# block 1

===== config.mk =====
export PLATFORM = sky130hd
export DESIGN_NAME = hazard_stall_unit
export DESIGN_NICKNAME = d
export VERILOG_FILES = /design/src/rtl/hazard_stall_unit_pkg.sv /design/src/rtl/hazard_stall_unit_perf_counter.sv /design/src/rtl/hazard_stall_unit.sv
export SDC_FILE = /design/constraint.sdc
export NUM_CORES = 1
export LEC_CHECK = 0
export CORE_AREA = 2 2 125 127
export CTS_CLUSTER_DIAMETER = 100
export CTS_CLUSTER_SIZE = 25
export DETAILED_ROUTE_END_ITERATION = 16
export DIE_AREA = 0 0 127 129
export PLACE_DENSITY = 0.47
export SYNTH_ARGS = -nofsm -noshare
export SYNTH_HDL_FRONTEND = slang
export SYNTH_SLANG_ARGS = --single-unit

===== constraint.sdc =====
create_clock -name clk -period 5.6 [get_ports clk]
set_input_delay 1.12 -clock clk [delete_from_list [all_inputs] [get_ports clk]]
set_output_delay 1.12 -clock clk [all_outputs]
set_load 0.01 [all_outputs]

===== src/rtl/hazard_stall_unit_pkg.sv =====
// Shared pipeline-control definitions: register-index width, hazard FSM states,
// default stall/redirect constants and the load-use detection rule.
package hazard_stall_unit_pkg;

    localparam int ADDRESS_PORT_WIDTH      = 5;
    localparam int DEFAULT_MEM_TIMEOUT     = 255;
    localparam int DEFAULT_REDIRECT_CYCLES = 1;

    typedef enum logic [1:0] {
        S_RUN,
        S_MEM_WAIT,
        S_REDIRECT
    } hazard_state_t;

    // x0 is hard-wired to zero, so a load targeting it can never cause a RAW stall.
    function automatic logic isLoadUse(
        input logic                          memRead,
        input logic [ADDRESS_PORT_WIDTH-1:0] rd,
        input logic [ADDRESS_PORT_WIDTH-1:0] rs1,
        input logic [ADDRESS_PORT_WIDTH-1:0] rs2,
        input logic                          usesRs1,
        input logic                          usesRs2
    );
        return memRead && (rd != '0) &&
               ((usesRs1 && (rd == rs1)) || (usesRs2 && (rd == rs2)));
    endfunction

endpackage


===== src/rtl/hazard_stall_unit_perf_counter.sv =====
// Enable-driven wrapping event counter used for the pipeline performance counters.
module perf_counter #(
    parameter int CNT_WIDTH = 32
) (
    input  logic                 clk,
    input  logic                 rst_n,
    input  logic                 enable,
    output logic [CNT_WIDTH-1:0] count
);

    always_ff @(posedge clk or negedge rst_n) begin
        if (!rst_n) begin
            count <= '0;
        end else if (enable) begin
            // NOTE: sequential state uses non-blocking assignment so every flop samples pre-edge values.
            count <= count + CNT_WIDTH'(1);
        end
    end

endmodule


===== src/rtl/hazard_stall_unit.sv =====
// Pipeline stall/flush controller: load-use bubbles, data-memory freezes and
// branch squashes, with stall/flush performance counters and a sticky timeout flag.
module hazard_stall_unit
    import hazard_stall_unit_pkg::*;
#(
    parameter int REDIRECT_CYCLES = DEFAULT_REDIRECT_CYCLES,
    parameter int MEM_TIMEOUT     = DEFAULT_MEM_TIMEOUT,
    parameter int CNT_WIDTH       = 32
) (
    input  logic                          clk,
    input  logic                          rst_n,
    input  logic [ADDRESS_PORT_WIDTH-1:0] ID_RS1,
    input  logic [ADDRESS_PORT_WIDTH-1:0] ID_RS2,
    input  logic                          ID_UsesRS1,
    input  logic                          ID_UsesRS2,
    input  logic [ADDRESS_PORT_WIDTH-1:0] ID_EX_RD,
    input  logic                          ID_EX_MemRead,
    input  logic                          BranchTaken_EX,
    input  logic                          DMem_Req,
    input  logic                          DMem_Ready,
    output logic                          PC_Write,
    output logic                          IF_ID_Write,
    output logic                          IF_ID_Flush,
    output logic                          ID_EX_Bubble,
    output logic                          ID_EX_Flush,
    output logic                          EX_MEM_Hold,
    output logic                          MEM_WB_Bubble,
    output logic                          mem_timeout,
    output logic [CNT_WIDTH-1:0]          stall_cycles,
    output logic [CNT_WIDTH-1:0]          flush_events
);

    localparam int RC_W   = (REDIRECT_CYCLES > 1) ? $clog2(REDIRECT_CYCLES) : 1;
    localparam int WAIT_W = $clog2(MEM_TIMEOUT + 1);
    localparam logic [RC_W-1:0]   REDIRECT_RELOAD = RC_W'(REDIRECT_CYCLES - 1);
    localparam logic [WAIT_W-1:0] WAIT_MAX        = WAIT_W'(MEM_TIMEOUT);
    localparam logic [WAIT_W-1:0] WAIT_LAST       = WAIT_W'(MEM_TIMEOUT - 1);

    hazard_state_t     state, stateNext;
    logic [RC_W-1:0]   redirectCnt, redirectCntNext;
    logic [WAIT_W-1:0] waitCnt;
    logic              memWait, loadUse, branchAccept;

    assign memWait      = DMem_Req & ~DMem_Ready;
    assign loadUse      = isLoadUse(ID_EX_MemRead, ID_EX_RD, ID_RS1, ID_RS2, ID_UsesRS1, ID_UsesRS2);
    assign branchAccept = BranchTaken_EX & ~memWait;

    always_ff @(posedge clk or negedge rst_n) begin
        if (!rst_n) begin
            state       <= S_RUN;
            redirectCnt <= '0;
        end else begin
            state       <= stateNext;
            redirectCnt <= redirectCntNext;
        end
    end

    always_comb begin
        stateNext       = state;
        redirectCntNext = redirectCnt;
        unique case (state)
            S_REDIRECT: begin
                // A memory freeze holds the squash window where it is.
                if (memWait) begin
                    stateNext = S_REDIRECT;
                end else if (BranchTaken_EX) begin
                    redirectCntNext = REDIRECT_RELOAD;
                end else if (redirectCnt == RC_W'(1)) begin
                    stateNext       = S_RUN;
                    redirectCntNext = '0;
                end else begin
                    redirectCntNext = redirectCnt - RC_W'(1);
                end
            end
            default: begin
                if (memWait) begin
                    stateNext = S_MEM_WAIT;
                end else if (BranchTaken_EX && (REDIRECT_CYCLES > 1)) begin
                    stateNext       = S_REDIRECT;
                    redirectCntNext = REDIRECT_RELOAD;
                end else begin
                    stateNext = S_RUN;
                end
            end
        endcase
    end

    always_comb begin
        // NOTE: every output gets a default before any branch, so no latch can be inferred.
        PC_Write      = 1'b1;
        IF_ID_Write   = 1'b1;
        IF_ID_Flush   = 1'b0;
        ID_EX_Bubble  = 1'b0;
        ID_EX_Flush   = 1'b0;
        EX_MEM_Hold   = 1'b0;
        MEM_WB_Bubble = 1'b0;
        if (rst_n) begin
            if (memWait) begin
                PC_Write      = 1'b0;
                IF_ID_Write   = 1'b0;
                EX_MEM_Hold   = 1'b1;
                MEM_WB_Bubble = 1'b1;
            end else if (BranchTaken_EX) begin
                IF_ID_Flush = 1'b1;
                ID_EX_Flush = 1'b1;
            end else if (state == S_REDIRECT) begin
                IF_ID_Flush = 1'b1;
            end else if (loadUse) begin
                PC_Write     = 1'b0;
                IF_ID_Write  = 1'b0;
                ID_EX_Bubble = 1'b1;
            end
        end
    end

    // Wait counter saturates at MEM_TIMEOUT so a stuck memory cannot wrap it.
    always_ff @(posedge clk or negedge rst_n) begin
        if (!rst_n) begin
            waitCnt     <= '0;
            mem_timeout <= 1'b0;
        end else if (memWait) begin
            if (waitCnt != WAIT_MAX) begin
                waitCnt <= waitCnt + WAIT_W'(1);
            end
            if (waitCnt >= WAIT_LAST) begin
                mem_timeout <= 1'b1;
            end
        end else begin
            waitCnt <= '0;
        end
    end

    perf_counter #(.CNT_WIDTH(CNT_WIDTH)) stallCounter (
        .clk    (clk),
        .rst_n  (rst_n),
        .enable (~PC_Write),
        .count  (stall_cycles)
    );

    perf_counter #(.CNT_WIDTH(CNT_WIDTH)) flushCounter (
        .clk    (clk),
        .rst_n  (rst_n),
        .enable (branchAccept),
        .count  (flush_events)
    );

endmodule


# block 2

**src/rtl/nts_api_pkg.sv**
```systemverilog
// Shared definitions for the NTS API arbiter: FSM state encoding and
// READ_LATENCY legal bounds.
package nts_api_pkg;

  localparam int unsigned READ_LATENCY_MIN = 1;
  localparam int unsigned READ_LATENCY_MAX = 15;
  localparam int unsigned LAT_CNT_W        = 4;

  typedef enum logic [1:0] {
    ST_IDLE  = 2'd0,
    ST_ISSUE = 2'd1,
    ST_WAIT  = 2'd2,
    ST_DONE  = 2'd3
  } api_state_t;

  function automatic bit read_latency_ok(input int unsigned lat);
    return (lat >= READ_LATENCY_MIN) && (lat <= READ_LATENCY_MAX);
  endfunction

endpackage

```
**src/rtl/nts_rr_arbiter2.sv**
```systemverilog
// Two-way round-robin picker; the pointer remembers the last granted
// requester and is advanced only when the update enable is high.
module nts_rr_arbiter2 (
  input  logic       i_clk,
  input  logic       i_areset_n,
  input  logic [1:0] i_req,
  input  logic       i_update,
  output logic [1:0] o_grant
);

  logic last_q;

  always_comb begin
    o_grant = i_req;
    if (i_req == 2'b11) begin
      o_grant = last_q ? 2'b01 : 2'b10;
    end
  end

  // Pointer starts at 1 so requester 0 takes the first tie.
  always_ff @(posedge i_clk or negedge i_areset_n) begin
    if (!i_areset_n) begin
      last_q <= 1'b1;
    end else if (i_update && (|i_req)) begin
      last_q <= o_grant[1];
    end
  end

endmodule

```
**src/rtl/nts_api_arbiter.sv**
```systemverilog
// Round-robin arbiter sharing one API bus between host and sequencer.
// Optional statistics counters are enabled with NTS_API_ARBITER_STATS_EN.
module nts_api_arbiter
  import nts_api_pkg::*;
#(
  parameter int unsigned READ_LATENCY = 1
) (
  input  logic        i_clk,
  input  logic        i_areset_n,
  input  logic        i_req0_cs,
  input  logic        i_req0_we,
  input  logic [11:0] i_req0_address,
  input  logic [31:0] i_req0_write_data,
  output logic        o_req0_ack,
  output logic [31:0] o_req0_read_data,
  input  logic        i_req1_cs,
  input  logic        i_req1_we,
  input  logic [11:0] i_req1_address,
  input  logic [31:0] i_req1_write_data,
  output logic        o_req1_ack,
  output logic [31:0] o_req1_read_data,
  output logic        o_api_cs,
  output logic        o_api_we,
  output logic [11:0] o_api_address,
  output logic [31:0] o_api_write_data,
  input  logic [31:0] i_api_read_data
`ifdef NTS_API_ARBITER_STATS_EN
  ,
  output logic [31:0] o_stat_grants0,
  output logic [31:0] o_stat_grants1,
  output logic [31:0] o_stat_conflicts
`endif
);

  if (!read_latency_ok(READ_LATENCY)) begin : g_lat_range
    $error("nts_api_arbiter: READ_LATENCY out of range");
  end

  localparam logic [LAT_CNT_W-1:0] LAT_LAST = LAT_CNT_W'(READ_LATENCY - 1);

  api_state_t           state_q, state_d;
  logic [1:0]           req;
  logic [1:0]           grant;
  logic                 pick;
  logic                 capture;
  logic                 win_q;
  logic                 we_q;
  logic [11:0]          addr_q;
  logic [31:0]          wdata_q;
  logic [LAT_CNT_W-1:0] cnt_q;
  logic [31:0]          rd0_q, rd1_q;

  assign req     = {i_req1_cs, i_req0_cs};
  assign pick    = (state_q == ST_IDLE);
  assign capture = (state_q == ST_WAIT) && (cnt_q == LAT_LAST);

  nts_rr_arbiter2 u_rr (
    .i_clk      (i_clk),
    .i_areset_n (i_areset_n),
    .i_req      (req),
    .i_update   (pick),
    .o_grant    (grant)
  );

  always_ff @(posedge i_clk or negedge i_areset_n) begin
    if (!i_areset_n) begin
      state_q <= ST_IDLE;
    end else begin
      state_q <= state_d;
    end
  end

  always_comb begin
    state_d = state_q;
    unique case (state_q)
      ST_IDLE:  if (|req) state_d = ST_ISSUE;
      ST_ISSUE: state_d = we_q ? ST_DONE : ST_WAIT;
      ST_WAIT:  if (capture) state_d = ST_DONE;
      ST_DONE:  state_d = ST_IDLE;
      default:  state_d = ST_IDLE;
    endcase
  end

  // Fields are latched once at grant; later requester changes are ignored.
  always_ff @(posedge i_clk or negedge i_areset_n) begin
    if (!i_areset_n) begin
      win_q   <= 1'b0;
      we_q    <= 1'b0;
      addr_q  <= '0;
      wdata_q <= '0;
      cnt_q   <= '0;
      rd0_q   <= '0;
      rd1_q   <= '0;
    end else begin
      if (pick && (|req)) begin
        win_q   <= grant[1];
        we_q    <= grant[1] ? i_req1_we         : i_req0_we;
        addr_q  <= grant[1] ? i_req1_address    : i_req0_address;
        wdata_q <= grant[1] ? i_req1_write_data : i_req0_write_data;
      end
      if (state_q == ST_ISSUE) begin
        cnt_q <= '0;
      end else if (state_q == ST_WAIT) begin
        cnt_q <= cnt_q + LAT_CNT_W'(1);
      end
      if (capture) begin
        if (win_q) rd1_q <= i_api_read_data;
        else       rd0_q <= i_api_read_data;
      end
    end
  end

  assign o_api_cs         = (state_q == ST_ISSUE);
  assign o_api_we         = o_api_cs & we_q;
  assign o_api_address    = o_api_cs ? addr_q  : '0;
  assign o_api_write_data = o_api_cs ? wdata_q : '0;

  assign o_req0_ack       = (state_q == ST_DONE) & ~win_q;
  assign o_req1_ack       = (state_q == ST_DONE) &  win_q;
  assign o_req0_read_data = rd0_q;
  assign o_req1_read_data = rd1_q;

`ifdef NTS_API_ARBITER_STATS_EN
  logic [31:0] grants0_q, grants1_q, conflicts_q;

  always_ff @(posedge i_clk or negedge i_areset_n) begin
    if (!i_areset_n) begin
      grants0_q   <= '0;
      grants1_q   <= '0;
      conflicts_q <= '0;
    end else if (pick) begin
      if (grant[0] && (grants0_q != '1)) grants0_q <= grants0_q + 32'd1;
      if (grant[1] && (grants1_q != '1)) grants1_q <= grants1_q + 32'd1;
      if ((req == 2'b11) && (conflicts_q != '1)) conflicts_q <= conflicts_q + 32'd1;
    end
  end

  assign o_stat_grants0   = grants0_q;
  assign o_stat_grants1   = grants1_q;
  assign o_stat_conflicts = conflicts_q;
`endif

endmodule
```
**config.mk**
```make
export PLATFORM = sky130hd
export DESIGN_NAME = nts_api_arbiter
export DESIGN_NICKNAME = d
export VERILOG_FILES = /design/src/rtl/nts_api_pkg.sv /design/src/rtl/nts_rr_arbiter2.sv /design/src/rtl/nts_api_arbiter.sv
export SDC_FILE = /design/constraint.sdc
export NUM_CORES = 1
export LEC_CHECK = 0
export CAP_MARGIN = 25
export CORE_ASPECT_RATIO = 1.2
export CORE_UTILIZATION = 39
export CTS_BUF_LIST = sky130_fd_sc_hd__clkbuf_8
export DETAILED_ROUTE_END_ITERATION = 6
export PLACE_DENSITY = 0.78
export SKIP_CTS_REPAIR_TIMING = 1
export SYNTH_ARGS = -nofsm -noshare
export SYNTH_HDL_FRONTEND = slang
export SYNTH_HIERARCHICAL = 1
export SYNTH_SLANG_ARGS = --single-unit
```
**constraint.sdc**
```tcl
create_clock -name i_clk -period 1.79 [get_ports i_clk]
set_clock_uncertainty 0.15 [all_clocks]
set_input_delay 0.358 -clock i_clk [delete_from_list [all_inputs] [get_ports i_clk]]
set_output_delay 0.358 -clock i_clk [all_outputs]
set_load 0.1 [all_outputs]
```
# block 3

## src/rtl/seg_display_arbiter_if.sv

```systemverilog
// ============================================================================
// Module   : seg_display_arbiter_if
// Brief    : Request/grant and seven-segment bus for the display arbiter.
// Revision : 1.0  initial release
// ============================================================================
`default_nettype none

interface seg_display_arbiter_if;
  logic        req_a;
  logic [15:0] val_a;
  logic        req_b;
  logic [15:0] val_b;
  logic        gnt_a;
  logic        gnt_b;
  logic [1:0]  owner;
  logic        busy;
  logic [7:0]  HEX0;
  logic [7:0]  HEX1;
  logic [7:0]  HEX2;
  logic [7:0]  HEX3;

  modport master (
    output req_a, val_a, req_b, val_b,
    input  gnt_a, gnt_b, owner, busy, HEX0, HEX1, HEX2, HEX3
  );

  modport slave (
    input  req_a, val_a, req_b, val_b,
    output gnt_a, gnt_b, owner, busy, HEX0, HEX1, HEX2, HEX3
  );
endinterface

`default_nettype wire

```

## src/rtl/seg_display_arbiter.sv

```systemverilog
// ============================================================================
// Module   : seg_display_arbiter
// Brief    : Two-requester round-robin owner of a 4-digit hex display with a
//            minimum hold window per granted value.
// Revision : 1.0  initial release
// ============================================================================
`default_nettype none

module seg_display_arbiter #(
  parameter int unsigned HOLD_CYCLES = 32'd50000000
) (
  input  logic                 clk,
  input  logic                 reset,
  seg_display_arbiter_if.slave bus
);

  localparam logic [0:0]  S_IDLE      = 1'b0;
  localparam logic [0:0]  S_HOLD      = 1'b1;
  localparam logic [1:0]  C_OWN_NONE  = 2'b00;
  localparam logic [1:0]  C_OWN_A     = 2'b01;
  localparam logic [1:0]  C_OWN_B     = 2'b10;
  localparam logic        C_LAST_A    = 1'b0;
  localparam logic        C_LAST_B    = 1'b1;
  localparam logic [31:0] C_HOLD_LAST = HOLD_CYCLES - 32'd1;

  logic [0:0]  r_state;
  logic [31:0] r_hold_cnt;
  logic        r_last;
  logic [15:0] r_disp_val;
  logic        r_disp_valid;
  logic        r_gnt_a;
  logic        r_gnt_b;
  logic [1:0]  r_owner;

  logic w_expiry;
  logic w_owner_is_a;
  logic w_owner_req;
  logic w_other_req;
  logic w_pick_other;
  logic w_pick_owner;
  logic w_grant_a;
  logic w_grant_b;
  logic w_to_idle;

  assign w_expiry     = (r_state == S_HOLD) && (r_hold_cnt == C_HOLD_LAST);
  assign w_owner_is_a = (r_owner == C_OWN_A);
  assign w_owner_req  = w_owner_is_a ? bus.req_a : bus.req_b;
  assign w_other_req  = w_owner_is_a ? bus.req_b : bus.req_a;
  // At expiry the waiting requester beats an owner re-request on the same edge.
  assign w_pick_other = w_expiry && w_other_req;
  assign w_pick_owner = !w_pick_other && w_owner_req;

  always_comb begin
    w_grant_a = 1'b0;
    w_grant_b = 1'b0;
    w_to_idle = 1'b0;
    case (r_state)
      S_IDLE: begin
        if (bus.req_a && bus.req_b) begin
          w_grant_a = (r_last == C_LAST_B);
          w_grant_b = (r_last == C_LAST_A);
        end else begin
          w_grant_a = bus.req_a;
          w_grant_b = bus.req_b;
        end
      end
      S_HOLD: begin
        w_grant_a = (w_pick_other && !w_owner_is_a) || (w_pick_owner && w_owner_is_a);
        w_grant_b = (w_pick_other && w_owner_is_a) || (w_pick_owner && !w_owner_is_a);
        w_to_idle = w_expiry && !w_other_req && !w_owner_req;
      end
      default: ;
    endcase
  end

  always_ff @(posedge clk or negedge reset) begin
    if (!reset) begin
      r_state      <= S_IDLE;
      r_hold_cnt   <= 32'd0;
      r_last       <= C_LAST_B;
      r_disp_val   <= 16'h0000;
      r_disp_valid <= 1'b0;
      r_gnt_a      <= 1'b0;
      r_gnt_b      <= 1'b0;
      r_owner      <= C_OWN_NONE;
    end else begin
      r_gnt_a <= w_grant_a;
      r_gnt_b <= w_grant_b;
      if (w_grant_a || w_grant_b) begin
        r_state      <= S_HOLD;
        r_hold_cnt   <= 32'd0;
        r_last       <= w_grant_a ? C_LAST_A : C_LAST_B;
        r_owner      <= w_grant_a ? C_OWN_A : C_OWN_B;
        r_disp_val   <= w_grant_a ? bus.val_a : bus.val_b;
        r_disp_valid <= 1'b1;
      end else if (w_to_idle) begin
        r_state    <= S_IDLE;
        r_owner    <= C_OWN_NONE;
        r_hold_cnt <= 32'd0;
      end else if (r_state == S_HOLD) begin
        r_hold_cnt <= r_hold_cnt + 32'd1;
      end
    end
  end

  function automatic logic [7:0] f_seg(input logic [3:0] nib);
    logic [7:0] seg;
    case (nib)
      4'h0: seg = 8'hC0;  4'h1: seg = 8'hF9;  4'h2: seg = 8'hA4;  4'h3: seg = 8'hB0;
      4'h4: seg = 8'h99;  4'h5: seg = 8'h92;  4'h6: seg = 8'h82;  4'h7: seg = 8'hF8;
      4'h8: seg = 8'h80;  4'h9: seg = 8'h90;  4'hA: seg = 8'h88;  4'hB: seg = 8'h83;
      4'hC: seg = 8'hC6;  4'hD: seg = 8'hA1;  4'hE: seg = 8'h86;  default: seg = 8'h8E;
    endcase
    return seg;
  endfunction

  assign bus.gnt_a = r_gnt_a;
  assign bus.gnt_b = r_gnt_b;
  assign bus.owner = r_owner;
  assign bus.busy  = (r_state == S_HOLD);
  assign bus.HEX0  = r_disp_valid ? f_seg(r_disp_val[3:0])   : 8'hFF;
  assign bus.HEX1  = r_disp_valid ? f_seg(r_disp_val[7:4])   : 8'hFF;
  assign bus.HEX2  = r_disp_valid ? f_seg(r_disp_val[11:8])  : 8'hFF;
  assign bus.HEX3  = r_disp_valid ? f_seg(r_disp_val[15:12]) : 8'hFF;

endmodule

`default_nettype wire

```

## src/flat_wrapper.sv

```systemverilog
// flat-port wrapper written by rule: the top's interface ports become plain ports
module seg_display_arbiter_flat 
#(
  parameter int unsigned HOLD_CYCLES = 32'd50000000
)
  (clk, reset, bus_req_a, bus_val_a, bus_req_b, bus_val_b, bus_gnt_a, bus_gnt_b, bus_owner, bus_busy, bus_HEX0, bus_HEX1, bus_HEX2, bus_HEX3);
  seg_display_arbiter_if bus_i ();
  input  logic clk;
  input  logic reset;
  input wire logic [$bits(bus_i.req_a)-1:0] bus_req_a;
  input wire logic [$bits(bus_i.val_a)-1:0] bus_val_a;
  input wire logic [$bits(bus_i.req_b)-1:0] bus_req_b;
  input wire logic [$bits(bus_i.val_b)-1:0] bus_val_b;
  output wire logic [$bits(bus_i.gnt_a)-1:0] bus_gnt_a;
  output wire logic [$bits(bus_i.gnt_b)-1:0] bus_gnt_b;
  output wire logic [$bits(bus_i.owner)-1:0] bus_owner;
  output wire logic [$bits(bus_i.busy)-1:0] bus_busy;
  output wire logic [$bits(bus_i.HEX0)-1:0] bus_HEX0;
  output wire logic [$bits(bus_i.HEX1)-1:0] bus_HEX1;
  output wire logic [$bits(bus_i.HEX2)-1:0] bus_HEX2;
  output wire logic [$bits(bus_i.HEX3)-1:0] bus_HEX3;
  assign bus_i.req_a = bus_req_a;
  assign bus_i.val_a = bus_val_a;
  assign bus_i.req_b = bus_req_b;
  assign bus_i.val_b = bus_val_b;
  assign bus_gnt_a = bus_i.gnt_a;
  assign bus_gnt_b = bus_i.gnt_b;
  assign bus_owner = bus_i.owner;
  assign bus_busy = bus_i.busy;
  assign bus_HEX0 = bus_i.HEX0;
  assign bus_HEX1 = bus_i.HEX1;
  assign bus_HEX2 = bus_i.HEX2;
  assign bus_HEX3 = bus_i.HEX3;
  seg_display_arbiter #(.HOLD_CYCLES(HOLD_CYCLES)) u_core (.clk(clk), .reset(reset), .bus(bus_i));
endmodule
```

## config.mk

```make
export PLATFORM = sky130hd
export DESIGN_NAME = seg_display_arbiter_flat
export DESIGN_NICKNAME = d
export VERILOG_FILES = /design/src/rtl/seg_display_arbiter_if.sv /design/src/rtl/seg_display_arbiter.sv /design/src/flat_wrapper.sv
export SDC_FILE = /design/constraint.sdc
export NUM_CORES = 1
export LEC_CHECK = 0
export CAP_MARGIN = 25
export CORE_MARGIN = 2
export CORE_UTILIZATION = 40
export CTS_CLUSTER_SIZE = 30
export DETAILED_ROUTE_END_ITERATION = 12
export GPL_TIMING_DRIVEN = 0
export PLACE_DENSITY = 0.66
export SYNTH_ARGS = -nofsm -noshare
export SYNTH_HDL_FRONTEND = slang
export SYNTH_SLANG_ARGS = --single-unit
```

## constraint.sdc

```tcl
create_clock -name clk -period 2.4 [get_ports clk]
set_clock_uncertainty 0.15 [all_clocks]
set_input_delay 0.24 -clock clk [delete_from_list [all_inputs] [get_ports clk]]
set_output_delay 0.24 -clock clk [all_outputs]
set_load 0.1 [all_outputs]
```

# block 4

===== config.mk =====
export PLATFORM = sky130hd
export DESIGN_NAME = pi_req_latch_flat
export DESIGN_NICKNAME = d
export VERILOG_FILES = /design/src/rtl/pi_req_latch_if.sv /design/src/rtl/pi_req_latch.sv /design/src/flat_wrapper.sv
export SDC_FILE = /design/constraint.sdc
export NUM_CORES = 1
export LEC_CHECK = 0
export CAP_MARGIN = 30
export CORE_ASPECT_RATIO = 1.5
export CORE_MARGIN = 10
export CORE_UTILIZATION = 25
export CTS_CLUSTER_DIAMETER = 150
export DETAILED_ROUTE_END_ITERATION = 16
export SYNTH_ARGS = -nofsm -noshare
export SYNTH_HDL_FRONTEND = slang
export SYNTH_SLANG_ARGS = --single-unit

===== constraint.sdc =====
create_clock -name clk -period 6.1 [get_ports clk]
set_input_delay 0.61 -clock clk [delete_from_list [all_inputs] [get_ports clk]]
set_output_delay 0.61 -clock clk [all_outputs]
set_load 0.01 [all_outputs]

===== src/rtl/pi_req_latch_if.sv =====
// pi_req_latch_if: bundle between asynchronous requesters, the request latch and the priority encoder
interface pi_req_latch_if #(parameter int SIZE = 2, parameter int CNT_W = 8);
    logic [2**SIZE-1:0] req_in, mask, pend_out, missed;
    logic ack, any_pend;
    logic [SIZE-1:0] ack_idx;
    logic [CNT_W-1:0] evt_cnt;
    modport master (output req_in, mask, ack, ack_idx, input pend_out, any_pend, missed, evt_cnt);
    modport slave (input req_in, mask, ack, ack_idx, output pend_out, any_pend, missed, evt_cnt);
endinterface


===== src/rtl/pi_req_latch.sv =====
// pi_req_latch: synchronizes request lines, latches rising edges until acked by index
module pi_req_latch #(parameter int SIZE = 2, parameter int CNT_W = 8) (
    input logic clk,
    input logic rst,
    pi_req_latch_if.slave bus
);
    localparam int N = 2**SIZE;
    localparam int W = CNT_W + SIZE + 1;
    localparam logic [CNT_W-1:0] MAX = '1;
    logic [N-1:0] s1, s2, s3, pend, miss, acc, clr;
    logic [CNT_W-1:0] cnt;
    logic [W-1:0] sum;
    assign acc = s2 & ~s3 & ~bus.mask;
    assign clr = bus.ack ? N'(1) << bus.ack_idx : '0;
    always_comb begin
        sum = W'(cnt);
        for (int i = 0; i < N; i++) sum = sum + W'(acc[i]);
    end
    always_ff @(posedge clk) begin
        if (rst) begin
            s1 <= '0;
            s2 <= '0;
            s3 <= '0;
            pend <= '0;
            miss <= '0;
            cnt <= '0;
        end else begin
            s1 <= bus.req_in;
            s2 <= s1;
            s3 <= s2;
            pend <= acc | (pend & ~clr);
            miss <= ((acc & pend) | miss) & ~clr;
            cnt <= sum > W'(MAX) ? MAX : sum[CNT_W-1:0];
        end
    end
    // visibility is gated combinationally so unmasking reveals a held request immediately
    assign bus.pend_out = pend & ~bus.mask;
    assign bus.any_pend = |bus.pend_out;
    assign bus.missed = miss;
    assign bus.evt_cnt = cnt;
endmodule


===== src/flat_wrapper.sv =====
// flat-port wrapper written by rule: the top's interface ports become plain ports
module pi_req_latch_flat 
#(parameter int SIZE = 2, parameter int CNT_W = 8)
  (clk, rst, bus_req_in, bus_mask, bus_ack, bus_ack_idx, bus_pend_out, bus_any_pend, bus_missed, bus_evt_cnt);
  pi_req_latch_if #(.SIZE(SIZE), .CNT_W(CNT_W)) bus_i ();
  input logic clk;
  input logic rst;
  input wire logic [$bits(bus_i.req_in)-1:0] bus_req_in;
  input wire logic [$bits(bus_i.mask)-1:0] bus_mask;
  input wire logic [$bits(bus_i.ack)-1:0] bus_ack;
  input wire logic [$bits(bus_i.ack_idx)-1:0] bus_ack_idx;
  output wire logic [$bits(bus_i.pend_out)-1:0] bus_pend_out;
  output wire logic [$bits(bus_i.any_pend)-1:0] bus_any_pend;
  output wire logic [$bits(bus_i.missed)-1:0] bus_missed;
  output wire logic [$bits(bus_i.evt_cnt)-1:0] bus_evt_cnt;
  assign bus_i.req_in = bus_req_in;
  assign bus_i.mask = bus_mask;
  assign bus_i.ack = bus_ack;
  assign bus_i.ack_idx = bus_ack_idx;
  assign bus_pend_out = bus_i.pend_out;
  assign bus_any_pend = bus_i.any_pend;
  assign bus_missed = bus_i.missed;
  assign bus_evt_cnt = bus_i.evt_cnt;
  pi_req_latch #(.SIZE(SIZE), .CNT_W(CNT_W)) u_core (.clk(clk), .rst(rst), .bus(bus_i));
endmodule


==> gallery <==
Clock distribution.
picture 1
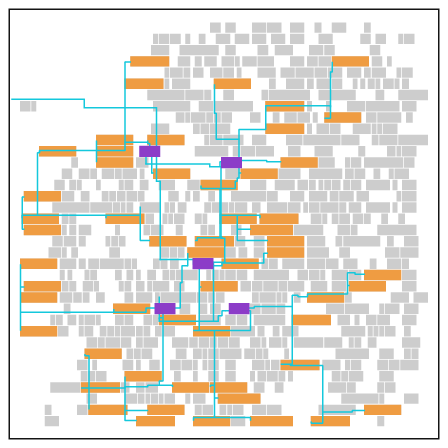
picture 2
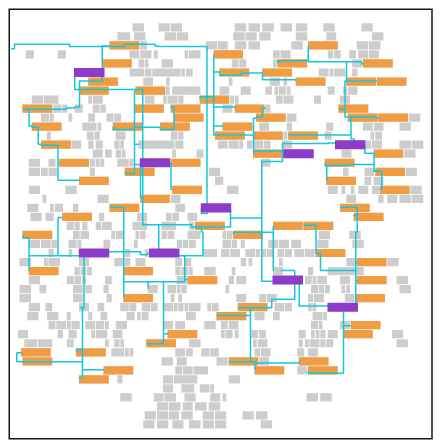
picture 3
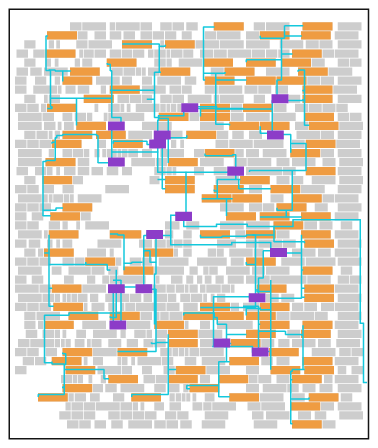
picture 4
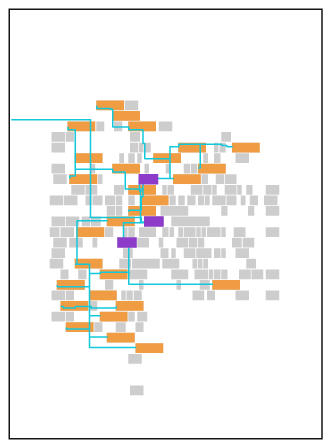
- most sequential cells: picture 3
- fewest sequential cells: picture 4
picture 3 -> block 2
picture 1 -> block 3
picture 4 -> block 4
picture 2 -> block 1

Key to picture 2:
[orange] flip-flops | count: 76
[cyan] clock wires | length: 1200 um
[purple] cells driving clock nets | count: 9
routed clock nets: 10
flops lie: spread over the die

Fig. 1: block 4, clock wiring as the flow saved it
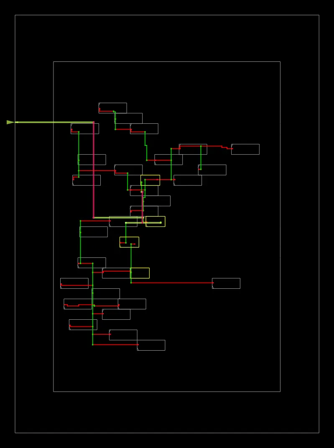
worst-case clock skew: 3.38 ps
clock tree sinks: 28
FF+latch count: 28

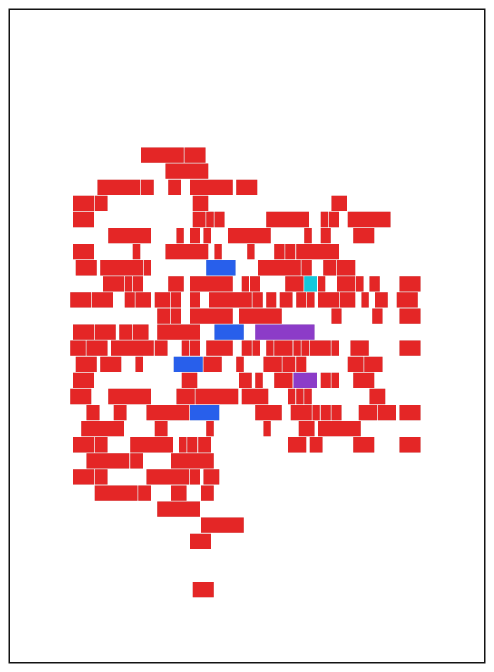
Fig. 2. Drive-strength map (block 4).
[purple] drive 3 to 4 | cells: 2
[cyan] drive 2 | cells: 1 | most used: or2_2
[blue] drive 6 and up | cells: 4 | most used: clkbuf_8
[red] drive 1 or less | cells: 173 | most used: clkdlybuf4s50_1
Post-Layout Inst Area: 1760 um2
PnR worst setup slack: 2620 ps
P&R area growth vs syn: 29.4%
Signal buffers: 29

==> flow_metrics.tcl, block 4 <==
# place-and-route summary
set metrics [dict create \
    status "completed" \
    clk_pin_slew_ps 90 \
    use_met2_pct 11.4 \
    placedCellCount 244 \
    die_w_um 80.1 \
    num_tap_cells 68 \
    fillCellCount 560 \
    worstReg2RegEnd "u_core.bus.evt_cnt[0]$_SDFF_PP0_" \
    comb_share_pct 41.4 \
    warning_count 26 \
    instances_no_fill 248 \
    endpoint_kind "flop" \
    period_used_pct 57.1 \
    compound_area_share_pct 14.7 \
    ant_nets 0 \
    final_net_count 199 \
    required_ps 6280 \
    synth.most_common_cell "dfxtp_1" \
    cts_buffers 3 \
    drive_gt1_share_pct 3.89 \
    post-place-ws_ps 2310 \
    hold_path.class "flop to flop" \
    viasPerCell 4.63 \
    synth.net_count 173 \
    num_vias 1149 \
    lay_top_count "clkdlybuf4s50_1" \
    topCellsByArea "dfxtp_1, nor2b_1, a21oi_1" \
    ys_sh_simple_pct 27.9 \
    cts_buffer_depth 2 \
    row_count 32 \
]
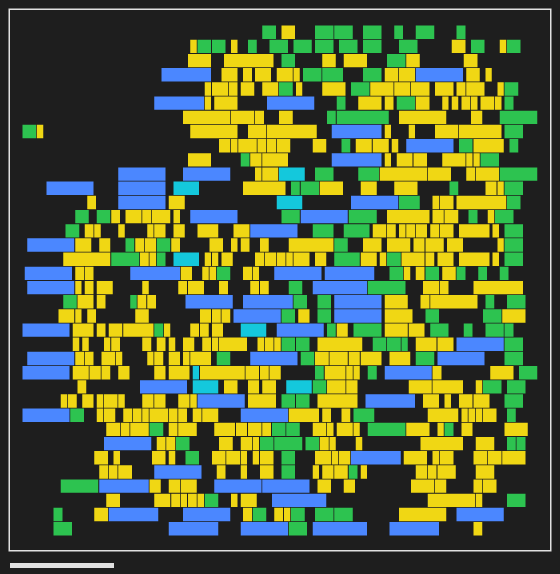
Fig. 3. Cell classes on the final placement (block 3).
Bar = 20 um.
[green] other buffers and delay cells | cells: 139
[cyan] clock drivers and dummy loads | cells: 8
[blue] flip-flops | cells: 55
[yellow] all other logic | cells: 380
total core area: 9680 um2
Finished Core Util: 60.1%
Core Rows: 36
Post-Layout Inst Area: 5820 um2

==> flow_metrics.tcl, block 3 <==
# place-and-route summary
set metrics [dict create \
    gr-usage-all-layers_pct 22.2 \
    dr_wl_met2_um 5980 \
    rr_worst_depth 8 \
    instances_no_fill 715 \
    syn_inst 463 \
    regMostFlops "u_core.r_hold_cnt" \
    root_buffer "clkbuf_8" \
    status "finished, violations left" \
    hold_path.class "input port to async pin" \
    rsz0062_at_grt "true" \
    finalSetupViolCount 20 \
    cpLargestDelayFamily "simple AND/OR/NAND/NOR gates" \
    viasPerCell 5.70 \
    crit_slowest_cell "dfrtp_2" \
    clock_buffers 8 \
    failed_checks "negative setup slack" \
    hold_slack_ps 276 \
    postCtsSetupRepairBufs 16 \
    cp_slowest_stage_delay_ps 430 \
    grt_pass1_vias 3963 \
    fin_ws_ps -180 \
    max_slew_margin_pct 33.0 \
    ys_sh_mux_pct 5.93 \
    cp_cell_sequence "nor4b_4 -> nand4_1 -> buf_4 -> or4_4 -> o311a_4 -> or2_4 -> buf_8 -> o21ai_2" \
    post_dp_cell_area_um2 5050 \
    cp.arrival_ps 2660 \
]
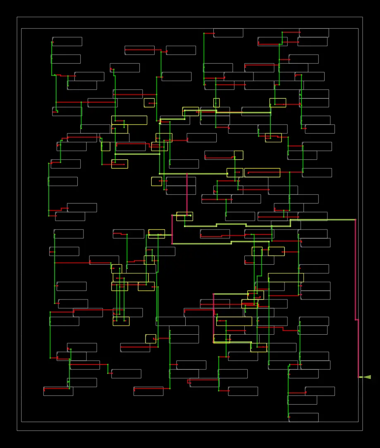
Fig. 4. Clock wiring as the flow saved it (block 2).
clock buf count: 18
cts bufs inserted: 17

==> flow_metrics.tcl, block 2 <==
# place-and-route summary
set metrics [dict create \
    status "finished, violations left" \
    failed_checks "negative setup slack" \
    endpoint_kind "primary output" \
    finalSetupViolCount 112 \
    fin_ws_ps -446 \
    core_um2 12800 \
    worstReg2RegEnd "o_req0_read_data[20]$_DFFE_PN0P_" \
    crit_slowest_cell "dfrtp_1" \
    yosysWarnings 6 \
    clock.fmax_mhz 447 \
    dr_wl_met3_um 1010 \
    rr_worst_depth 7 \
    cpLargestDelayFamily "buffers and inverters" \
    wire_per_inst_um 17.7 \
]
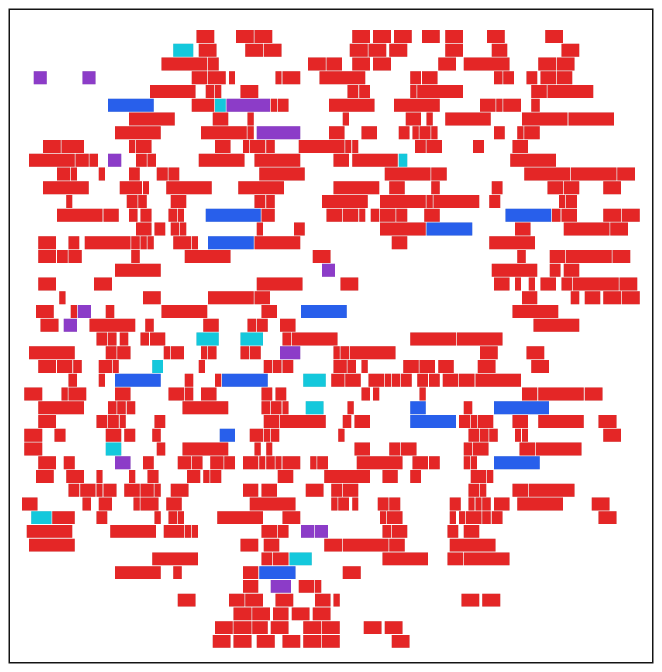
Fig. 5. Drive-strength map (block 1).
[cyan] drive 2 | cells: 11
[purple] drive 3 to 4 | cells: 13 | most used: buf_4
[blue] drive 6 and up | cells: 14 | most used: clkbuf_16
[red] drive 1 or less | cells: 496 | most used: clkdlybuf4s50_1
P&R area growth vs syn: 33.2%
Signal buffers: 100
Post-Layout Inst Area: 5710 um2

==> flow_metrics.tcl, block 1 <==
# place-and-route summary
set metrics [dict create \
    post_cts_resized 0 \
    grt_pass1_wl_um 18000 \
    dr_wl_met2_um 5170 \
    ys_seq_share_pct 44.4 \
    finalSetupViolCount 0 \
    viasPerCell 5.03 \
    cts_sinks 76 \
    fp-utilization_pct 28.6 \
    status "completed" \
    combGateArea_um2 2240 \
    edf_count 0 \
    synth.net_count 468 \
    final_net_count 556 \
    grt_max_degree 42 \
    cts_tree "yes" \
    dieArea_um2 16400 \
    period_minus_slack_ps 4700 \
    skew_ps 8.28 \
    synth.most_common_cell "dfrtp_1" \
    placedCellCount 706 \
    synth.distinct_cells 56 \
    hold_depth 1 \
    critical_path_class "input port to primary output" \
    ff_type "dfrtp_1" \
    worstHoldEndpoint "flushCounter.count[31]$_DFFE_PN0P_" \
    root_buffer "clkbuf_16" \
]

# block 5

Fig. 6: block 5, drive-strength map
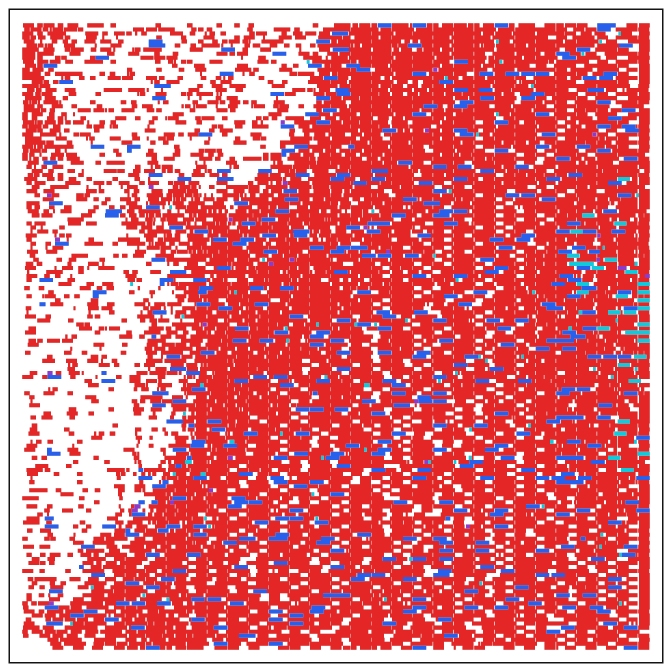

<file path="src/rtl/miner_work_scheduler_if.sv">
// rtl/miner_work_scheduler_if.sv - work, issue and golden-nonce signals of the hash scheduler
interface miner_work_scheduler_if;
    logic         rx_work_valid;
    logic         rx_work_ready;
    logic [255:0] rx_midstate;
    logic [95:0]  rx_data;
    logic [255:0] tx_state;
    logic [127:0] tx_data;
    logic         tx_issue_valid;
    logic         rx_is_golden_ticket;
    logic         tx_golden_valid;
    logic [31:0]  tx_golden_nonce;
    logic         rx_golden_ready;
    logic         tx_exhausted;
    logic         tx_overflow;
    logic         tx_busy;

    modport master (
        output rx_work_valid, rx_midstate, rx_data, rx_is_golden_ticket, rx_golden_ready,
        input  rx_work_ready, tx_state, tx_data, tx_issue_valid, tx_golden_valid,
        input  tx_golden_nonce, tx_exhausted, tx_overflow, tx_busy
    );

    modport slave (
        input  rx_work_valid, rx_midstate, rx_data, rx_is_golden_ticket, rx_golden_ready,
        output rx_work_ready, tx_state, tx_data, tx_issue_valid, tx_golden_valid,
        output tx_golden_nonce, tx_exhausted, tx_overflow, tx_busy
    );
endinterface

</file>
<file path="src/rtl/miner_work_scheduler.sv">
// rtl/miner_work_scheduler.sv - nonce issue sequencer with result attribution and golden-nonce FIFO
module miner_work_scheduler #(
    parameter int unsigned PIPE_LATENCY = 130,
    parameter int unsigned FIFO_DEPTH   = 4,
    parameter logic [31:0] NONCE_START  = 32'h0
) (
    input logic                    hash_clk,
    input logic                    reset,
    miner_work_scheduler_if.slave  bus
);
    localparam int unsigned AW = $clog2(FIFO_DEPTH);

    typedef enum logic [1:0] {IDLE, RUN, DRAIN} state_t;

    state_t                  state, state_next;
    logic                    accept, last_issue, drain_done;
    logic [7:0]              drain_cnt;
    logic [PIPE_LATENCY-1:0] dl_valid;
    logic [31:0]             dl_nonce [PIPE_LATENCY];
    logic [31:0]             fifo_mem [FIFO_DEPTH];
    logic [AW-1:0]           rd_ptr, wr_ptr;
    logic [AW:0]             count;
    logic                    push, pop, write, empty, full;

    assign bus.rx_work_ready = !reset;
    assign accept      = bus.rx_work_valid && bus.rx_work_ready;
    assign last_issue  = (state == RUN) && (bus.tx_data[127:96] == 32'hFFFF_FFFF);
    assign drain_done  = (state == DRAIN) && (drain_cnt == 8'(PIPE_LATENCY - 1));
    assign bus.tx_busy = (state != IDLE);

    always_comb begin
        state_next = state;
        if (accept) begin
            state_next = RUN;
        end else begin
            case (state)
                IDLE:    state_next = IDLE;
                RUN:     if (last_issue) state_next = DRAIN;
                DRAIN:   if (drain_done) state_next = IDLE;
                default: state_next = IDLE;
            endcase
        end
    end

    // Issue registers double as the latched work: tx_state is the midstate, tx_data[95:0] the tail.
    always_ff @(posedge hash_clk) begin
        if (reset) begin
            state              <= IDLE;
            drain_cnt          <= '0;
            bus.tx_issue_valid <= 1'b0;
            bus.tx_state       <= '0;
            bus.tx_data        <= '0;
            bus.tx_exhausted   <= 1'b0;
            dl_valid           <= '0;
        end else begin
            state     <= state_next;
            drain_cnt <= (state == DRAIN) ? drain_cnt + 8'd1 : 8'd0;
            if (accept) begin
                bus.tx_state       <= bus.rx_midstate;
                bus.tx_data        <= {NONCE_START, bus.rx_data};
                bus.tx_issue_valid <= 1'b1;
                bus.tx_exhausted   <= 1'b0;
            end else if (state_next == RUN) begin
                bus.tx_data[127:96] <= bus.tx_data[127:96] + 32'd1;
                bus.tx_issue_valid  <= 1'b1;
            end else begin
                bus.tx_issue_valid <= 1'b0;
                if (drain_done) bus.tx_exhausted <= 1'b1;
            end
            // A work switch invalidates every tag still in flight, including this cycle's issue.
            dl_valid <= accept ? '0 : {dl_valid[PIPE_LATENCY-2:0], bus.tx_issue_valid};
        end
    end

    always_ff @(posedge hash_clk) begin
        dl_nonce[0] <= bus.tx_data[127:96];
        for (int i = 1; i < PIPE_LATENCY; i++) dl_nonce[i] <= dl_nonce[i-1];
    end

    assign empty = (count == '0);
    assign full  = (count == (AW+1)'(FIFO_DEPTH));
    assign push  = dl_valid[PIPE_LATENCY-1] && bus.rx_is_golden_ticket;
    assign pop   = bus.rx_golden_ready && !empty;
    assign write = push && (!full || pop);

    assign bus.tx_golden_valid = !empty;
    assign bus.tx_golden_nonce = fifo_mem[rd_ptr];

    always_ff @(posedge hash_clk) begin
        if (reset) begin
            rd_ptr          <= '0;
            wr_ptr          <= '0;
            count           <= '0;
            bus.tx_overflow <= 1'b0;
            for (int i = 0; i < FIFO_DEPTH; i++) fifo_mem[i] <= '0;
        end else begin
            if (write) begin
                fifo_mem[wr_ptr] <= dl_nonce[PIPE_LATENCY-1];
                wr_ptr           <= wr_ptr + AW'(1);
            end
            if (pop) rd_ptr <= rd_ptr + AW'(1);
            count <= count + {{AW{1'b0}}, write} - {{AW{1'b0}}, pop};
            if (push && !write) bus.tx_overflow <= 1'b1;
        end
    end
endmodule

</file>
<file path="src/flat_wrapper.sv">
// flat-port wrapper written by rule: the top's interface ports become plain ports
module miner_work_scheduler_flat 
#(
    parameter int unsigned PIPE_LATENCY = 130,
    parameter int unsigned FIFO_DEPTH   = 4,
    parameter logic [31:0] NONCE_START  = 32'h0
)
  (hash_clk, reset, bus_rx_work_valid, bus_rx_midstate, bus_rx_data, bus_rx_is_golden_ticket, bus_rx_golden_ready, bus_rx_work_ready, bus_tx_state, bus_tx_data, bus_tx_issue_valid, bus_tx_golden_valid, bus_tx_golden_nonce, bus_tx_exhausted, bus_tx_overflow, bus_tx_busy);
  miner_work_scheduler_if bus_i ();
  input logic hash_clk;
  input logic reset;
  input wire logic [$bits(bus_i.rx_work_valid)-1:0] bus_rx_work_valid;
  input wire logic [$bits(bus_i.rx_midstate)-1:0] bus_rx_midstate;
  input wire logic [$bits(bus_i.rx_data)-1:0] bus_rx_data;
  input wire logic [$bits(bus_i.rx_is_golden_ticket)-1:0] bus_rx_is_golden_ticket;
  input wire logic [$bits(bus_i.rx_golden_ready)-1:0] bus_rx_golden_ready;
  output wire logic [$bits(bus_i.rx_work_ready)-1:0] bus_rx_work_ready;
  output wire logic [$bits(bus_i.tx_state)-1:0] bus_tx_state;
  output wire logic [$bits(bus_i.tx_data)-1:0] bus_tx_data;
  output wire logic [$bits(bus_i.tx_issue_valid)-1:0] bus_tx_issue_valid;
  output wire logic [$bits(bus_i.tx_golden_valid)-1:0] bus_tx_golden_valid;
  output wire logic [$bits(bus_i.tx_golden_nonce)-1:0] bus_tx_golden_nonce;
  output wire logic [$bits(bus_i.tx_exhausted)-1:0] bus_tx_exhausted;
  output wire logic [$bits(bus_i.tx_overflow)-1:0] bus_tx_overflow;
  output wire logic [$bits(bus_i.tx_busy)-1:0] bus_tx_busy;
  assign bus_i.rx_work_valid = bus_rx_work_valid;
  assign bus_i.rx_midstate = bus_rx_midstate;
  assign bus_i.rx_data = bus_rx_data;
  assign bus_i.rx_is_golden_ticket = bus_rx_is_golden_ticket;
  assign bus_i.rx_golden_ready = bus_rx_golden_ready;
  assign bus_rx_work_ready = bus_i.rx_work_ready;
  assign bus_tx_state = bus_i.tx_state;
  assign bus_tx_data = bus_i.tx_data;
  assign bus_tx_issue_valid = bus_i.tx_issue_valid;
  assign bus_tx_golden_valid = bus_i.tx_golden_valid;
  assign bus_tx_golden_nonce = bus_i.tx_golden_nonce;
  assign bus_tx_exhausted = bus_i.tx_exhausted;
  assign bus_tx_overflow = bus_i.tx_overflow;
  assign bus_tx_busy = bus_i.tx_busy;
  miner_work_scheduler #(.PIPE_LATENCY(PIPE_LATENCY), .FIFO_DEPTH(FIFO_DEPTH), .NONCE_START(NONCE_START)) u_core (.hash_clk(hash_clk), .reset(reset), .bus(bus_i));
endmodule
</file>
<file path="config.mk">
export PLATFORM = sky130hd
export DESIGN_NAME = miner_work_scheduler_flat
export DESIGN_NICKNAME = d
export VERILOG_FILES = /design/src/rtl/miner_work_scheduler_if.sv /design/src/rtl/miner_work_scheduler.sv /design/src/flat_wrapper.sv
export SDC_FILE = /design/constraint.sdc
export NUM_CORES = 2
export LEC_CHECK = 0
export CAP_MARGIN = 0
export CORE_MARGIN = 8
export CORE_UTILIZATION = 60
export CTS_BUF_LIST = sky130_fd_sc_hd__clkbuf_16
export CTS_CLUSTER_SIZE = 25
export DETAILED_ROUTE_END_ITERATION = 12
export GPL_TIMING_DRIVEN = 0
export PLACE_DENSITY = 0.81
export SLEW_MARGIN = 10
export SYNTH_ARGS = -nofsm -noshare
export SYNTH_HDL_FRONTEND = slang
export SYNTH_MEMORY_MAX_BITS = 65536
export SYNTH_SLANG_ARGS = --single-unit
export TNS_END_PERCENT = 30
</file>
<file path="constraint.sdc">
create_clock -name hash_clk -period 9.5 [get_ports hash_clk]
set_input_delay 2.85 -clock hash_clk [delete_from_list [all_inputs] [get_ports hash_clk]]
set_output_delay 2.85 -clock hash_clk [all_outputs]
set_load 0.02 [all_outputs]
</file>
# block 6

===== config.mk =====
export PLATFORM = sky130hd
export DESIGN_NAME = pad_frame_writer
export DESIGN_NICKNAME = d
export VERILOG_FILES = /design/src/rtl/pad_writer_pkg.sv /design/src/rtl/pad_frame_writer_pos.sv /design/src/rtl/pad_frame_writer.sv
export SDC_FILE = /design/constraint.sdc
export NUM_CORES = 1
export LEC_CHECK = 0
export CAP_MARGIN = 20
export CORE_MARGIN = 2
export CORE_UTILIZATION = 35
export DETAILED_ROUTE_END_ITERATION = 10
export PLACE_DENSITY_LB_ADDON = 0.15
export SKIP_CTS_REPAIR_TIMING = 1
export SYNTH_ARGS = -nofsm -noshare
export SYNTH_HDL_FRONTEND = slang
export SYNTH_HIERARCHICAL = 1
export SYNTH_SLANG_ARGS = --single-unit

===== constraint.sdc =====
create_clock -name clk -period 2.6 [get_ports clk]
set_clock_uncertainty 0.05 [all_clocks]
set_input_delay 0.52 -clock clk [delete_from_list [all_inputs] [get_ports clk]]
set_output_delay 0.52 -clock clk [all_outputs]
set_load 0.1 [all_outputs]

===== src/rtl/pad_writer_pkg.sv =====
// Shared types and constants for the padded frame writer: FSM states,
// default geometry and the checksum width.
package pad_writer_pkg;

   localparam int DEF_IMG_W = 256;
   localparam int DEF_IMG_H = 256;
   localparam int DEF_PAD_W = DEF_IMG_W + 2;
   localparam int DEF_PAD_H = DEF_IMG_H + 2;
   localparam int CSUM_W    = 16;

   typedef enum logic [2:0] {
      IDLE   = 3'd0,
      TOP    = 3'd1,
      LEFT   = 3'd2,
      BODY   = 3'd3,
      RIGHT  = 3'd4,
      BOTTOM = 3'd5,
      DONE   = 3'd6
   } state_t;

   // Padded dimension for an active dimension of n pixels.
   function automatic int pad_dim(input int n);
      return n + 2;
   endfunction

endpackage


===== src/rtl/pad_frame_writer_pos.sv =====
// Column/row position counters for the padded frame writer. The column wraps
// at a caller-supplied terminal value so that border rows and body rows share it.
module pad_pos_counter #(
   parameter int IMG_W = 256,
   parameter int IMG_H = 256,
   parameter int CW    = $clog2(IMG_W + 2),
   parameter int RW    = $clog2(IMG_H + 1)
) (
   input  logic          clk,
   input  logic          rst_n,
   input  logic          clr_i,
   input  logic          col_en_i,
   input  logic          row_en_i,
   input  logic [CW-1:0] col_max_i,
   output logic          eol_o,
   output logic          eof_o
);

   logic [CW-1:0] col_q;
   logic [RW-1:0] row_q;

   assign eol_o = (col_q == col_max_i);
   assign eof_o = (row_q == RW'(IMG_H - 1));

   // Position registers: clear on frame start, column wraps at its terminal value.
   always_ff @(posedge clk or negedge rst_n) begin
      if (!rst_n) begin
         col_q <= {CW{1'b0}};
         row_q <= {RW{1'b0}};
      end else if (clr_i) begin
         col_q <= {CW{1'b0}};
         row_q <= {RW{1'b0}};
      end else begin
         if (col_en_i) begin
            col_q <= eol_o ? {CW{1'b0}} : col_q + CW'(1);
         end
         if (row_en_i) begin
            row_q <= row_q + RW'(1);
         end
      end
   end

endmodule


===== src/rtl/pad_frame_writer.sv =====
// Writes a raw raster frame into memory surrounded by a one-pixel zero border.
// Optional macro FRAME_CHECKSUM_EN adds a 16-bit sum of accepted body pixels.
module pad_frame_writer
   import pad_writer_pkg::*;
#(
   parameter int IMG_W  = 256,
   parameter int IMG_H  = 256,
   parameter int PIX_W  = 8,
   parameter int ADDR_W = 17
) (
   input  logic              clk,
   input  logic              rst_n,
   input  logic              start,
   input  logic              s_valid,
   input  logic [PIX_W-1:0]  s_pixel,
   output logic              s_ready,
   output logic              mem_we,
   output logic [ADDR_W-1:0] mem_addr,
   output logic [PIX_W-1:0]  mem_wdata,
   output logic              busy,
   output logic              done
`ifdef FRAME_CHECKSUM_EN
   ,output logic [CSUM_W-1:0] checksum
`endif
);

   localparam int PAD_W = pad_dim(IMG_W);
   localparam int CW    = $clog2(IMG_W + 2);

   state_t            state_q, state_d;
   logic              slot_s;
   logic [PIX_W-1:0]  wdata_s;
   logic              clr_s, col_en_s, row_en_s;
   logic [CW-1:0]     col_max_s;
   logic              eol_s, eof_s;
   logic [ADDR_W-1:0] waddr_q;
   logic              mem_we_q, busy_q, done_q;
   logic [ADDR_W-1:0] mem_addr_q;
   logic [PIX_W-1:0]  mem_wdata_q;

   pad_pos_counter #(.IMG_W(IMG_W), .IMG_H(IMG_H), .CW(CW)) u_pos (
      .clk       (clk),
      .rst_n     (rst_n),
      .clr_i     (clr_s),
      .col_en_i  (col_en_s),
      .row_en_i  (row_en_s),
      .col_max_i (col_max_s),
      .eol_o     (eol_s),
      .eof_o     (eof_s)
   );

   assign s_ready = (state_q == BODY);

   // State register.
   always_ff @(posedge clk or negedge rst_n) begin
      if (!rst_n) begin
         state_q <= IDLE;
      end else begin
         state_q <= state_d;
      end
   end

   // Next state and per-cycle write slot; border slots always carry zero data.
   always_comb begin
      state_d   = state_q;
      slot_s    = 1'b0;
      wdata_s   = {PIX_W{1'b0}};
      clr_s     = 1'b0;
      col_en_s  = 1'b0;
      row_en_s  = 1'b0;
      col_max_s = CW'(PAD_W - 1);
      case (state_q)
         IDLE: begin
            if (start) begin
               state_d = TOP;
               clr_s   = 1'b1;
            end else begin
               state_d = IDLE;
            end
         end
         TOP: begin
            slot_s   = 1'b1;
            col_en_s = 1'b1;
            if (eol_s) begin
               state_d = LEFT;
            end else begin
               state_d = TOP;
            end
         end
         LEFT: begin
            slot_s  = 1'b1;
            state_d = BODY;
         end
         BODY: begin
            col_max_s = CW'(IMG_W - 1);
            if (s_valid) begin
               slot_s   = 1'b1;
               wdata_s  = s_pixel;
               col_en_s = 1'b1;
               if (eol_s) begin
                  state_d = RIGHT;
               end else begin
                  state_d = BODY;
               end
            end else begin
               state_d = BODY;
            end
         end
         RIGHT: begin
            slot_s = 1'b1;
            if (eof_s) begin
               state_d = BOTTOM;
            end else begin
               row_en_s = 1'b1;
               state_d  = LEFT;
            end
         end
         BOTTOM: begin
            slot_s   = 1'b1;
            col_en_s = 1'b1;
            if (eol_s) begin
               state_d = DONE;
            end else begin
               state_d = BOTTOM;
            end
         end
         DONE:    state_d = IDLE;
         default: state_d = IDLE;
      endcase
   end

   // Registered write port, status flags and the linear write address.
   always_ff @(posedge clk or negedge rst_n) begin
      if (!rst_n) begin
         waddr_q     <= {ADDR_W{1'b0}};
         mem_we_q    <= 1'b0;
         mem_addr_q  <= {ADDR_W{1'b0}};
         mem_wdata_q <= {PIX_W{1'b0}};
         busy_q      <= 1'b0;
         done_q      <= 1'b0;
      end else begin
         mem_we_q <= slot_s;
         busy_q   <= (state_d != IDLE);
         done_q   <= (state_q == DONE);
         if (slot_s) begin
            mem_addr_q  <= waddr_q;
            mem_wdata_q <= wdata_s;
         end
         if (clr_s) begin
            waddr_q <= {ADDR_W{1'b0}};
         end else if (slot_s) begin
            waddr_q <= waddr_q + ADDR_W'(1);
         end
      end
   end

   assign mem_we    = mem_we_q;
   assign mem_addr  = mem_addr_q;
   assign mem_wdata = mem_wdata_q;
   assign busy      = busy_q;
   assign done      = done_q;

`ifdef FRAME_CHECKSUM_EN
   logic [CSUM_W-1:0] csum_q;

   // Running sum of accepted body pixels, held after the frame completes.
   always_ff @(posedge clk or negedge rst_n) begin
      if (!rst_n) begin
         csum_q <= {CSUM_W{1'b0}};
      end else if (clr_s) begin
         csum_q <= {CSUM_W{1'b0}};
      end else if (s_ready && s_valid) begin
         csum_q <= csum_q + CSUM_W'(s_pixel);
      end
   end

   assign checksum = csum_q;
`endif

endmodule

# block 7

[config.mk]
export PLATFORM = sky130hd
export DESIGN_NAME = instr_fetch_unit
export DESIGN_NICKNAME = d
export VERILOG_FILES = /design/src/rtl/fetch_pkg.sv /design/src/rtl/fetch_fifo.sv /design/src/rtl/instr_fetch_unit.sv
export SDC_FILE = /design/constraint.sdc
export NUM_CORES = 1
export LEC_CHECK = 0
export CAP_MARGIN = 20
export CORE_MARGIN = 3
export CORE_UTILIZATION = 38
export CTS_CLUSTER_DIAMETER = 80
export DETAILED_ROUTE_END_ITERATION = 8
export SLEW_MARGIN = 0
export SYNTH_ARGS = -nofsm -noshare
export SYNTH_HDL_FRONTEND = slang
export SYNTH_HIERARCHICAL = 1
export SYNTH_SLANG_ARGS = --single-unit
[constraint.sdc]
create_clock -name clk -period 9.2 [get_ports clk]
set_clock_uncertainty 0.15 [all_clocks]
set_input_delay 0.92 -clock clk [delete_from_list [all_inputs] [get_ports clk]]
set_output_delay 0.92 -clock clk [all_outputs]
set_load 0.05 [all_outputs]
[src/rtl/fetch_pkg.sv]
// Shared definitions for the instruction fetch unit.
//   - fetch_state_t : fetch FSM states (IDLE / BUSY / DISCARD)
//   - DEF_*         : default configuration constants
//   - fetch_entry_t : prefetch FIFO entry layout {word, pc} at default widths
//   - ptr_width()   : FIFO pointer width, never zero even for DEPTH=1
package fetch_pkg;

    localparam int DEF_ADDR_W   = 8;
    localparam int DEF_DATA_W   = 16;
    localparam int DEF_DEPTH    = 2;
    localparam int DEF_RESET_PC = 0;

    typedef enum logic [1:0] {
        IDLE    = 2'd0,
        BUSY    = 2'd1,
        DISCARD = 2'd2
    } fetch_state_t;

    // The FIFO stores entries packed in this order ({word, pc}) for any widths.
    typedef struct packed {
        logic [DEF_DATA_W-1:0] word;
        logic [DEF_ADDR_W-1:0] pc;
    } fetch_entry_t;

    function automatic int ptr_width(input int depth);
        return (depth > 1) ? $clog2(depth) : 1;
    endfunction

endpackage

[src/rtl/fetch_fifo.sv]
// Small synchronous prefetch FIFO.
// Ports:
//   clk, rst_n       : clock, asynchronous active-low reset
//   push, push_data  : write an entry (ignored when full unless popping too)
//   pop              : drop the head entry (ignored when empty)
//   flush            : empty the FIFO; overrides push and pop
//   head             : head entry, all zeros when empty
//   full, empty      : occupancy flags
//   count            : current occupancy, 0..DEPTH
module fetch_fifo
    import fetch_pkg::*;
#(
    parameter int WIDTH = DEF_DATA_W + DEF_ADDR_W,
    parameter int DEPTH = DEF_DEPTH
) (
    input  logic                       clk,
    input  logic                       rst_n,
    input  logic                       push,
    input  logic [WIDTH-1:0]           push_data,
    input  logic                       pop,
    input  logic                       flush,
    output logic [WIDTH-1:0]           head,
    output logic                       full,
    output logic                       empty,
    output logic [$clog2(DEPTH+1)-1:0] count
);

    localparam int PTR_W = ptr_width(DEPTH);
    localparam int CNT_W = $clog2(DEPTH + 1);

    logic [WIDTH-1:0] mem_reg [DEPTH];
    logic [PTR_W-1:0] wr_ptr_reg, rd_ptr_reg;
    logic [CNT_W-1:0] count_reg;
    logic             do_push, do_pop;

    // Pointers wrap modulo DEPTH, which need not fill the pointer range.
    function automatic logic [PTR_W-1:0] next_ptr(input logic [PTR_W-1:0] p);
        return (p == PTR_W'(DEPTH - 1)) ? '0 : p + 1'b1;
    endfunction

    assign empty   = (count_reg == '0);
    assign full    = (count_reg == CNT_W'(DEPTH));
    assign count   = count_reg;
    assign do_pop  = pop && !empty;
    // A push into a full FIFO is legal only when the head leaves the same cycle.
    assign do_push = push && (!full || do_pop);
    assign head    = empty ? '0 : mem_reg[rd_ptr_reg];

    // Storage needs no reset: entries are only visible while counted.
    always_ff @(posedge clk) begin
        if (do_push && !flush) begin
            mem_reg[wr_ptr_reg] <= push_data;
        end
    end

    always_ff @(posedge clk or negedge rst_n) begin
        if (!rst_n) begin
            wr_ptr_reg <= '0;
            rd_ptr_reg <= '0;
            count_reg  <= '0;
        end else if (flush) begin
            wr_ptr_reg <= '0;
            rd_ptr_reg <= '0;
            count_reg  <= '0;
        end else begin
            if (do_push) begin
                wr_ptr_reg <= next_ptr(wr_ptr_reg);
            end
            if (do_pop) begin
                rd_ptr_reg <= next_ptr(rd_ptr_reg);
            end
            case ({do_push, do_pop})
                2'b10:   count_reg <= count_reg + 1'b1;
                2'b01:   count_reg <= count_reg - 1'b1;
                default: count_reg <= count_reg;
            endcase
        end
    end

endmodule

[src/rtl/instr_fetch_unit.sv]
// Instruction fetch stage: owns the fetch PC, issues single-outstanding reads
// to instruction memory, buffers returned words in a prefetch FIFO and
// presents the head word to the controller as ir / ir_pc / ir_valid.
// Ports:
//   clk, reset_n          : clock, asynchronous active-low reset
//   imem_req, imem_addr   : read request, held with a stable address until ack
//   imem_ack, imem_rdata  : one-cycle acknowledge with the read word
//   ir, ir_pc, ir_valid   : head instruction, its address, valid flag
//   ir_take               : controller consumes the head word
//   pc_load, pc_load_val  : redirect; flushes prefetched words
//   fetch_stall_cnt       : cycles with no valid instruction, saturating
// Optional build macro FETCH_PERF_CNT_EN enables fetch_stall_cnt; without it
// the output is tied to zero.
module instr_fetch_unit
    import fetch_pkg::*;
#(
    parameter int ADDR_W   = DEF_ADDR_W,
    parameter int DATA_W   = DEF_DATA_W,
    parameter int DEPTH    = DEF_DEPTH,
    parameter int RESET_PC = DEF_RESET_PC
) (
    input  logic              clk,
    input  logic              reset_n,
    output logic              imem_req,
    output logic [ADDR_W-1:0] imem_addr,
    input  logic              imem_ack,
    input  logic [DATA_W-1:0] imem_rdata,
    output logic [DATA_W-1:0] ir,
    output logic [ADDR_W-1:0] ir_pc,
    output logic              ir_valid,
    input  logic              ir_take,
    input  logic              pc_load,
    input  logic [ADDR_W-1:0] pc_load_val,
    output logic [15:0]       fetch_stall_cnt
);

    localparam int CNT_W   = $clog2(DEPTH + 1);
    localparam int ENTRY_W = DATA_W + ADDR_W;

    fetch_state_t      state_reg, state_next;
    logic [ADDR_W-1:0] fpc_reg, fpc_next;
    logic [ADDR_W-1:0] addr_reg, addr_next;

    logic               fifo_push, fifo_pop, fifo_full, fifo_empty;
    logic [CNT_W-1:0]   fifo_count;
    logic [ENTRY_W-1:0] fifo_head;
    logic [CNT_W:0]     occ_after;
    logic               space_after;

    // A redirect wins over a same-cycle take.
    assign fifo_pop = ir_take && !fifo_empty && !pc_load;

    // Occupancy after an ack cycle's push and any simultaneous pop; decides
    // whether the next request can go out back-to-back.
    assign occ_after   = {1'b0, fifo_count} + (CNT_W+1)'(1) - (CNT_W+1)'(fifo_pop);
    assign space_after = (occ_after < (CNT_W+1)'(DEPTH));

    fetch_fifo #(
        .WIDTH (ENTRY_W),
        .DEPTH (DEPTH)
    ) u_fifo (
        .clk       (clk),
        .rst_n     (reset_n),
        .push      (fifo_push),
        .push_data ({imem_rdata, fpc_reg}),
        .pop       (fifo_pop),
        .flush     (pc_load),
        .head      (fifo_head),
        .full      (fifo_full),
        .empty     (fifo_empty),
        .count     (fifo_count)
    );

    assign {ir, ir_pc} = fifo_head;
    assign ir_valid    = !fifo_empty;

    // State register
    always_ff @(posedge clk or negedge reset_n) begin
        if (!reset_n) begin
            state_reg <= IDLE;
            fpc_reg   <= ADDR_W'(RESET_PC);
            addr_reg  <= '0;
        end else begin
            state_reg <= state_next;
            fpc_reg   <= fpc_next;
            addr_reg  <= addr_next;
        end
    end

    // Next-state logic. addr_reg holds the address of the outstanding request,
    // separate from fpc so a redirect cannot disturb a request still on the bus.
    always_comb begin
        state_next = state_reg;
        fpc_next   = fpc_reg;
        addr_next  = addr_reg;
        if (pc_load) begin
            fpc_next = pc_load_val;
            case (state_reg)
                // An un-acked request must still complete; its data is dropped.
                BUSY, DISCARD: state_next = imem_ack ? IDLE : DISCARD;
                default:       state_next = IDLE;
            endcase
        end else begin
            case (state_reg)
                IDLE: begin
                    if (!fifo_full) begin
                        state_next = BUSY;
                        addr_next  = fpc_reg;
                    end
                end
                BUSY: begin
                    if (imem_ack) begin
                        fpc_next = fpc_reg + 1'b1;
                        if (space_after) begin
                            addr_next = fpc_reg + 1'b1;
                        end else begin
                            state_next = IDLE;
                        end
                    end
                end
                DISCARD: begin
                    // FIFO was flushed by the redirect, so there is room.
                    if (imem_ack) begin
                        state_next = BUSY;
                        addr_next  = fpc_reg;
                    end
                end
                default: state_next = IDLE;
            endcase
        end
    end

    // Outputs
    always_comb begin
        imem_req  = (state_reg != IDLE);
        imem_addr = addr_reg;
        fifo_push = (state_reg == BUSY) && imem_ack && !pc_load;
    end

`ifdef FETCH_PERF_CNT_EN
    logic [15:0] stall_cnt_reg;

    always_ff @(posedge clk or negedge reset_n) begin
        if (!reset_n) begin
            stall_cnt_reg <= '0;
        end else if (!ir_valid && (stall_cnt_reg != 16'hFFFF)) begin
            stall_cnt_reg <= stall_cnt_reg + 16'd1;
        end
    end

    assign fetch_stall_cnt = stall_cnt_reg;
`else
    assign fetch_stall_cnt = 16'h0000;
`endif

endmodule

# block 8

## config.mk

```make
export PLATFORM = sky130hd
export DESIGN_NAME = mix_columns_iter_flat
export DESIGN_NICKNAME = d
export VERILOG_FILES = /design/src/rtl/mix_columns_iter_if.sv /design/src/rtl/mix_columns_iter.sv /design/src/flat_wrapper.sv
export SDC_FILE = /design/constraint.sdc
export NUM_CORES = 1
export LEC_CHECK = 0
export CAP_MARGIN = 20
export CORE_AREA = 4 4 255 257
export DETAILED_ROUTE_END_ITERATION = 10
export DIE_AREA = 0 0 259 261
export GPL_ROUTABILITY_DRIVEN = 0
export SLEW_MARGIN = 20
export SYNTH_ARGS = -nofsm -noshare
export SYNTH_HDL_FRONTEND = slang
export SYNTH_HIERARCHICAL = 1
export SYNTH_SLANG_ARGS = --single-unit
```

## constraint.sdc

```tcl
create_clock -name Clk -period 4.5 [get_ports Clk]
set_input_delay 0.9 -clock Clk [delete_from_list [all_inputs] [get_ports Clk]]
set_output_delay 0.9 -clock Clk [all_outputs]
set_load 0.005 [all_outputs]
```

## src/rtl/mix_columns_iter_if.sv

```systemverilog
// Handshake and data bus of the MixColumns round stage.
// The requester drives Mix_En/Text; the stage returns Modified_Text/Mix_Ry.
interface mix_columns_iter_if;
  logic         Mix_En;
  logic [127:0] Text;
  logic [127:0] Modified_Text;
  logic         Mix_Ry;

  modport master (output Mix_En, Text, input Modified_Text, Mix_Ry);
  modport slave  (input Mix_En, Text, output Modified_Text, Mix_Ry);
endinterface

```

## src/rtl/mix_columns_iter.sv

```systemverilog
// AES forward MixColumns, LANES columns per clock, Mix_En/Mix_Ry level handshake.
// Partial columns build up in acc; Modified_Text is written only with a complete result.
module mix_col_lane (
  input  logic [31:0] col,
  output logic [31:0] mixed
);
  function automatic logic [7:0] xt(input logic [7:0] b);
    return {b[6:0], 1'b0} ^ (b[7] ? 8'h1B : 8'h00);
  endfunction

  logic [7:0] a0, a1, a2, a3;
  assign {a0, a1, a2, a3} = col;

  assign mixed = {xt(a0) ^ xt(a1) ^ a1 ^ a2 ^ a3,
                  a0 ^ xt(a1) ^ xt(a2) ^ a2 ^ a3,
                  a0 ^ a1 ^ xt(a2) ^ xt(a3) ^ a3,
                  xt(a0) ^ a0 ^ a1 ^ a2 ^ xt(a3)};
endmodule

module mix_columns_iter #(
  parameter int LANES = 1
) (
  input  logic               Clk,
  input  logic               Rst_n,
  mix_columns_iter_if.slave  bus
);
  if (!(LANES == 1 || LANES == 2 || LANES == 4)) begin : g_bad_lanes
    $error("mix_columns_iter: LANES must be 1, 2 or 4");
  end

  typedef enum logic [1:0] {IDLE, BUSY, DONE} state_t;

  state_t       state;
  logic [1:0]   cnt;
  logic [127:0] work;
  logic [127:0] acc;
  logic [127:0] mod_text;
  logic         ry;

  logic [127:0]                src;
  logic [127:0]                acc_next;
  logic [LANES-1:0][1:0]       idx;
  logic [LANES-1:0][31:0]      col_in;
  logic [LANES-1:0][31:0]      col_out;
  logic                        last;
  logic [1:0]                  cnt_next;

  // The first slice comes straight from the bus so LANES=4 finishes in one edge.
  assign src = (state == IDLE) ? bus.Text : work;

  for (genvar i = 0; i < LANES; i++) begin : g_lane
    // Column c sits at bits [127-32c -: 32]; ~idx selects that word.
    assign idx[i]    = cnt + 2'(i);
    assign col_in[i] = src[{~idx[i], 5'b0} +: 32];
    mix_col_lane u_lane (.col(col_in[i]), .mixed(col_out[i]));
  end

  always_comb begin
    acc_next = acc;
    for (int i = 0; i < LANES; i++)
      acc_next[{~idx[i], 5'b0} +: 32] = col_out[i];
  end

  assign last     = ({1'b0, cnt} + 3'(LANES)) == 3'd4;
  assign cnt_next = cnt + 2'(LANES);

  always_ff @(posedge Clk or negedge Rst_n) begin
    if (!Rst_n) begin
      state    <= IDLE;
      cnt      <= '0;
      work     <= '0;
      acc      <= '0;
      mod_text <= '0;
      ry       <= 1'b0;
    end else begin
      case (state)
        IDLE: if (bus.Mix_En) begin
          work <= bus.Text;
          acc  <= acc_next;
          if (last) begin
            state    <= DONE;
            mod_text <= acc_next;
            ry       <= 1'b1;
          end else begin
            state <= BUSY;
            cnt   <= cnt_next;
          end
        end
        BUSY: if (!bus.Mix_En) begin
          state <= IDLE;
          cnt   <= '0;
        end else begin
          acc <= acc_next;
          if (last) begin
            state    <= DONE;
            cnt      <= '0;
            mod_text <= acc_next;
            ry       <= 1'b1;
          end else begin
            cnt <= cnt_next;
          end
        end
        DONE: if (!bus.Mix_En) begin
          state <= IDLE;
          ry    <= 1'b0;
        end
        default: begin
          state <= IDLE;
          cnt   <= '0;
          ry    <= 1'b0;
        end
      endcase
    end
  end

  assign bus.Modified_Text = mod_text;
  assign bus.Mix_Ry        = ry;
endmodule

```

## src/flat_wrapper.sv

```systemverilog
// flat-port wrapper written by rule: the top's interface ports become plain ports
module mix_columns_iter_flat 
#(
  parameter int LANES = 1
)
  (Clk, Rst_n, bus_Mix_En, bus_Text, bus_Modified_Text, bus_Mix_Ry);
  mix_columns_iter_if bus_i ();
  input  logic Clk;
  input  logic Rst_n;
  input wire logic [$bits(bus_i.Mix_En)-1:0] bus_Mix_En;
  input wire logic [$bits(bus_i.Text)-1:0] bus_Text;
  output wire logic [$bits(bus_i.Modified_Text)-1:0] bus_Modified_Text;
  output wire logic [$bits(bus_i.Mix_Ry)-1:0] bus_Mix_Ry;
  assign bus_i.Mix_En = bus_Mix_En;
  assign bus_i.Text = bus_Text;
  assign bus_Modified_Text = bus_i.Modified_Text;
  assign bus_Mix_Ry = bus_i.Mix_Ry;
  mix_columns_iter #(.LANES(LANES)) u_core (.Clk(Clk), .Rst_n(Rst_n), .bus(bus_i));
endmodule
```


==> screenshots <==
Clock distribution.
shot_01.png
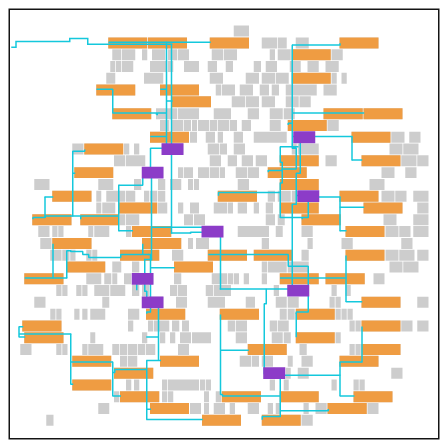
shot_02.png
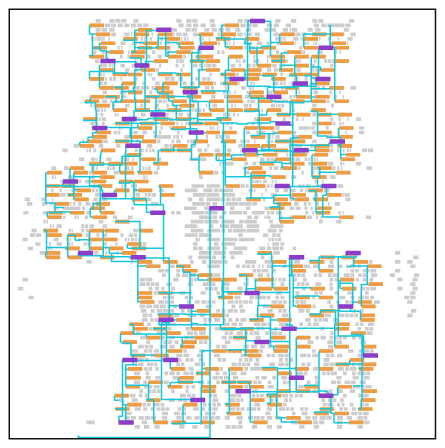
shot_03.png
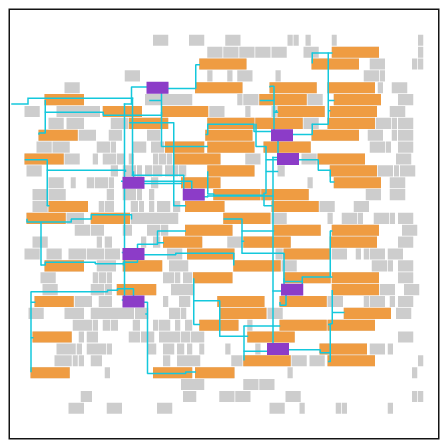
shot_04.png
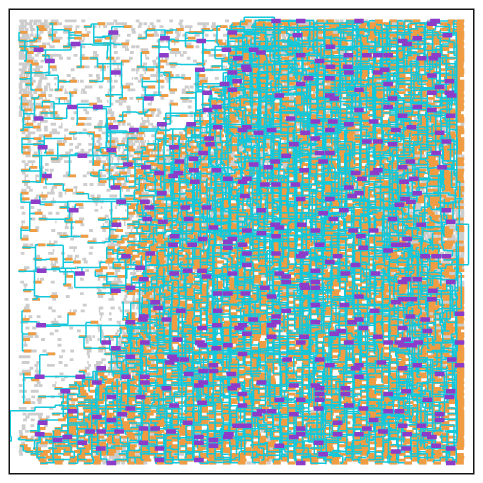
shot_04.png -> block 5
shot_02.png -> block 8
shot_01.png -> block 6
shot_03.png -> block 7
Of these, most sequential cells: shot_04.png

Fig. 7: block 7, the metal 1 layer
Supply wires on this layer in grey. Cells faint in the background.
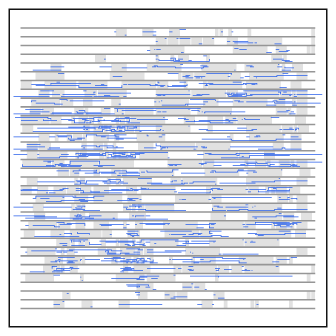
nets with wire on the layer: 296
main direction: horizontal
wire length on this layer: 2730 um
longest straight run: 31.7 um
vias: 1957
WL final: 5870 um
met1 usage: 17.0%

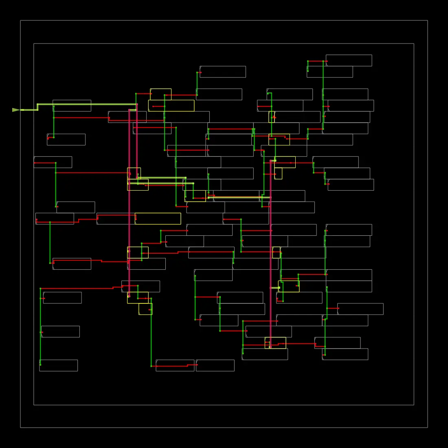
Fig. 8. Clock wiring as the flow saved it (block 7).
worst skew pair latency: 340 ps
clock buf count: 10
clock tree sinks: 70

==> flow_metrics.tcl, block 7 <==
# place-and-route summary
set metrics [dict create \
    period_minus_slack_ps 3210 \
    fin_ws_ps 5990 \
    sh_seq_area_pct 48.0 \
    postCtsSetupRepairBufs 0 \
    synth_top_area_share_pct 44.8 \
    flops 70 \
    regArea_um2 1990 \
    largest_class "sequential cells" \
    hold_path.class "flop to flop" \
    die_h_um 98.1 \
    ys_ff 70 \
    yosys.area_share.adder_pct 1.94 \
    insertedDiodeCount 0 \
    root_buffer "clkbuf_8" \
    num_tap_cells 102 \
    clock_cell_area_share_pct 5.18 \
    rsz0062_at_grt "false" \
    die_w_um 98.1 \
    clk_pin_slew_ps 70 \
    grt_pass1_wl_um 9690 \
    crit_fanout 25 \
    wire_per_inst_um 13.8 \
    synth.most_common_cell "edfxtp_1" \
    status "completed" \
    period_used_pct 34.9 \
    tns_ps 0 \
    lay_top_cells "clkdlybuf4s50_1, edfxtp_1, nor2_1" \
    synthToLayoutAreaGrowth_pct 29.0 \
    critical_path_class "flop to primary output" \
    cts_tree "yes" \
    cpLargestDelayFamily "buffers and inverters" \
    reg2reg_from "state_reg[1]$_DFFE_PN0P_" \
    largest_register_ffs 48 \
    met3_usage_pct 3.50 \
    drt_iter0_markers 40 \
    buf_share_pct 16.7 \
    netlist_area_um2 3220 \
    largest_area_cell "edfxtp_1" \
    ys_sh_mux_pct 11.7 \
]
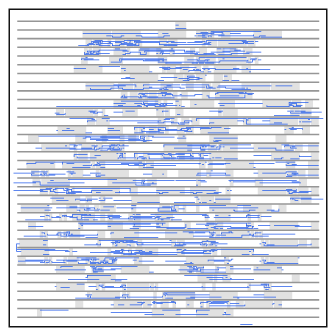
Fig. 9. The metal 1 layer (block 6).
Supply wires on this layer in grey. Cells faint in the background.
longest straight run: 46.0 um
main direction: horizontal
wire length on this layer: 3580 um
share of all routed wire: 53%
vias: 2417
WL final: 6800 um
met1 usage: 22.9%

==> flow_metrics.tcl, block 6 <==
# place-and-route summary
set metrics [dict create \
    status "completed" \
    combGateArea_um2 1390 \
    gr-usage-all-layers_pct 15.2 \
    insertedDiodeCount 0 \
    synth.net_count 332 \
    startpoint "state_q[1]$_DFF_PN0_" \
    die_w_um 98.7 \
    comb_share_pct 35.9 \
    cp.arrival_ps 2550 \
    period_used_pct 92.0 \
    synth.distinct_cells 47 \
    start_kind "flop" \
    row_count 34 \
    regArea_um2 1650 \
    syn_inst 316 \
    crit_fanout 8 \
    cts_buffer_depth 2 \
    drc_errors 0 \
    num_tap_cells 108 \
    wl_met1_um 3580 \
    grt_pass1_vias 2444 \
    cpLargestDelayFamily "simple AND/OR/NAND/NOR gates" \
    endpoint_kind "flop" \
    r2r_slack_ps 210 \
    finalSetupViolCount 0 \
    xor_area_share_pct 5.58 \
    sh_seq_area_pct 42.6 \
    cp_cell_sequence "nor2b_4 -> nand2_2 -> clkinvlp_4 -> xnor2_1 -> nand4_1 -> nor4_4 -> nand3_1 -> a21oi_1 -> o22ai_1 -> or3_1" \
    rsz0062_at_grt "false" \
    grt_pass1_wl_um 11900 \
    root_buffer "clkbuf_8" \
    grt_max_degree 42 \
    ff_type "dfrtp_1" \
]
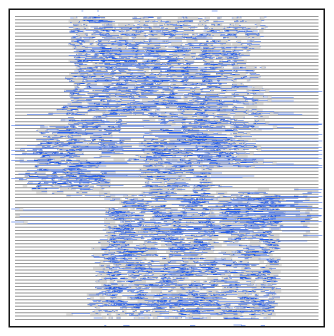
Fig. 10. The metal 1 layer (block 8).
Supply wires on this layer in grey. Cells faint in the background.
share of all routed wire: 42%
main direction: horizontal
nets with wire on the layer: 1857
wire length on this layer: 25.9 mm
vias: 13800
met1 usage: 22.9%
WL final: 61100 um

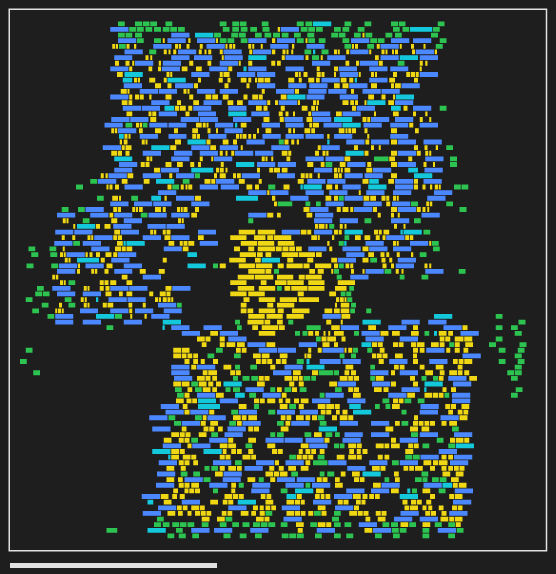
Fig. 11. Cell classes on the final placement (block 8).
Bar = 100 um.
[cyan] clock drivers and dummy loads | cells: 80
[blue] flip-flops | cells: 389
[yellow] all other logic | cells: 1075
[green] other buffers and delay cells | cells: 331
total core area: 62700 um2
Post-Layout Inst Area: 24000 um2
fraction of area in registers: 40.7%
Finished Core Util: 38.2%
Core Rows: 92

==> flow_metrics.tcl, block 8 <==
# place-and-route summary
set metrics [dict create \
    root_buffer "clkbuf_16" \
    drt_iter0_markers 899 \
    flops 389 \
    ff_type "dfrtp_1" \
    cp_slowest_stage_delay_ps 720 \
    dr_wl_met3_um 2990 \
    die_w_um 259 \
    fillCellCount 6049 \
    insertedDiodeCount 15 \
    fin_ws_ps 538 \
    die_h_um 261 \
    postCtsSetupRepairBufs 0 \
    cp_cell_sequence "nor2_4 -> buf_4 -> a211oi_1 -> nor4_1 -> buf_4 -> xnor3_1 -> xnor3_1 -> a21oi_1 -> o21ai_0" \
    max_cap_violations 0 \
    yosysWarnings 6 \
    ys_cells 1613 \
    num_tap_cells 846 \
    reg2reg_from "u_core/state[1]$_DFFE_PN0P_" \
    status "completed" \
    drive_gt1_share_pct 15.6 \
    regArea_um2 9740 \
    top_cells_by_count "dfrtp_1, nand2_1, a22o_1, mux2_2" \
    compound_area_share_pct 20.7 \
    drc_errors 0 \
    ios 260 \
    synthToLayoutAreaGrowth_pct 28.1 \
    synthArstFlopShare_pct 100 \
    worstReg2RegEnd "u_core/bus.Modified_Text[9]$_DFFE_PN0P_" \
    edf_count 0 \
    use_met2_pct 29.8 \
    required_ps 4990 \
    placedCellCount 2641 \
    lay_top_count "dfrtp_1" \
    max_slew_margin_pct 29.3 \
    tightest_slew_ps 1060 \
    hpwl_um 41200 \
]
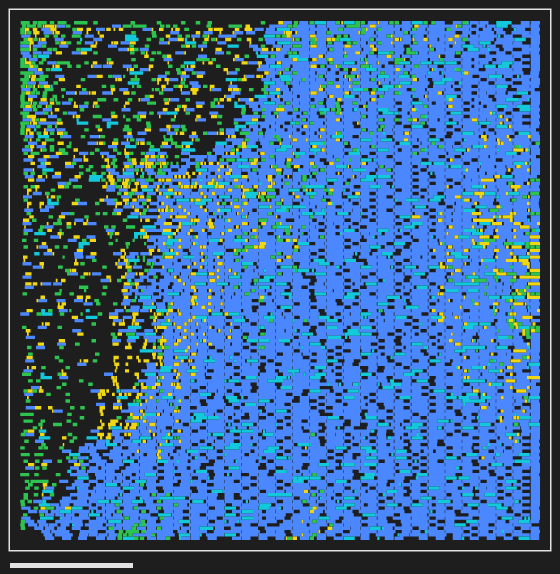
Fig. 12. Cell classes on the final placement (block 5).
Bar = 100 um.
[green] other buffers and delay cells | cells: 920
[cyan] clock drivers and dummy loads | cells: 747
[blue] flip-flops | cells: 4824
[yellow] all other logic | cells: 1259
fraction of area in registers: 74.5%
total core area: 178000 um2
Post-Layout Inst Area: 131000 um2

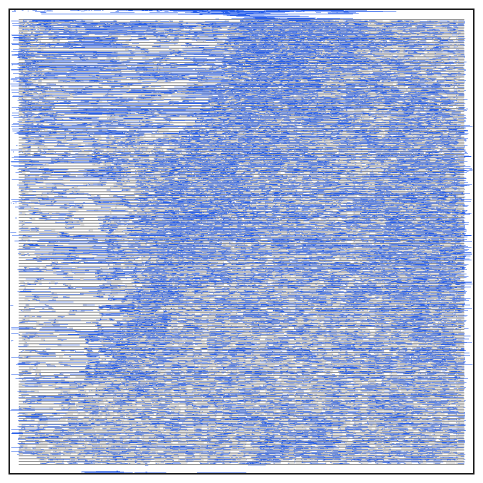
Fig. 13. The metal 1 layer (block 5).
Supply wires on this layer in grey. Cells faint in the background.
nets with wire on the layer: 7602
longest straight run: 295 um
share of all routed wire: 28%
main direction: horizontal
wire length on this layer: 126 mm
met1 usage: 35.1%
vias: 59400
WL final: 448000 um

Notes on Fig. 6 above:
[purple] drive 3 to 4 | cells: 28 | most used: clkinvlp_4
[blue] drive 6 and up | cells: 478 | most used: clkbuf_16
[red] drive 1 or less | cells: 7137 | most used: dfxtp_1
[cyan] drive 2 | cells: 107 | most used: clkinv_2
PnR worst setup slack: 657 ps
Signal buffers: 920

==> flow_metrics.tcl, block 5 <==
# place-and-route summary
set metrics [dict create \
    hold_viol_final 0 \
    regArea_um2 97900 \
    tns_ps 0 \
    ctsHoldBuffers 0 \
    top_cells_by_count "dfxtp_1, nor2_1, mux2i_1" \
    cts_sinks 4824 \
    fillCellCount 9232 \
    slew_violations 23 \
    ys_ff 4824 \
    port_buffers 778 \
    buf_share_pct 6.42 \
    n_all_inverters 14 \
    failed_checks "max-capacitance violations, max-slew violations" \
    use_met2_pct 66.8 \
    tightest_slew_ps 1600 \
    max_cap_violations 3 \
    root_buffer "clkbuf_16" \
    syn_inst 6222 \
    status "finished, violations left" \
    busiest_layer "met2" \
    postSynthAreaPerCell_um2 17.2 \
    dr_wl_met2_um 208000 \
    cp_slowest_stage_delay_ps 1010 \
    drt_iter0_markers 8149 \
]

# block 9

Fig. 14: block 9, clock distribution
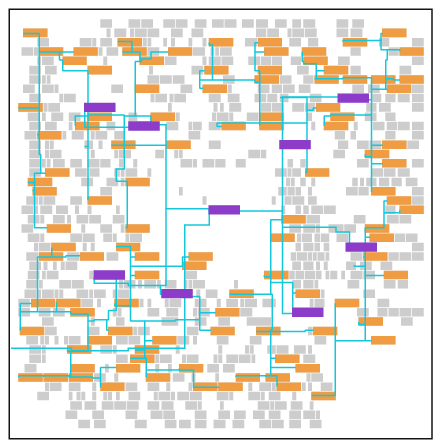

<file path="config.mk">
export PLATFORM = sky130hd
export DESIGN_NAME = lsq_mem_unit
export DESIGN_NICKNAME = d
export VERILOG_FILES = /design/src/rtl/lsq_mem_unit.sv
export SDC_FILE = /design/constraint.sdc
export NUM_CORES = 1
export LEC_CHECK = 0
export CORE_AREA = 2 2 121 123
export DETAILED_ROUTE_END_ITERATION = 16
export DIE_AREA = 0 0 123 125
export GPL_TIMING_DRIVEN = 0
export PLACE_DENSITY = 0.6
export SYNTH_ARGS = -nofsm -noshare
export SYNTH_HDL_FRONTEND = slang
export SYNTH_SLANG_ARGS = --single-unit
</file>
<file path="constraint.sdc">
create_clock -name clk -period 2.72 [get_ports clk]
set_input_delay 0.544 -clock clk [delete_from_list [all_inputs] [get_ports clk]]
set_output_delay 0.544 -clock clk [all_outputs]
set_load 0.01 [all_outputs]
</file>
<file path="src/rtl/lsq_mem_unit.sv">
// lsq_mem_unit
// Memory-access stage behind the load/store queue. Takes the LSQ head,
// issues one data-memory transaction at a time over req/gnt + rvalid and
// offers load results to the CDB arbiter until granted. Stores issue only
// when the ROB head commits them; loads issue speculatively and are
// discarded on flush.
//
// Optional feature macro: LSQ_MEM_ALIGN_CHECK_EN
//   defined   - misaligned accesses (addr[1:0] != 0) bypass memory; a load
//               goes straight to the CDB with result 0 and cdb_exc=1, a store
//               is dropped and store_done pulses with cdb_exc=1.
//   undefined - no check, cdb_exc tied 0.
//
// Ports:
//   clk, reset          clock, synchronous active-high reset
//   head_*              LSQ head entry (valid/ready/load/addr/data/tag)
//   rob_head_tag/valid  ROB head, gates store issue
//   flush               mispredict flush
//   lsq_rd_en           combinational dequeue pulse in the accept cycle
//   dmem_*              data-memory request/response interface
//   cdb_*               load-result broadcast, held until cdb_grant
//   store_done          one-cycle pulse after a store is accepted by memory
//   busy                unit is not idle
module lsq_mem_unit #(
    parameter int XLEN  = 32,
    parameter int TAG_W = 4
) (
    input  logic             clk,
    input  logic             reset,
    input  logic             head_valid,
    input  logic             head_ready,
    input  logic             head_load,
    input  logic [XLEN-1:0]  head_addr,
    input  logic [XLEN-1:0]  head_data,
    input  logic [TAG_W-1:0] head_tag,
    input  logic [TAG_W-1:0] rob_head_tag,
    input  logic             rob_head_valid,
    input  logic             flush,
    output logic             lsq_rd_en,
    output logic             dmem_req,
    output logic             dmem_we,
    output logic [XLEN-1:0]  dmem_addr,
    output logic [XLEN-1:0]  dmem_wdata,
    input  logic             dmem_gnt,
    input  logic             dmem_rvalid,
    input  logic [XLEN-1:0]  dmem_rdata,
    output logic             cdb_valid,
    output logic [TAG_W-1:0] cdb_tag,
    output logic [XLEN-1:0]  cdb_result,
    input  logic             cdb_grant,
    output logic             cdb_exc,
    output logic             store_done,
    output logic             busy
);

    typedef enum logic [2:0] {IDLE, REQ, WAIT, CDB, DRAIN} state_t;

    state_t state, state_next;

    logic             load_q;
    logic             flushed_q;     // flush seen while a load request was pending
    logic             exc_q;
    logic             store_done_q;
    logic [XLEN-1:0]  addr_q;
    logic [XLEN-1:0]  wdata_q;
    logic [XLEN-1:0]  result_q;
    logic [TAG_W-1:0] tag_q;
    logic             commit_ok;
    logic             accept;
    logic             misalign;

    // rob_head_valid gating keeps a tag-0 head from matching an empty ROB.
    assign commit_ok = rob_head_valid && (rob_head_tag == head_tag);
    assign accept    = (state == IDLE) && !reset && head_valid && head_ready &&
                       !flush && (head_load || commit_ok);

`ifdef LSQ_MEM_ALIGN_CHECK_EN
    assign misalign = (head_addr[1:0] != 2'b00);
    assign cdb_exc  = exc_q && ((state == CDB) || store_done_q);
`else
    assign misalign = 1'b0;
    assign cdb_exc  = 1'b0;
`endif

    assign dmem_addr  = addr_q;
    assign dmem_wdata = wdata_q;
    assign cdb_tag    = tag_q;
    assign cdb_result = result_q;
    assign store_done = store_done_q;

    always_comb begin
        state_next = state;
        lsq_rd_en  = accept;
        dmem_req   = (state == REQ);
        dmem_we    = (state == REQ) && !load_q;
        cdb_valid  = (state == CDB);
        busy       = (state != IDLE);
        case (state)
            IDLE: begin
                if (accept) begin
                    if (misalign)
                        state_next = head_load ? CDB : IDLE;
                    else
                        state_next = REQ;
                end
            end
            REQ: begin
                if (dmem_gnt) begin
                    if (!load_q)
                        state_next = IDLE;
                    else if (flush || flushed_q)
                        state_next = DRAIN;
                    else
                        state_next = WAIT;
                end
            end
            WAIT: begin
                // A response arriving together with flush is already consumed,
                // so there is nothing left to drain.
                if (dmem_rvalid)
                    state_next = flush ? IDLE : CDB;
                else if (flush)
                    state_next = DRAIN;
            end
            CDB: begin
                if (cdb_grant || flush)
                    state_next = IDLE;
            end
            DRAIN: begin
                if (dmem_rvalid)
                    state_next = IDLE;
            end
            default: state_next = IDLE;
        endcase
    end

    always_ff @(posedge clk) begin
        if (reset) begin
            state        <= IDLE;
            load_q       <= 1'b0;
            flushed_q    <= 1'b0;
            exc_q        <= 1'b0;
            store_done_q <= 1'b0;
            addr_q       <= '0;
            wdata_q      <= '0;
            result_q     <= '0;
            tag_q        <= '0;
        end else begin
            state        <= state_next;
            store_done_q <= 1'b0;
            if (accept) begin
                load_q    <= head_load;
                addr_q    <= head_addr;
                wdata_q   <= head_data;
                tag_q     <= head_tag;
                flushed_q <= 1'b0;
                exc_q     <= misalign;
                result_q  <= '0;
                if (misalign && !head_load)
                    store_done_q <= 1'b1;
            end
            if (state == REQ && flush)
                flushed_q <= 1'b1;
            if (state == REQ && dmem_gnt && !load_q)
                store_done_q <= 1'b1;
            if (state == WAIT && dmem_rvalid)
                result_q <= dmem_rdata;
        end
    end

endmodule
</file>
# block 10

**src/rtl/axis_joiner.sv**
```systemverilog
// axis_joiner: each header packet on axis_i1 is followed by one payload packet on axis_i2 as a single output packet.
// Optional registered output (2-entry skid buffer) selected by defining AXIS_JOINER_OUTPUT_REG_EN.
module axis_joiner #(
    parameter int unsigned AXIS_BYTES     = 1,
    parameter int unsigned AXIS_USER_BITS = 1,
    parameter int unsigned HDR_WORDS      = 0
) (
    input  logic                        clk,
    input  logic                        sresetn,
    input  logic [8*AXIS_BYTES-1:0]     axis_i1_tdata,
    input  logic [AXIS_BYTES-1:0]       axis_i1_tkeep,
    input  logic [AXIS_USER_BITS-1:0]   axis_i1_tuser,
    input  logic                        axis_i1_tlast,
    input  logic                        axis_i1_tvalid,
    output logic                        axis_i1_tready,
    input  logic [8*AXIS_BYTES-1:0]     axis_i2_tdata,
    input  logic [AXIS_BYTES-1:0]       axis_i2_tkeep,
    input  logic [AXIS_USER_BITS-1:0]   axis_i2_tuser,
    input  logic                        axis_i2_tlast,
    input  logic                        axis_i2_tvalid,
    output logic                        axis_i2_tready,
    output logic [8*AXIS_BYTES-1:0]     axis_o_tdata,
    output logic [AXIS_BYTES-1:0]       axis_o_tkeep,
    output logic [AXIS_USER_BITS-1:0]   axis_o_tuser,
    output logic                        axis_o_tlast,
    output logic                        axis_o_tvalid,
    input  logic                        axis_o_tready,
    output logic                        hdr_err
);

    localparam int unsigned DATA_W   = 8 * AXIS_BYTES;
    localparam int unsigned CTR_W    = ($clog2(HDR_WORDS + 2) > 1) ? $clog2(HDR_WORDS + 2) : 1;
    localparam logic [CTR_W-1:0] CTR_SAT  = CTR_W'(HDR_WORDS + 1);
    localparam logic [CTR_W-1:0] CTR_LAST = CTR_W'(HDR_WORDS - 1);

    typedef struct packed {
        logic [DATA_W-1:0]         tdata;
        logic [AXIS_BYTES-1:0]     tkeep;
        logic [AXIS_USER_BITS-1:0] tuser;
        logic                      tlast;
    } beat_t;

    typedef enum logic {
        ST_HDR     = 1'b0,
        ST_PAYLOAD = 1'b1
    } state_t;

    state_t           state_q, state_d;
    logic [CTR_W-1:0] ctr_q, ctr_d;
    logic             hdr_err_q, hdr_err_d;
    beat_t            mux_beat;
    logic             mux_valid;
    logic             o_ready_int;

    // State, header beat counter and error pulse register
    always_ff @(posedge clk) begin
        if (!sresetn) begin
            state_q   <= ST_HDR;
            ctr_q     <= '0;
            hdr_err_q <= 1'b0;
        end else begin
            state_q   <= state_d;
            ctr_q     <= ctr_d;
            hdr_err_q <= hdr_err_d;
        end
    end

    // Source select, ready steering and next state; treadys held low during reset
    always_comb begin
        state_d        = state_q;
        ctr_d          = ctr_q;
        hdr_err_d      = 1'b0;
        mux_beat       = '0;
        mux_valid      = 1'b0;
        axis_i1_tready = 1'b0;
        axis_i2_tready = 1'b0;
        case (state_q)
            ST_HDR: begin
                mux_beat       = '{tdata: axis_i1_tdata, tkeep: axis_i1_tkeep,
                                   tuser: axis_i1_tuser, tlast: 1'b0};
                mux_valid      = axis_i1_tvalid & sresetn;
                axis_i1_tready = o_ready_int & sresetn;
                if (axis_i1_tvalid && axis_i1_tready) begin
                    if (ctr_q != CTR_SAT) begin
                        ctr_d = ctr_q + CTR_W'(1);
                    end
                    if (axis_i1_tlast) begin
                        state_d   = ST_PAYLOAD;
                        ctr_d     = '0;
                        hdr_err_d = (HDR_WORDS != 0) && (ctr_q != CTR_LAST);
                    end
                end
            end
            ST_PAYLOAD: begin
                mux_beat       = '{tdata: axis_i2_tdata, tkeep: axis_i2_tkeep,
                                   tuser: axis_i2_tuser, tlast: axis_i2_tlast};
                mux_valid      = axis_i2_tvalid & sresetn;
                axis_i2_tready = o_ready_int & sresetn;
                if (axis_i2_tvalid && axis_i2_tready && axis_i2_tlast) begin
                    state_d = ST_HDR;
                end
            end
            default: state_d = ST_HDR;
        endcase
    end

    assign hdr_err = hdr_err_q;

`ifdef AXIS_JOINER_OUTPUT_REG_EN
    logic  out_valid_q, skid_valid_q;
    beat_t out_q, skid_q;

    // Upstream ready depends only on skid occupancy, never on axis_o_tready
    assign o_ready_int = ~skid_valid_q;

    always_ff @(posedge clk) begin
        if (!sresetn) begin
            out_valid_q  <= 1'b0;
            skid_valid_q <= 1'b0;
            out_q        <= '0;
            skid_q       <= '0;
        end else if (!out_valid_q || axis_o_tready) begin
            if (skid_valid_q) begin
                out_q        <= skid_q;
                out_valid_q  <= 1'b1;
                skid_valid_q <= 1'b0;
            end else begin
                out_q       <= mux_beat;
                out_valid_q <= mux_valid;
            end
        end else if (mux_valid && o_ready_int) begin
            skid_q       <= mux_beat;
            skid_valid_q <= 1'b1;
        end
    end

    assign axis_o_tvalid = out_valid_q;
    assign axis_o_tdata  = out_q.tdata;
    assign axis_o_tkeep  = out_q.tkeep;
    assign axis_o_tuser  = out_q.tuser;
    assign axis_o_tlast  = out_q.tlast;
`else
    assign o_ready_int   = axis_o_tready;
    assign axis_o_tvalid = mux_valid;
    assign axis_o_tdata  = mux_beat.tdata;
    assign axis_o_tkeep  = mux_beat.tkeep;
    assign axis_o_tuser  = mux_beat.tuser;
    assign axis_o_tlast  = mux_beat.tlast;
`endif

endmodule

```
**config.mk**
```make
export PLATFORM = sky130hd
export DESIGN_NAME = axis_joiner
export DESIGN_NICKNAME = d
export VERILOG_FILES = /design/src/rtl/axis_joiner.sv
export SDC_FILE = /design/constraint.sdc
export NUM_CORES = 1
export LEC_CHECK = 0
export CORE_MARGIN = 4
export CORE_UTILIZATION = 21
export DETAILED_ROUTE_END_ITERATION = 16
export GPL_ROUTABILITY_DRIVEN = 1
export PLACE_DENSITY = 0.82
export SLEW_MARGIN = 0
export SYNTH_ARGS = -nofsm -noshare
export SYNTH_HDL_FRONTEND = slang
export SYNTH_SLANG_ARGS = --single-unit
```
**constraint.sdc**
```tcl
create_clock -name clk -period 1.05 [get_ports clk]
set_clock_uncertainty 0.05 [all_clocks]
set_input_delay 0.105 -clock clk [delete_from_list [all_inputs] [get_ports clk]]
set_output_delay 0.105 -clock clk [all_outputs]
set_load 0.005 [all_outputs]
```
# block 11

[src/rtl/writeback_dp_pkg.sv]
// Shared types for the writeback stage: the machine word, register index,
// result-source select, load funct3 encodings and the writeback FSM states.
package writeback_dp_pkg;

  typedef logic signed [31:0] word_st;
  typedef logic        [31:0] word_32ut;
  typedef logic        [4:0]  reg_e;

  localparam reg_e REG_ZERO = 5'd0;

  typedef enum logic [1:0] {
    RES_ALU = 2'd0,
    RES_MEM = 2'd1,
    RES_PC4 = 2'd2
  } result_src_e;

  typedef enum logic [2:0] {
    LB  = 3'd0,
    LH  = 3'd1,
    LW  = 3'd2,
    LBU = 3'd4,
    LHU = 3'd5
  } load_f3_e;

  typedef enum logic {
    IDLE     = 1'b0,
    WAIT_MEM = 1'b1
  } wb_state_e;

endpackage

[src/rtl/writeback_dp_load_extend.sv]
// Load alignment and extension: picks the byte/half/word addressed by the low
// address bits out of an aligned memory word and flags misaligned or
// unsupported load encodings.
module load_extend
  import writeback_dp_pkg::*;
(
  input  logic [2:0]  funct3_i,
  input  logic [1:0]  off_i,
  input  logic [31:0] rdata_i,
  output logic [31:0] data_o,
  output logic        err_o
);

  word_32ut byteShift;
  word_32ut halfShift;
  logic [7:0]  byteVal;
  logic [15:0] halfVal;

  // Lane selection followed by sign/zero extension according to funct3.
  always_comb begin
    byteShift = rdata_i >> {off_i, 3'b000};
    halfShift = rdata_i >> {off_i[1], 4'b0000};
    byteVal   = byteShift[7:0];
    halfVal   = halfShift[15:0];
    data_o    = 32'd0;
    err_o     = 1'b0;
    case (funct3_i)
      LB:  data_o = {{24{byteVal[7]}}, byteVal};
      LBU: data_o = {24'd0, byteVal};
      LH: begin
        data_o = {{16{halfVal[15]}}, halfVal};
        err_o  = off_i[0];
      end
      LHU: begin
        data_o = {16'd0, halfVal};
        err_o  = off_i[0];
      end
      LW: begin
        data_o = rdata_i;
        err_o  = (off_i != 2'b00);
      end
      default: begin
        data_o = 32'd0;
        err_o  = 1'b1;
      end
    endcase
  end

endmodule

[src/rtl/writeback_dp.sv]
// Writeback stage: waits for load data when needed, aligns/extends it, picks
// the result and drives the registered register-file write port. Also stalls
// upstream while a load is outstanding and counts retired instructions.
module writeback_dp
  import writeback_dp_pkg::*;
#(
  parameter int INSTRET_W = 64
) (
  input  logic                 clk_i,
  input  logic                 rst_ni,
  input  logic                 valid_wb_i,
  input  logic                 reg_write_wb_i,
  input  logic [4:0]           rd_a_wb_i,
  input  logic [1:0]           result_src_wb_i,
  input  logic [2:0]           funct3_wb_i,
  input  logic [31:0]          alu_result_wb_i,
  input  logic [31:0]          pc_next_4_wb_i,
  input  logic                 mem_rvalid_i,
  input  logic [31:0]          mem_rdata_i,
  output logic                 mem_rready_o,
  output logic                 stall_wb_o,
  output logic                 rd_we_wb_o,
  output logic [4:0]           rd_a_wb_o,
  output logic [31:0]          rd_d_wb_o,
  output logic                 err_wb_o,
  output logic [INSTRET_W-1:0] instret_o
);

  wb_state_e state_q, state_d;

  reg_e       capRd_q;
  logic       capWe_q;
  logic [2:0] capF3_q;
  logic [1:0] capOff_q;

  logic       isLoad;
  logic       commit;
  logic       useMem;
  logic       selWe;
  reg_e       selRd;
  logic [2:0] selF3;
  logic [1:0] selOff;
  word_32ut   ldData;
  logic       ldErr;
  logic       commitErr;
  word_32ut   result;

  logic                 rdWe_q;
  reg_e                 rdA_q;
  word_32ut             rdD_q;
  logic                 err_q;
  logic [INSTRET_W-1:0] instret_q;

  assign isLoad = valid_wb_i && (result_src_wb_i == RES_MEM);

  // FSM state register.
  always_ff @(posedge clk_i or negedge rst_ni) begin
    if (!rst_ni) state_q <= IDLE;
    else         state_q <= state_d;
  end

  // Next state: park in WAIT_MEM only when a load misses its response.
  always_comb begin
    state_d = state_q;
    unique case (state_q)
      IDLE:     if (isLoad && !mem_rvalid_i) state_d = WAIT_MEM;
      WAIT_MEM: if (mem_rvalid_i)            state_d = IDLE;
      default:  state_d = IDLE;
    endcase
  end

  // FSM outputs: handshake, stall, commit strobe and which fields to retire.
  always_comb begin
    commit       = 1'b0;
    useMem       = 1'b0;
    mem_rready_o = 1'b0;
    stall_wb_o   = 1'b0;
    selWe        = reg_write_wb_i;
    selRd        = rd_a_wb_i;
    selF3        = funct3_wb_i;
    selOff       = alu_result_wb_i[1:0];
    unique case (state_q)
      IDLE: begin
        if (isLoad) begin
          useMem       = 1'b1;
          mem_rready_o = 1'b1;
          stall_wb_o   = !mem_rvalid_i;
          commit       = mem_rvalid_i;
        end else if (valid_wb_i) begin
          commit = 1'b1;
        end
      end
      WAIT_MEM: begin
        useMem       = 1'b1;
        mem_rready_o = 1'b1;
        stall_wb_o   = !mem_rvalid_i;
        commit       = mem_rvalid_i;
        selWe        = capWe_q;
        selRd        = capRd_q;
        selF3        = capF3_q;
        selOff       = capOff_q;
      end
      default: ;
    endcase
  end

  load_extend u_load_extend (
    .funct3_i (selF3),
    .off_i    (selOff),
    .rdata_i  (mem_rdata_i),
    .data_o   (ldData),
    .err_o    (ldErr)
  );

  // Result mux; the unused source encoding falls back to the ALU result.
  always_comb begin
    commitErr = useMem && ldErr;
    if (useMem)                              result = ldData;
    else if (result_src_wb_i == RES_PC4)     result = pc_next_4_wb_i;
    else                                     result = alu_result_wb_i;
  end

  // Remember the load's destination and alignment while memory is slow.
  always_ff @(posedge clk_i or negedge rst_ni) begin
    if (!rst_ni) begin
      capRd_q  <= REG_ZERO;
      capWe_q  <= 1'b0;
      capF3_q  <= 3'd0;
      capOff_q <= 2'd0;
    end else if (state_q == IDLE && isLoad && !mem_rvalid_i) begin
      capRd_q  <= rd_a_wb_i;
      capWe_q  <= reg_write_wb_i;
      capF3_q  <= funct3_wb_i;
      capOff_q <= alu_result_wb_i[1:0];
    end
  end

  // Registered write port, error pulse and retire counter.
  always_ff @(posedge clk_i or negedge rst_ni) begin
    if (!rst_ni) begin
      rdWe_q    <= 1'b0;
      rdA_q     <= REG_ZERO;
      rdD_q     <= 32'd0;
      err_q     <= 1'b0;
      instret_q <= '0;
    end else if (commit) begin
      rdWe_q    <= selWe && (selRd != REG_ZERO) && !commitErr;
      rdA_q     <= selRd;
      rdD_q     <= result;
      err_q     <= commitErr;
      instret_q <= instret_q + INSTRET_W'(1);
    end else begin
      rdWe_q <= 1'b0;
      err_q  <= 1'b0;
    end
  end

  assign rd_we_wb_o = rdWe_q;
  assign rd_a_wb_o  = rdA_q;
  assign rd_d_wb_o  = rdD_q;
  assign err_wb_o   = err_q;
  assign instret_o  = instret_q;

endmodule
[config.mk]
export PLATFORM = sky130hd
export DESIGN_NAME = writeback_dp
export DESIGN_NICKNAME = d
export VERILOG_FILES = /design/src/rtl/writeback_dp_pkg.sv /design/src/rtl/writeback_dp_load_extend.sv /design/src/rtl/writeback_dp.sv
export SDC_FILE = /design/constraint.sdc
export NUM_CORES = 1
export LEC_CHECK = 0
export CAP_MARGIN = 20
export CORE_MARGIN = 5
export CORE_UTILIZATION = 30
export CTS_BUF_LIST = sky130_fd_sc_hd__clkbuf_2 sky130_fd_sc_hd__clkbuf_4 sky130_fd_sc_hd__clkbuf_8
export DETAILED_ROUTE_END_ITERATION = 8
export PLACE_DENSITY = 0.63
export SLEW_MARGIN = 20
export SYNTH_ARGS = -nofsm -noshare
export SYNTH_HDL_FRONTEND = slang
export SYNTH_SLANG_ARGS = --single-unit
[constraint.sdc]
create_clock -name clk_i -period 5.04 [get_ports clk_i]
set_input_delay 0.504 -clock clk_i [delete_from_list [all_inputs] [get_ports clk_i]]
set_output_delay 0.504 -clock clk_i [all_outputs]
set_load 0.1 [all_outputs]
# block 12

### src/rtl/uart_tx_cmd_queue_pkg.sv
// Shared types, constants and helpers for the UART transmit command queue.
// Covers the presenter state encoding, the idle line byte and the legality test.
package uart_tx_cmd_queue_pkg;

    typedef enum logic [1:0] {
        IDLE    = 2'd0,
        PRESENT = 2'd1,
        GAP     = 2'd2
    } tx_state_t;

    // The UART treats any byte with a non-zero low pair as valid, so 8'h00 is "nothing to send".
    localparam logic [7:0] UART_IDLE_BYTE = 8'h00;

    function automatic logic is_legal_cmd(input logic [7:0] cmd_byte);
        return cmd_byte[1:0] != 2'b00;
    endfunction

endpackage

### src/rtl/uart_sync_fifo.sv
// Single-clock FIFO with power-of-two depth, synchronous reset and an occupancy count.
// Pushes while full and pops while empty are ignored.
module uart_sync_fifo #(
    parameter int DEPTH = 8,
    parameter int WIDTH = 8
) (
    input  logic                       clock,
    input  logic                       reset,
    input  logic                       push,
    input  logic [WIDTH-1:0]           push_data,
    input  logic                       pop,
    output logic [WIDTH-1:0]           pop_data,
    output logic                       full,
    output logic                       empty,
    output logic [$clog2(DEPTH):0]     level
);

    localparam int PTR_W = $clog2(DEPTH);
    localparam int LVL_W = PTR_W + 1;

    logic [WIDTH-1:0] mem [DEPTH];
    logic [PTR_W-1:0] wr_ptr;
    logic [PTR_W-1:0] rd_ptr;
    logic [LVL_W-1:0] level_q;
    logic             push_en;
    logic             pop_en;

    assign full     = (level_q == LVL_W'(DEPTH));
    assign empty    = (level_q == '0);
    assign push_en  = push && !full;
    assign pop_en   = pop && !empty;
    assign pop_data = mem[rd_ptr];
    assign level    = level_q;

    // Storage is not reset; only the pointers and count define what is valid.
    always_ff @(posedge clock) begin
        if (push_en) begin
            mem[wr_ptr] <= push_data;
        end
    end

    // Pointers wrap naturally because DEPTH is a power of two.
    always_ff @(posedge clock) begin
        if (reset) begin
            wr_ptr  <= '0;
            rd_ptr  <= '0;
            level_q <= '0;
        end else begin
            if (push_en) begin
                wr_ptr <= wr_ptr + PTR_W'(1);
            end
            if (pop_en) begin
                rd_ptr <= rd_ptr + PTR_W'(1);
            end
            case ({push_en, pop_en})
                2'b10:   level_q <= level_q + LVL_W'(1);
                2'b01:   level_q <= level_q - LVL_W'(1);
                default: level_q <= level_q;
            endcase
        end
    end

endmodule

### src/rtl/uart_tx_cmd_queue.sv
// Queues command bytes and presents them one at a time to the UART byte input,
// holding each until the transmitter accepts it and then forcing an idle gap.
module uart_tx_cmd_queue
    import uart_tx_cmd_queue_pkg::*;
#(
    parameter int DEPTH      = 8,
    parameter int GAP_CYCLES = 32,
    parameter int CNT_W      = 16
) (
    input  logic                   clock,
    input  logic                   reset,
    input  logic                   cmd_valid,
    input  logic [7:0]             cmd_bits,
    output logic                   cmd_ready,
    output logic                   err_invalid,
    output logic [7:0]             tx_bits,
    input  logic                   tx_ready,
    output logic                   busy,
    output logic [$clog2(DEPTH):0] level,
    output logic [CNT_W-1:0]       sent_cnt
);

    localparam int GAP_W = $clog2(GAP_CYCLES + 1);

    tx_state_t        state_q;
    tx_state_t        state_d;
    logic [7:0]       tx_bits_q;
    logic [7:0]       tx_bits_d;
    logic [GAP_W-1:0] gap_q;
    logic [GAP_W-1:0] gap_d;
    logic [CNT_W-1:0] sent_q;
    logic [CNT_W-1:0] sent_d;
    logic             err_q;
    logic             fifo_push;
    logic             fifo_pop;
    logic [7:0]       fifo_head;
    logic             fifo_full;
    logic             fifo_empty;

    assign cmd_ready   = !fifo_full;
    assign fifo_push   = cmd_valid && cmd_ready && is_legal_cmd(cmd_bits);
    assign tx_bits     = tx_bits_q;
    assign err_invalid = err_q;
    assign sent_cnt    = sent_q;
    assign busy        = (state_q != IDLE) || !fifo_empty;

    uart_sync_fifo #(
        .DEPTH (DEPTH),
        .WIDTH (8)
    ) u_fifo (
        .clock     (clock),
        .reset     (reset),
        .push      (fifo_push),
        .push_data (cmd_bits),
        .pop       (fifo_pop),
        .pop_data  (fifo_head),
        .full      (fifo_full),
        .empty     (fifo_empty),
        .level     (level)
    );

    always_ff @(posedge clock) begin
        if (reset) begin
            state_q   <= IDLE;
            tx_bits_q <= UART_IDLE_BYTE;
            gap_q     <= '0;
            sent_q    <= '0;
            err_q     <= 1'b0;
        end else begin
            state_q   <= state_d;
            tx_bits_q <= tx_bits_d;
            gap_q     <= gap_d;
            sent_q    <= sent_d;
            err_q     <= cmd_valid && !is_legal_cmd(cmd_bits);
        end
    end

    // The head byte stays in the FIFO until tx_ready; the pop and the gap start share that edge.
    always_comb begin
        state_d   = state_q;
        tx_bits_d = tx_bits_q;
        gap_d     = gap_q;
        sent_d    = sent_q;
        fifo_pop  = 1'b0;
        case (state_q)
            IDLE: begin
                if (!fifo_empty) begin
                    tx_bits_d = fifo_head;
                    state_d   = PRESENT;
                end else begin
                    tx_bits_d = UART_IDLE_BYTE;
                end
            end
            PRESENT: begin
                if (tx_ready) begin
                    fifo_pop  = 1'b1;
                    tx_bits_d = UART_IDLE_BYTE;
                    sent_d    = sent_q + CNT_W'(1);
                    gap_d     = GAP_W'(GAP_CYCLES - 1);
                    state_d   = GAP;
                end
            end
            GAP: begin
                tx_bits_d = UART_IDLE_BYTE;
                if (gap_q == '0) begin
                    state_d = IDLE;
                end else begin
                    gap_d = gap_q - GAP_W'(1);
                end
            end
            default: begin
                tx_bits_d = UART_IDLE_BYTE;
                state_d   = IDLE;
            end
        endcase
    end

endmodule

### config.mk
export PLATFORM = sky130hd
export DESIGN_NAME = uart_tx_cmd_queue
export DESIGN_NICKNAME = d
export VERILOG_FILES = /design/src/rtl/uart_tx_cmd_queue_pkg.sv /design/src/rtl/uart_sync_fifo.sv /design/src/rtl/uart_tx_cmd_queue.sv
export SDC_FILE = /design/constraint.sdc
export NUM_CORES = 1
export LEC_CHECK = 0
export ABC_CLOCK_PERIOD_IN_PS = 5670
export CELL_PAD_IN_SITES_DETAIL_PLACEMENT = 0
export CELL_PAD_IN_SITES_GLOBAL_PLACEMENT = 1
export CORE_MARGIN = 2
export CORE_UTILIZATION = 33
export CTS_CLUSTER_SIZE = 12
export DETAILED_ROUTE_END_ITERATION = 8
export GPL_ROUTABILITY_DRIVEN = 0
export PLACE_DENSITY = 0.64
export SLEW_MARGIN = 20
export SYNTH_ARGS = -nofsm -noshare
export SYNTH_HDL_FRONTEND = slang
export SYNTH_SLANG_ARGS = --single-unit
### constraint.sdc
create_clock -name clock -period 5.67 [get_ports clock]
set_input_delay 1.134 -clock clock [delete_from_list [all_inputs] [get_ports clock]]
set_output_delay 1.134 -clock clock [all_outputs]
set_load 0.03 [all_outputs]
Fig. 15: block 11, drive-strength map
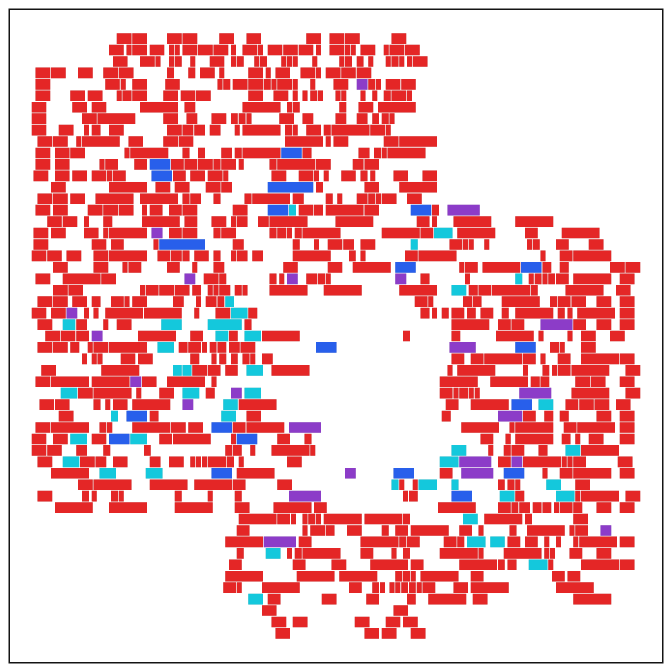
[red] drive 1 or less | cells: 781 | most used: clkdlybuf4s50_1
[blue] drive 6 and up | cells: 20 | most used: clkbuf_8
[purple] drive 3 to 4 | cells: 23 | most used: buf_4
[cyan] drive 2 | cells: 43 | most used: mux2_2
Signal buffers: 222
P&R area growth vs syn: 44.2%
Post-Layout Inst Area: 9100 um2

==> flow_metrics.tcl, block 11 <==
# place-and-route summary
set metrics [dict create \
    status "completed" \
    period_minus_slack_ps 3550 \
    max_cap_violations 0 \
    warning_count 26 \
    grt_pass1_wl_um 32800 \
    post-place-ws_ps 1410 \
    busiest_layer "met2" \
    clk_pin_slew_ps 70 \
    period_used_pct 70.5 \
    slew_violations 0 \
    required_ps 4540 \
    wl_met1_um 9160 \
    ys_ff 115 \
    internal-power_mw 1.80 \
    postCtsSetupRepairBufs 0 \
    post_cts_resized 0 \
    fin_ws_ps 1490 \
    ys_cells 642 \
    num_vias 5678 \
    power_frac_clock_pct 26.7 \
    post_dp_cell_area_um2 8720 \
    grt_pass1_vias 5721 \
]
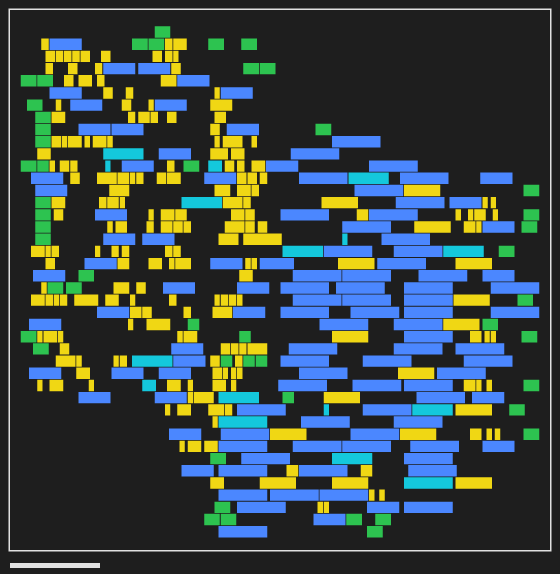
Fig. 16. Cell classes on the final placement (block 12).
Bar = 20 um.
[yellow] all other logic | cells: 206
[cyan] clock drivers and dummy loads | cells: 16
[green] other buffers and delay cells | cells: 49
[blue] flip-flops | cells: 110
Post-Layout Inst Area: 5430 um2
fraction of area in registers: 52.4%
Core Rows: 42
total core area: 13200 um2

==> flow_metrics.tcl, block 12 <==
# place-and-route summary
set metrics [dict create \
    synthToLayoutAreaGrowth_pct 21.2 \
    netlist_area_um2 4480 \
    post_cts_resized 0 \
    wire_per_inst_um 16.2 \
    synthArstFlopShare_pct 0 \
    detail_route.wirelength_um 9040 \
    grt_max_degree 42 \
    die_w_um 121 \
    status "completed" \
    path_depth 3 \
    insertedDiodeCount 0 \
    dr_wl_met3_um 436 \
    synth.logic.top_family "simple AND/OR/NAND/NOR gates" \
    power.switching_uw 430 \
    root_buffer "clkbuf_16" \
    slew_violations 0 \
    lay_top_cells "edfxtp_1, dfxtp_1, clkdlybuf4s50_1" \
]
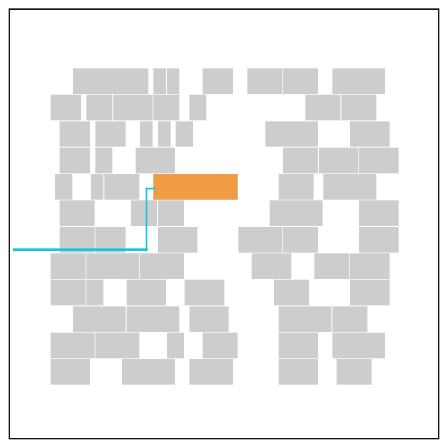
Fig. 17. Clock distribution (block 10).
[cyan] clock wires | length: 20.8 um
[orange] flip-flops | count: 1
routed clock nets: 1
clock power share: 0%
Clock net power: 0 uW
worst skew pair latency: 0 ps

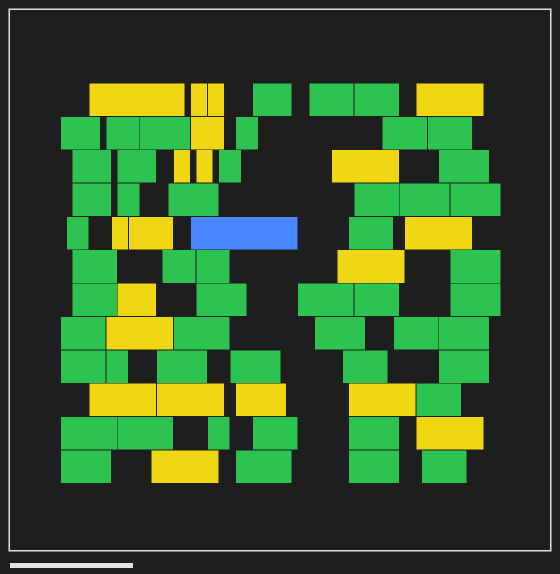
Fig. 18. Cell classes on the final placement (block 10).
Bar = 10 um.
[green] other buffers and delay cells | cells: 51
[blue] flip-flops | cells: 1
[yellow] all other logic | cells: 20
Post-Layout Inst Area: 768 um2
total core area: 1170 um2

==> flow_metrics.tcl, block 10 <==
# place-and-route summary
set metrics [dict create \
    combinationalPowerShare_pct 87.2 \
    startpoint "state_q$_SDFF_PN0_" \
    dr_wl_met2_um 513 \
    final_net_count 101 \
    synth.distinct_cells 15 \
    failed_checks "negative setup slack" \
    dr_wl_met3_um 218 \
    placedCellCount 83 \
    synth.most_common_cell "mux2_4" \
    p_comb_uw 288 \
    netlist_area_um2 273 \
    ys_ff 1 \
    fin_ws_ps -88.3 \
    yosys.area_share.adder_pct 0 \
    hold_path.class "input port to primary output" \
    finalSetupViolCount 3 \
    period_used_pct 108 \
    flops 1 \
    rsz0062_at_grt "true" \
    power_leader "combinational cells" \
    p_seq_share_pct 12.8 \
    comb_share_pct 29.2 \
    status "finished, violations left" \
    reg2reg_from "state_q$_SDFF_PN0_" \
    synthArstFlopShare_pct 0 \
    largest_area_cell "mux2_4" \
    compound_area_share_pct 13.3 \
    top_cells_by_count "mux2_4, mux2_2, nor2_1" \
    die_w_um 44.0 \
    power_uw 331 \
    hold_viol_final 0 \
    sequentialPower_uw 42.5 \
    antenna_found_initial 0 \
    worstReg2RegEnd "state_q$_SDFF_PN0_" \
    cpLargestDelayFamily "buffers and inverters" \
    critical_path.most_common_cell "buf_6" \
    fillCellCount 104 \
    edf_count 0 \
    postSynthAreaPerCell_um2 11.4 \
]
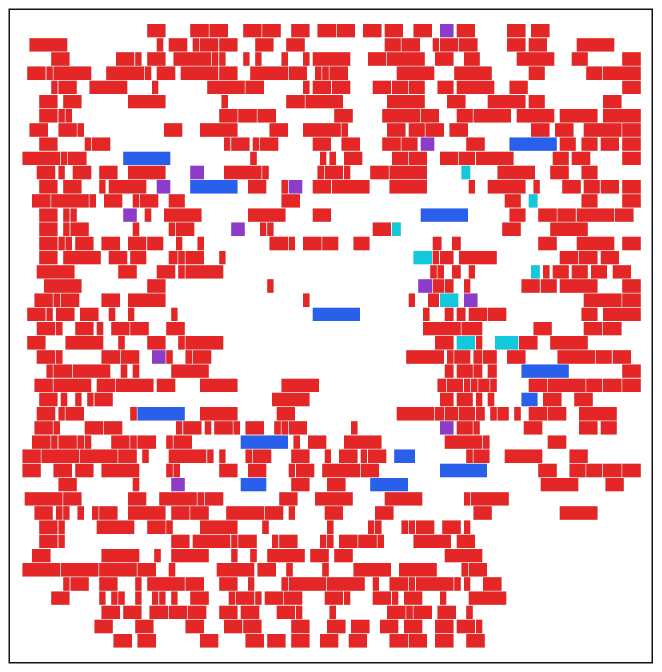
Fig. 19. Drive-strength map (block 9).
[blue] drive 6 and up | cells: 13 | most used: clkbuf_16
[cyan] drive 2 | cells: 8 | most used: buf_2
[red] drive 1 or less | cells: 633 | most used: clkdlybuf4s50_1
[purple] drive 3 to 4 | cells: 12 | most used: buf_4
Signal buffers: 252
PnR worst setup slack: 130 ps
Post-Layout Inst Area: 6820 um2
P&R area growth vs syn: 65.5%

## Picture notes: Fig. 14
[orange] flip-flops | count: 106
[purple] cells driving clock nets | count: 9
[cyan] clock wires | length: 1420 um
flops lie: spread over the die
clock power share: 39.3%
worst skew pair latency: 350 ps
worst-case clock skew: 5.01 ps

==> flow_metrics.tcl, block 9 <==
# place-and-route summary
set metrics [dict create \
    sh_seq_area_pct 31.1 \
    compound_area_share_pct 10.2 \
    power.switching_uw 733 \
    htreeDepth 3 \
    viasPerCell 4.56 \
    xor_area_share_pct 0.850 \
    status "completed" \
    use_met2_pct 26.4 \
    synth.distinct_cells 33 \
    required_ps 2180 \
    final_net_count 775 \
    edf_count 0 \
    port_buffers 218 \
    comb_share_pct 26.3 \
    period_minus_slack_ps 2590 \
    die_h_um 125 \
    place_congestion 0.774 \
    regArea_um2 2120 \
    detail_route.wirelength_um 12600 \
    yosys_area_um2 4120 \
    ys_sh_simple_pct 15.9 \
    wire_per_inst_um 14.8 \
    grt_max_degree 18 \
    placedCellCount 833 \
    path_buffers 2 \
    start_kind "input port" \
    final_core_util_pct 48.0 \
    p_sw_share_pct 23.2 \
    clock.fmax_mhz 386 \
    dr.pass1.iters 4 \
    sequentialPower_mw 1.58 \
    ys_cells 431 \
    clk_pin_slew_ps 70 \
    ios 221 \
    buf_share_pct 34.7 \
    internal-power_mw 2.43 \
    grt_util_met1_pct 17.8 \
    startpoint "flush" \
    flops 106 \
    synth.most_common_cell "nand2_1" \
    endpoint_kind "primary output" \
]

==> layout pictures side by side <==
The metal 1 layer.
Supply wires on this layer in grey. Cells faint in the background.
image #1
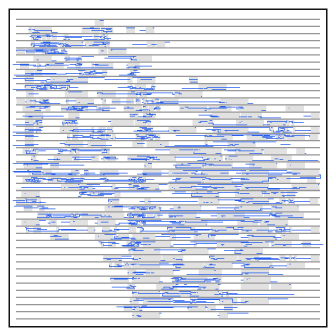
image #2
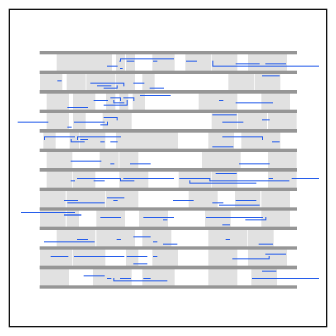
image #3
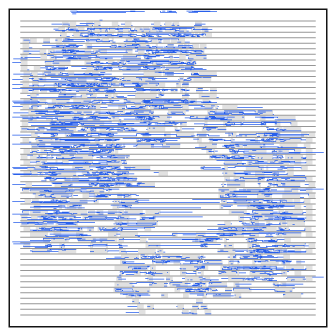
image #4
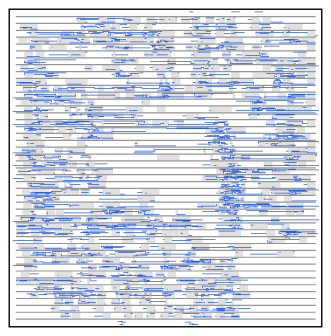
block 10 -> image #2
block 12 -> image #1
block 9 -> image #4
block 11 -> image #3

Key to image #2:
main direction: horizontal
longest straight run: 14.7 um



==> notes/layouts.md <==
Pictures saved along the way, in no particular order.

Cell classes on the final placement.
(a)
Bar = 20 um.
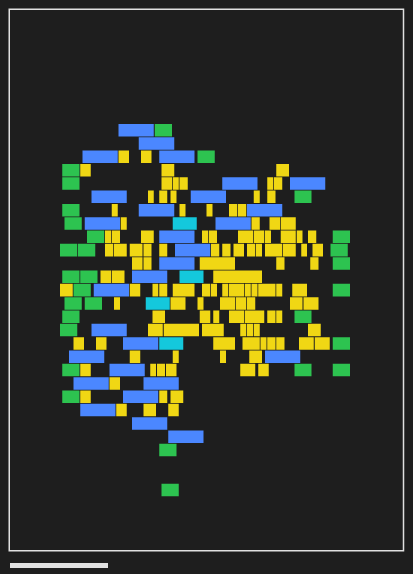
(b)
Bar = 50 um.
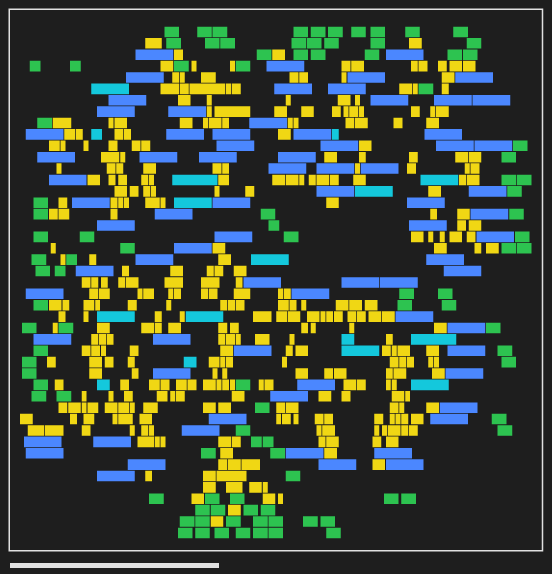
(c)
Bar = 20 um.
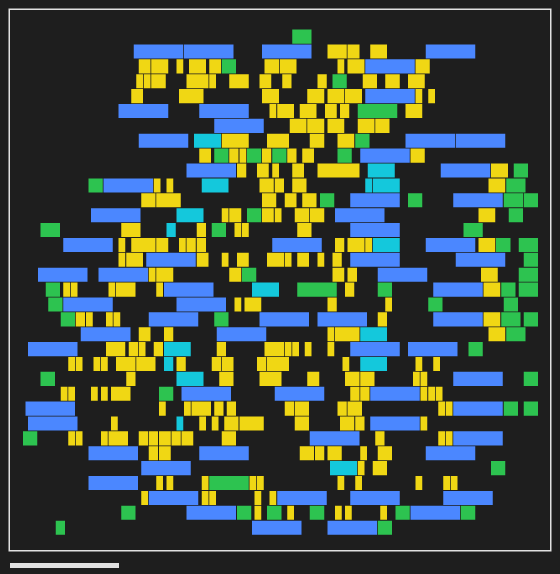
(d)
Bar = 20 um.
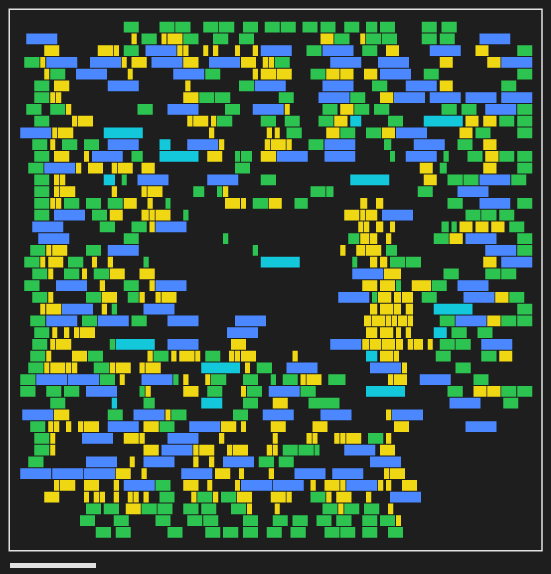
(e)
Bar = 20 um.
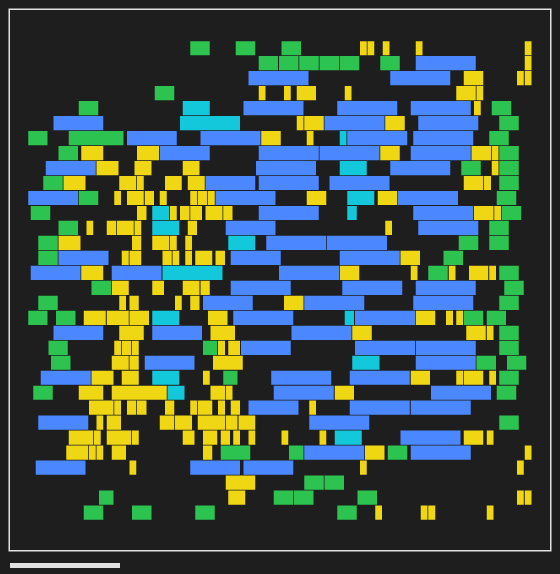
(f)
Bar = 20 um.
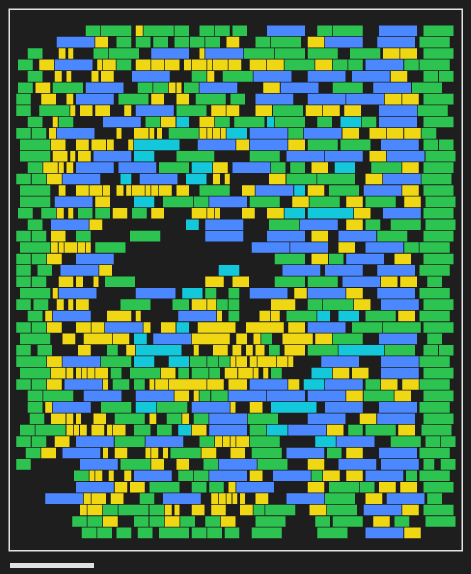
block 1: (b)
block 6: (c)
block 7: (e)
block 9: (d)
block 4: (a)
block 2: (f)
The one with the fewest cells is (a).

Key to (a):
[green] other buffers and delay cells | cells: 29
[cyan] clock drivers and dummy loads | cells: 4
[blue] flip-flops | cells: 28
[yellow] all other logic | cells: 119


## Gallery

The metal 1 layer.
Supply wires on this layer in grey. Cells faint in the background.
panel A
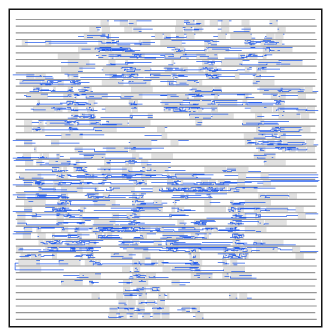
panel B
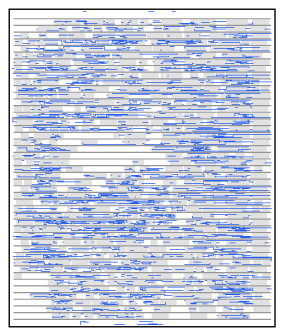
panel C
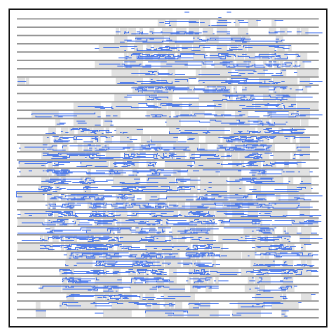
panel D
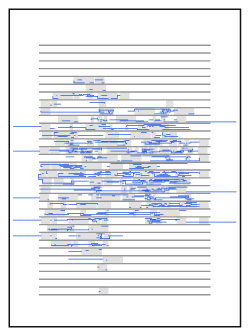
Block 1 is panel A.
Block 2 is panel B.
Block 4 is panel D.
Block 3 is panel C.

Key to panel C:
main direction: horizontal
wire length on this layer: 5180 um
longest straight run: 30.4 um
nets with wire on the layer: 571

Power figures rest on the tool's default switching activity, not on a simulated workload.
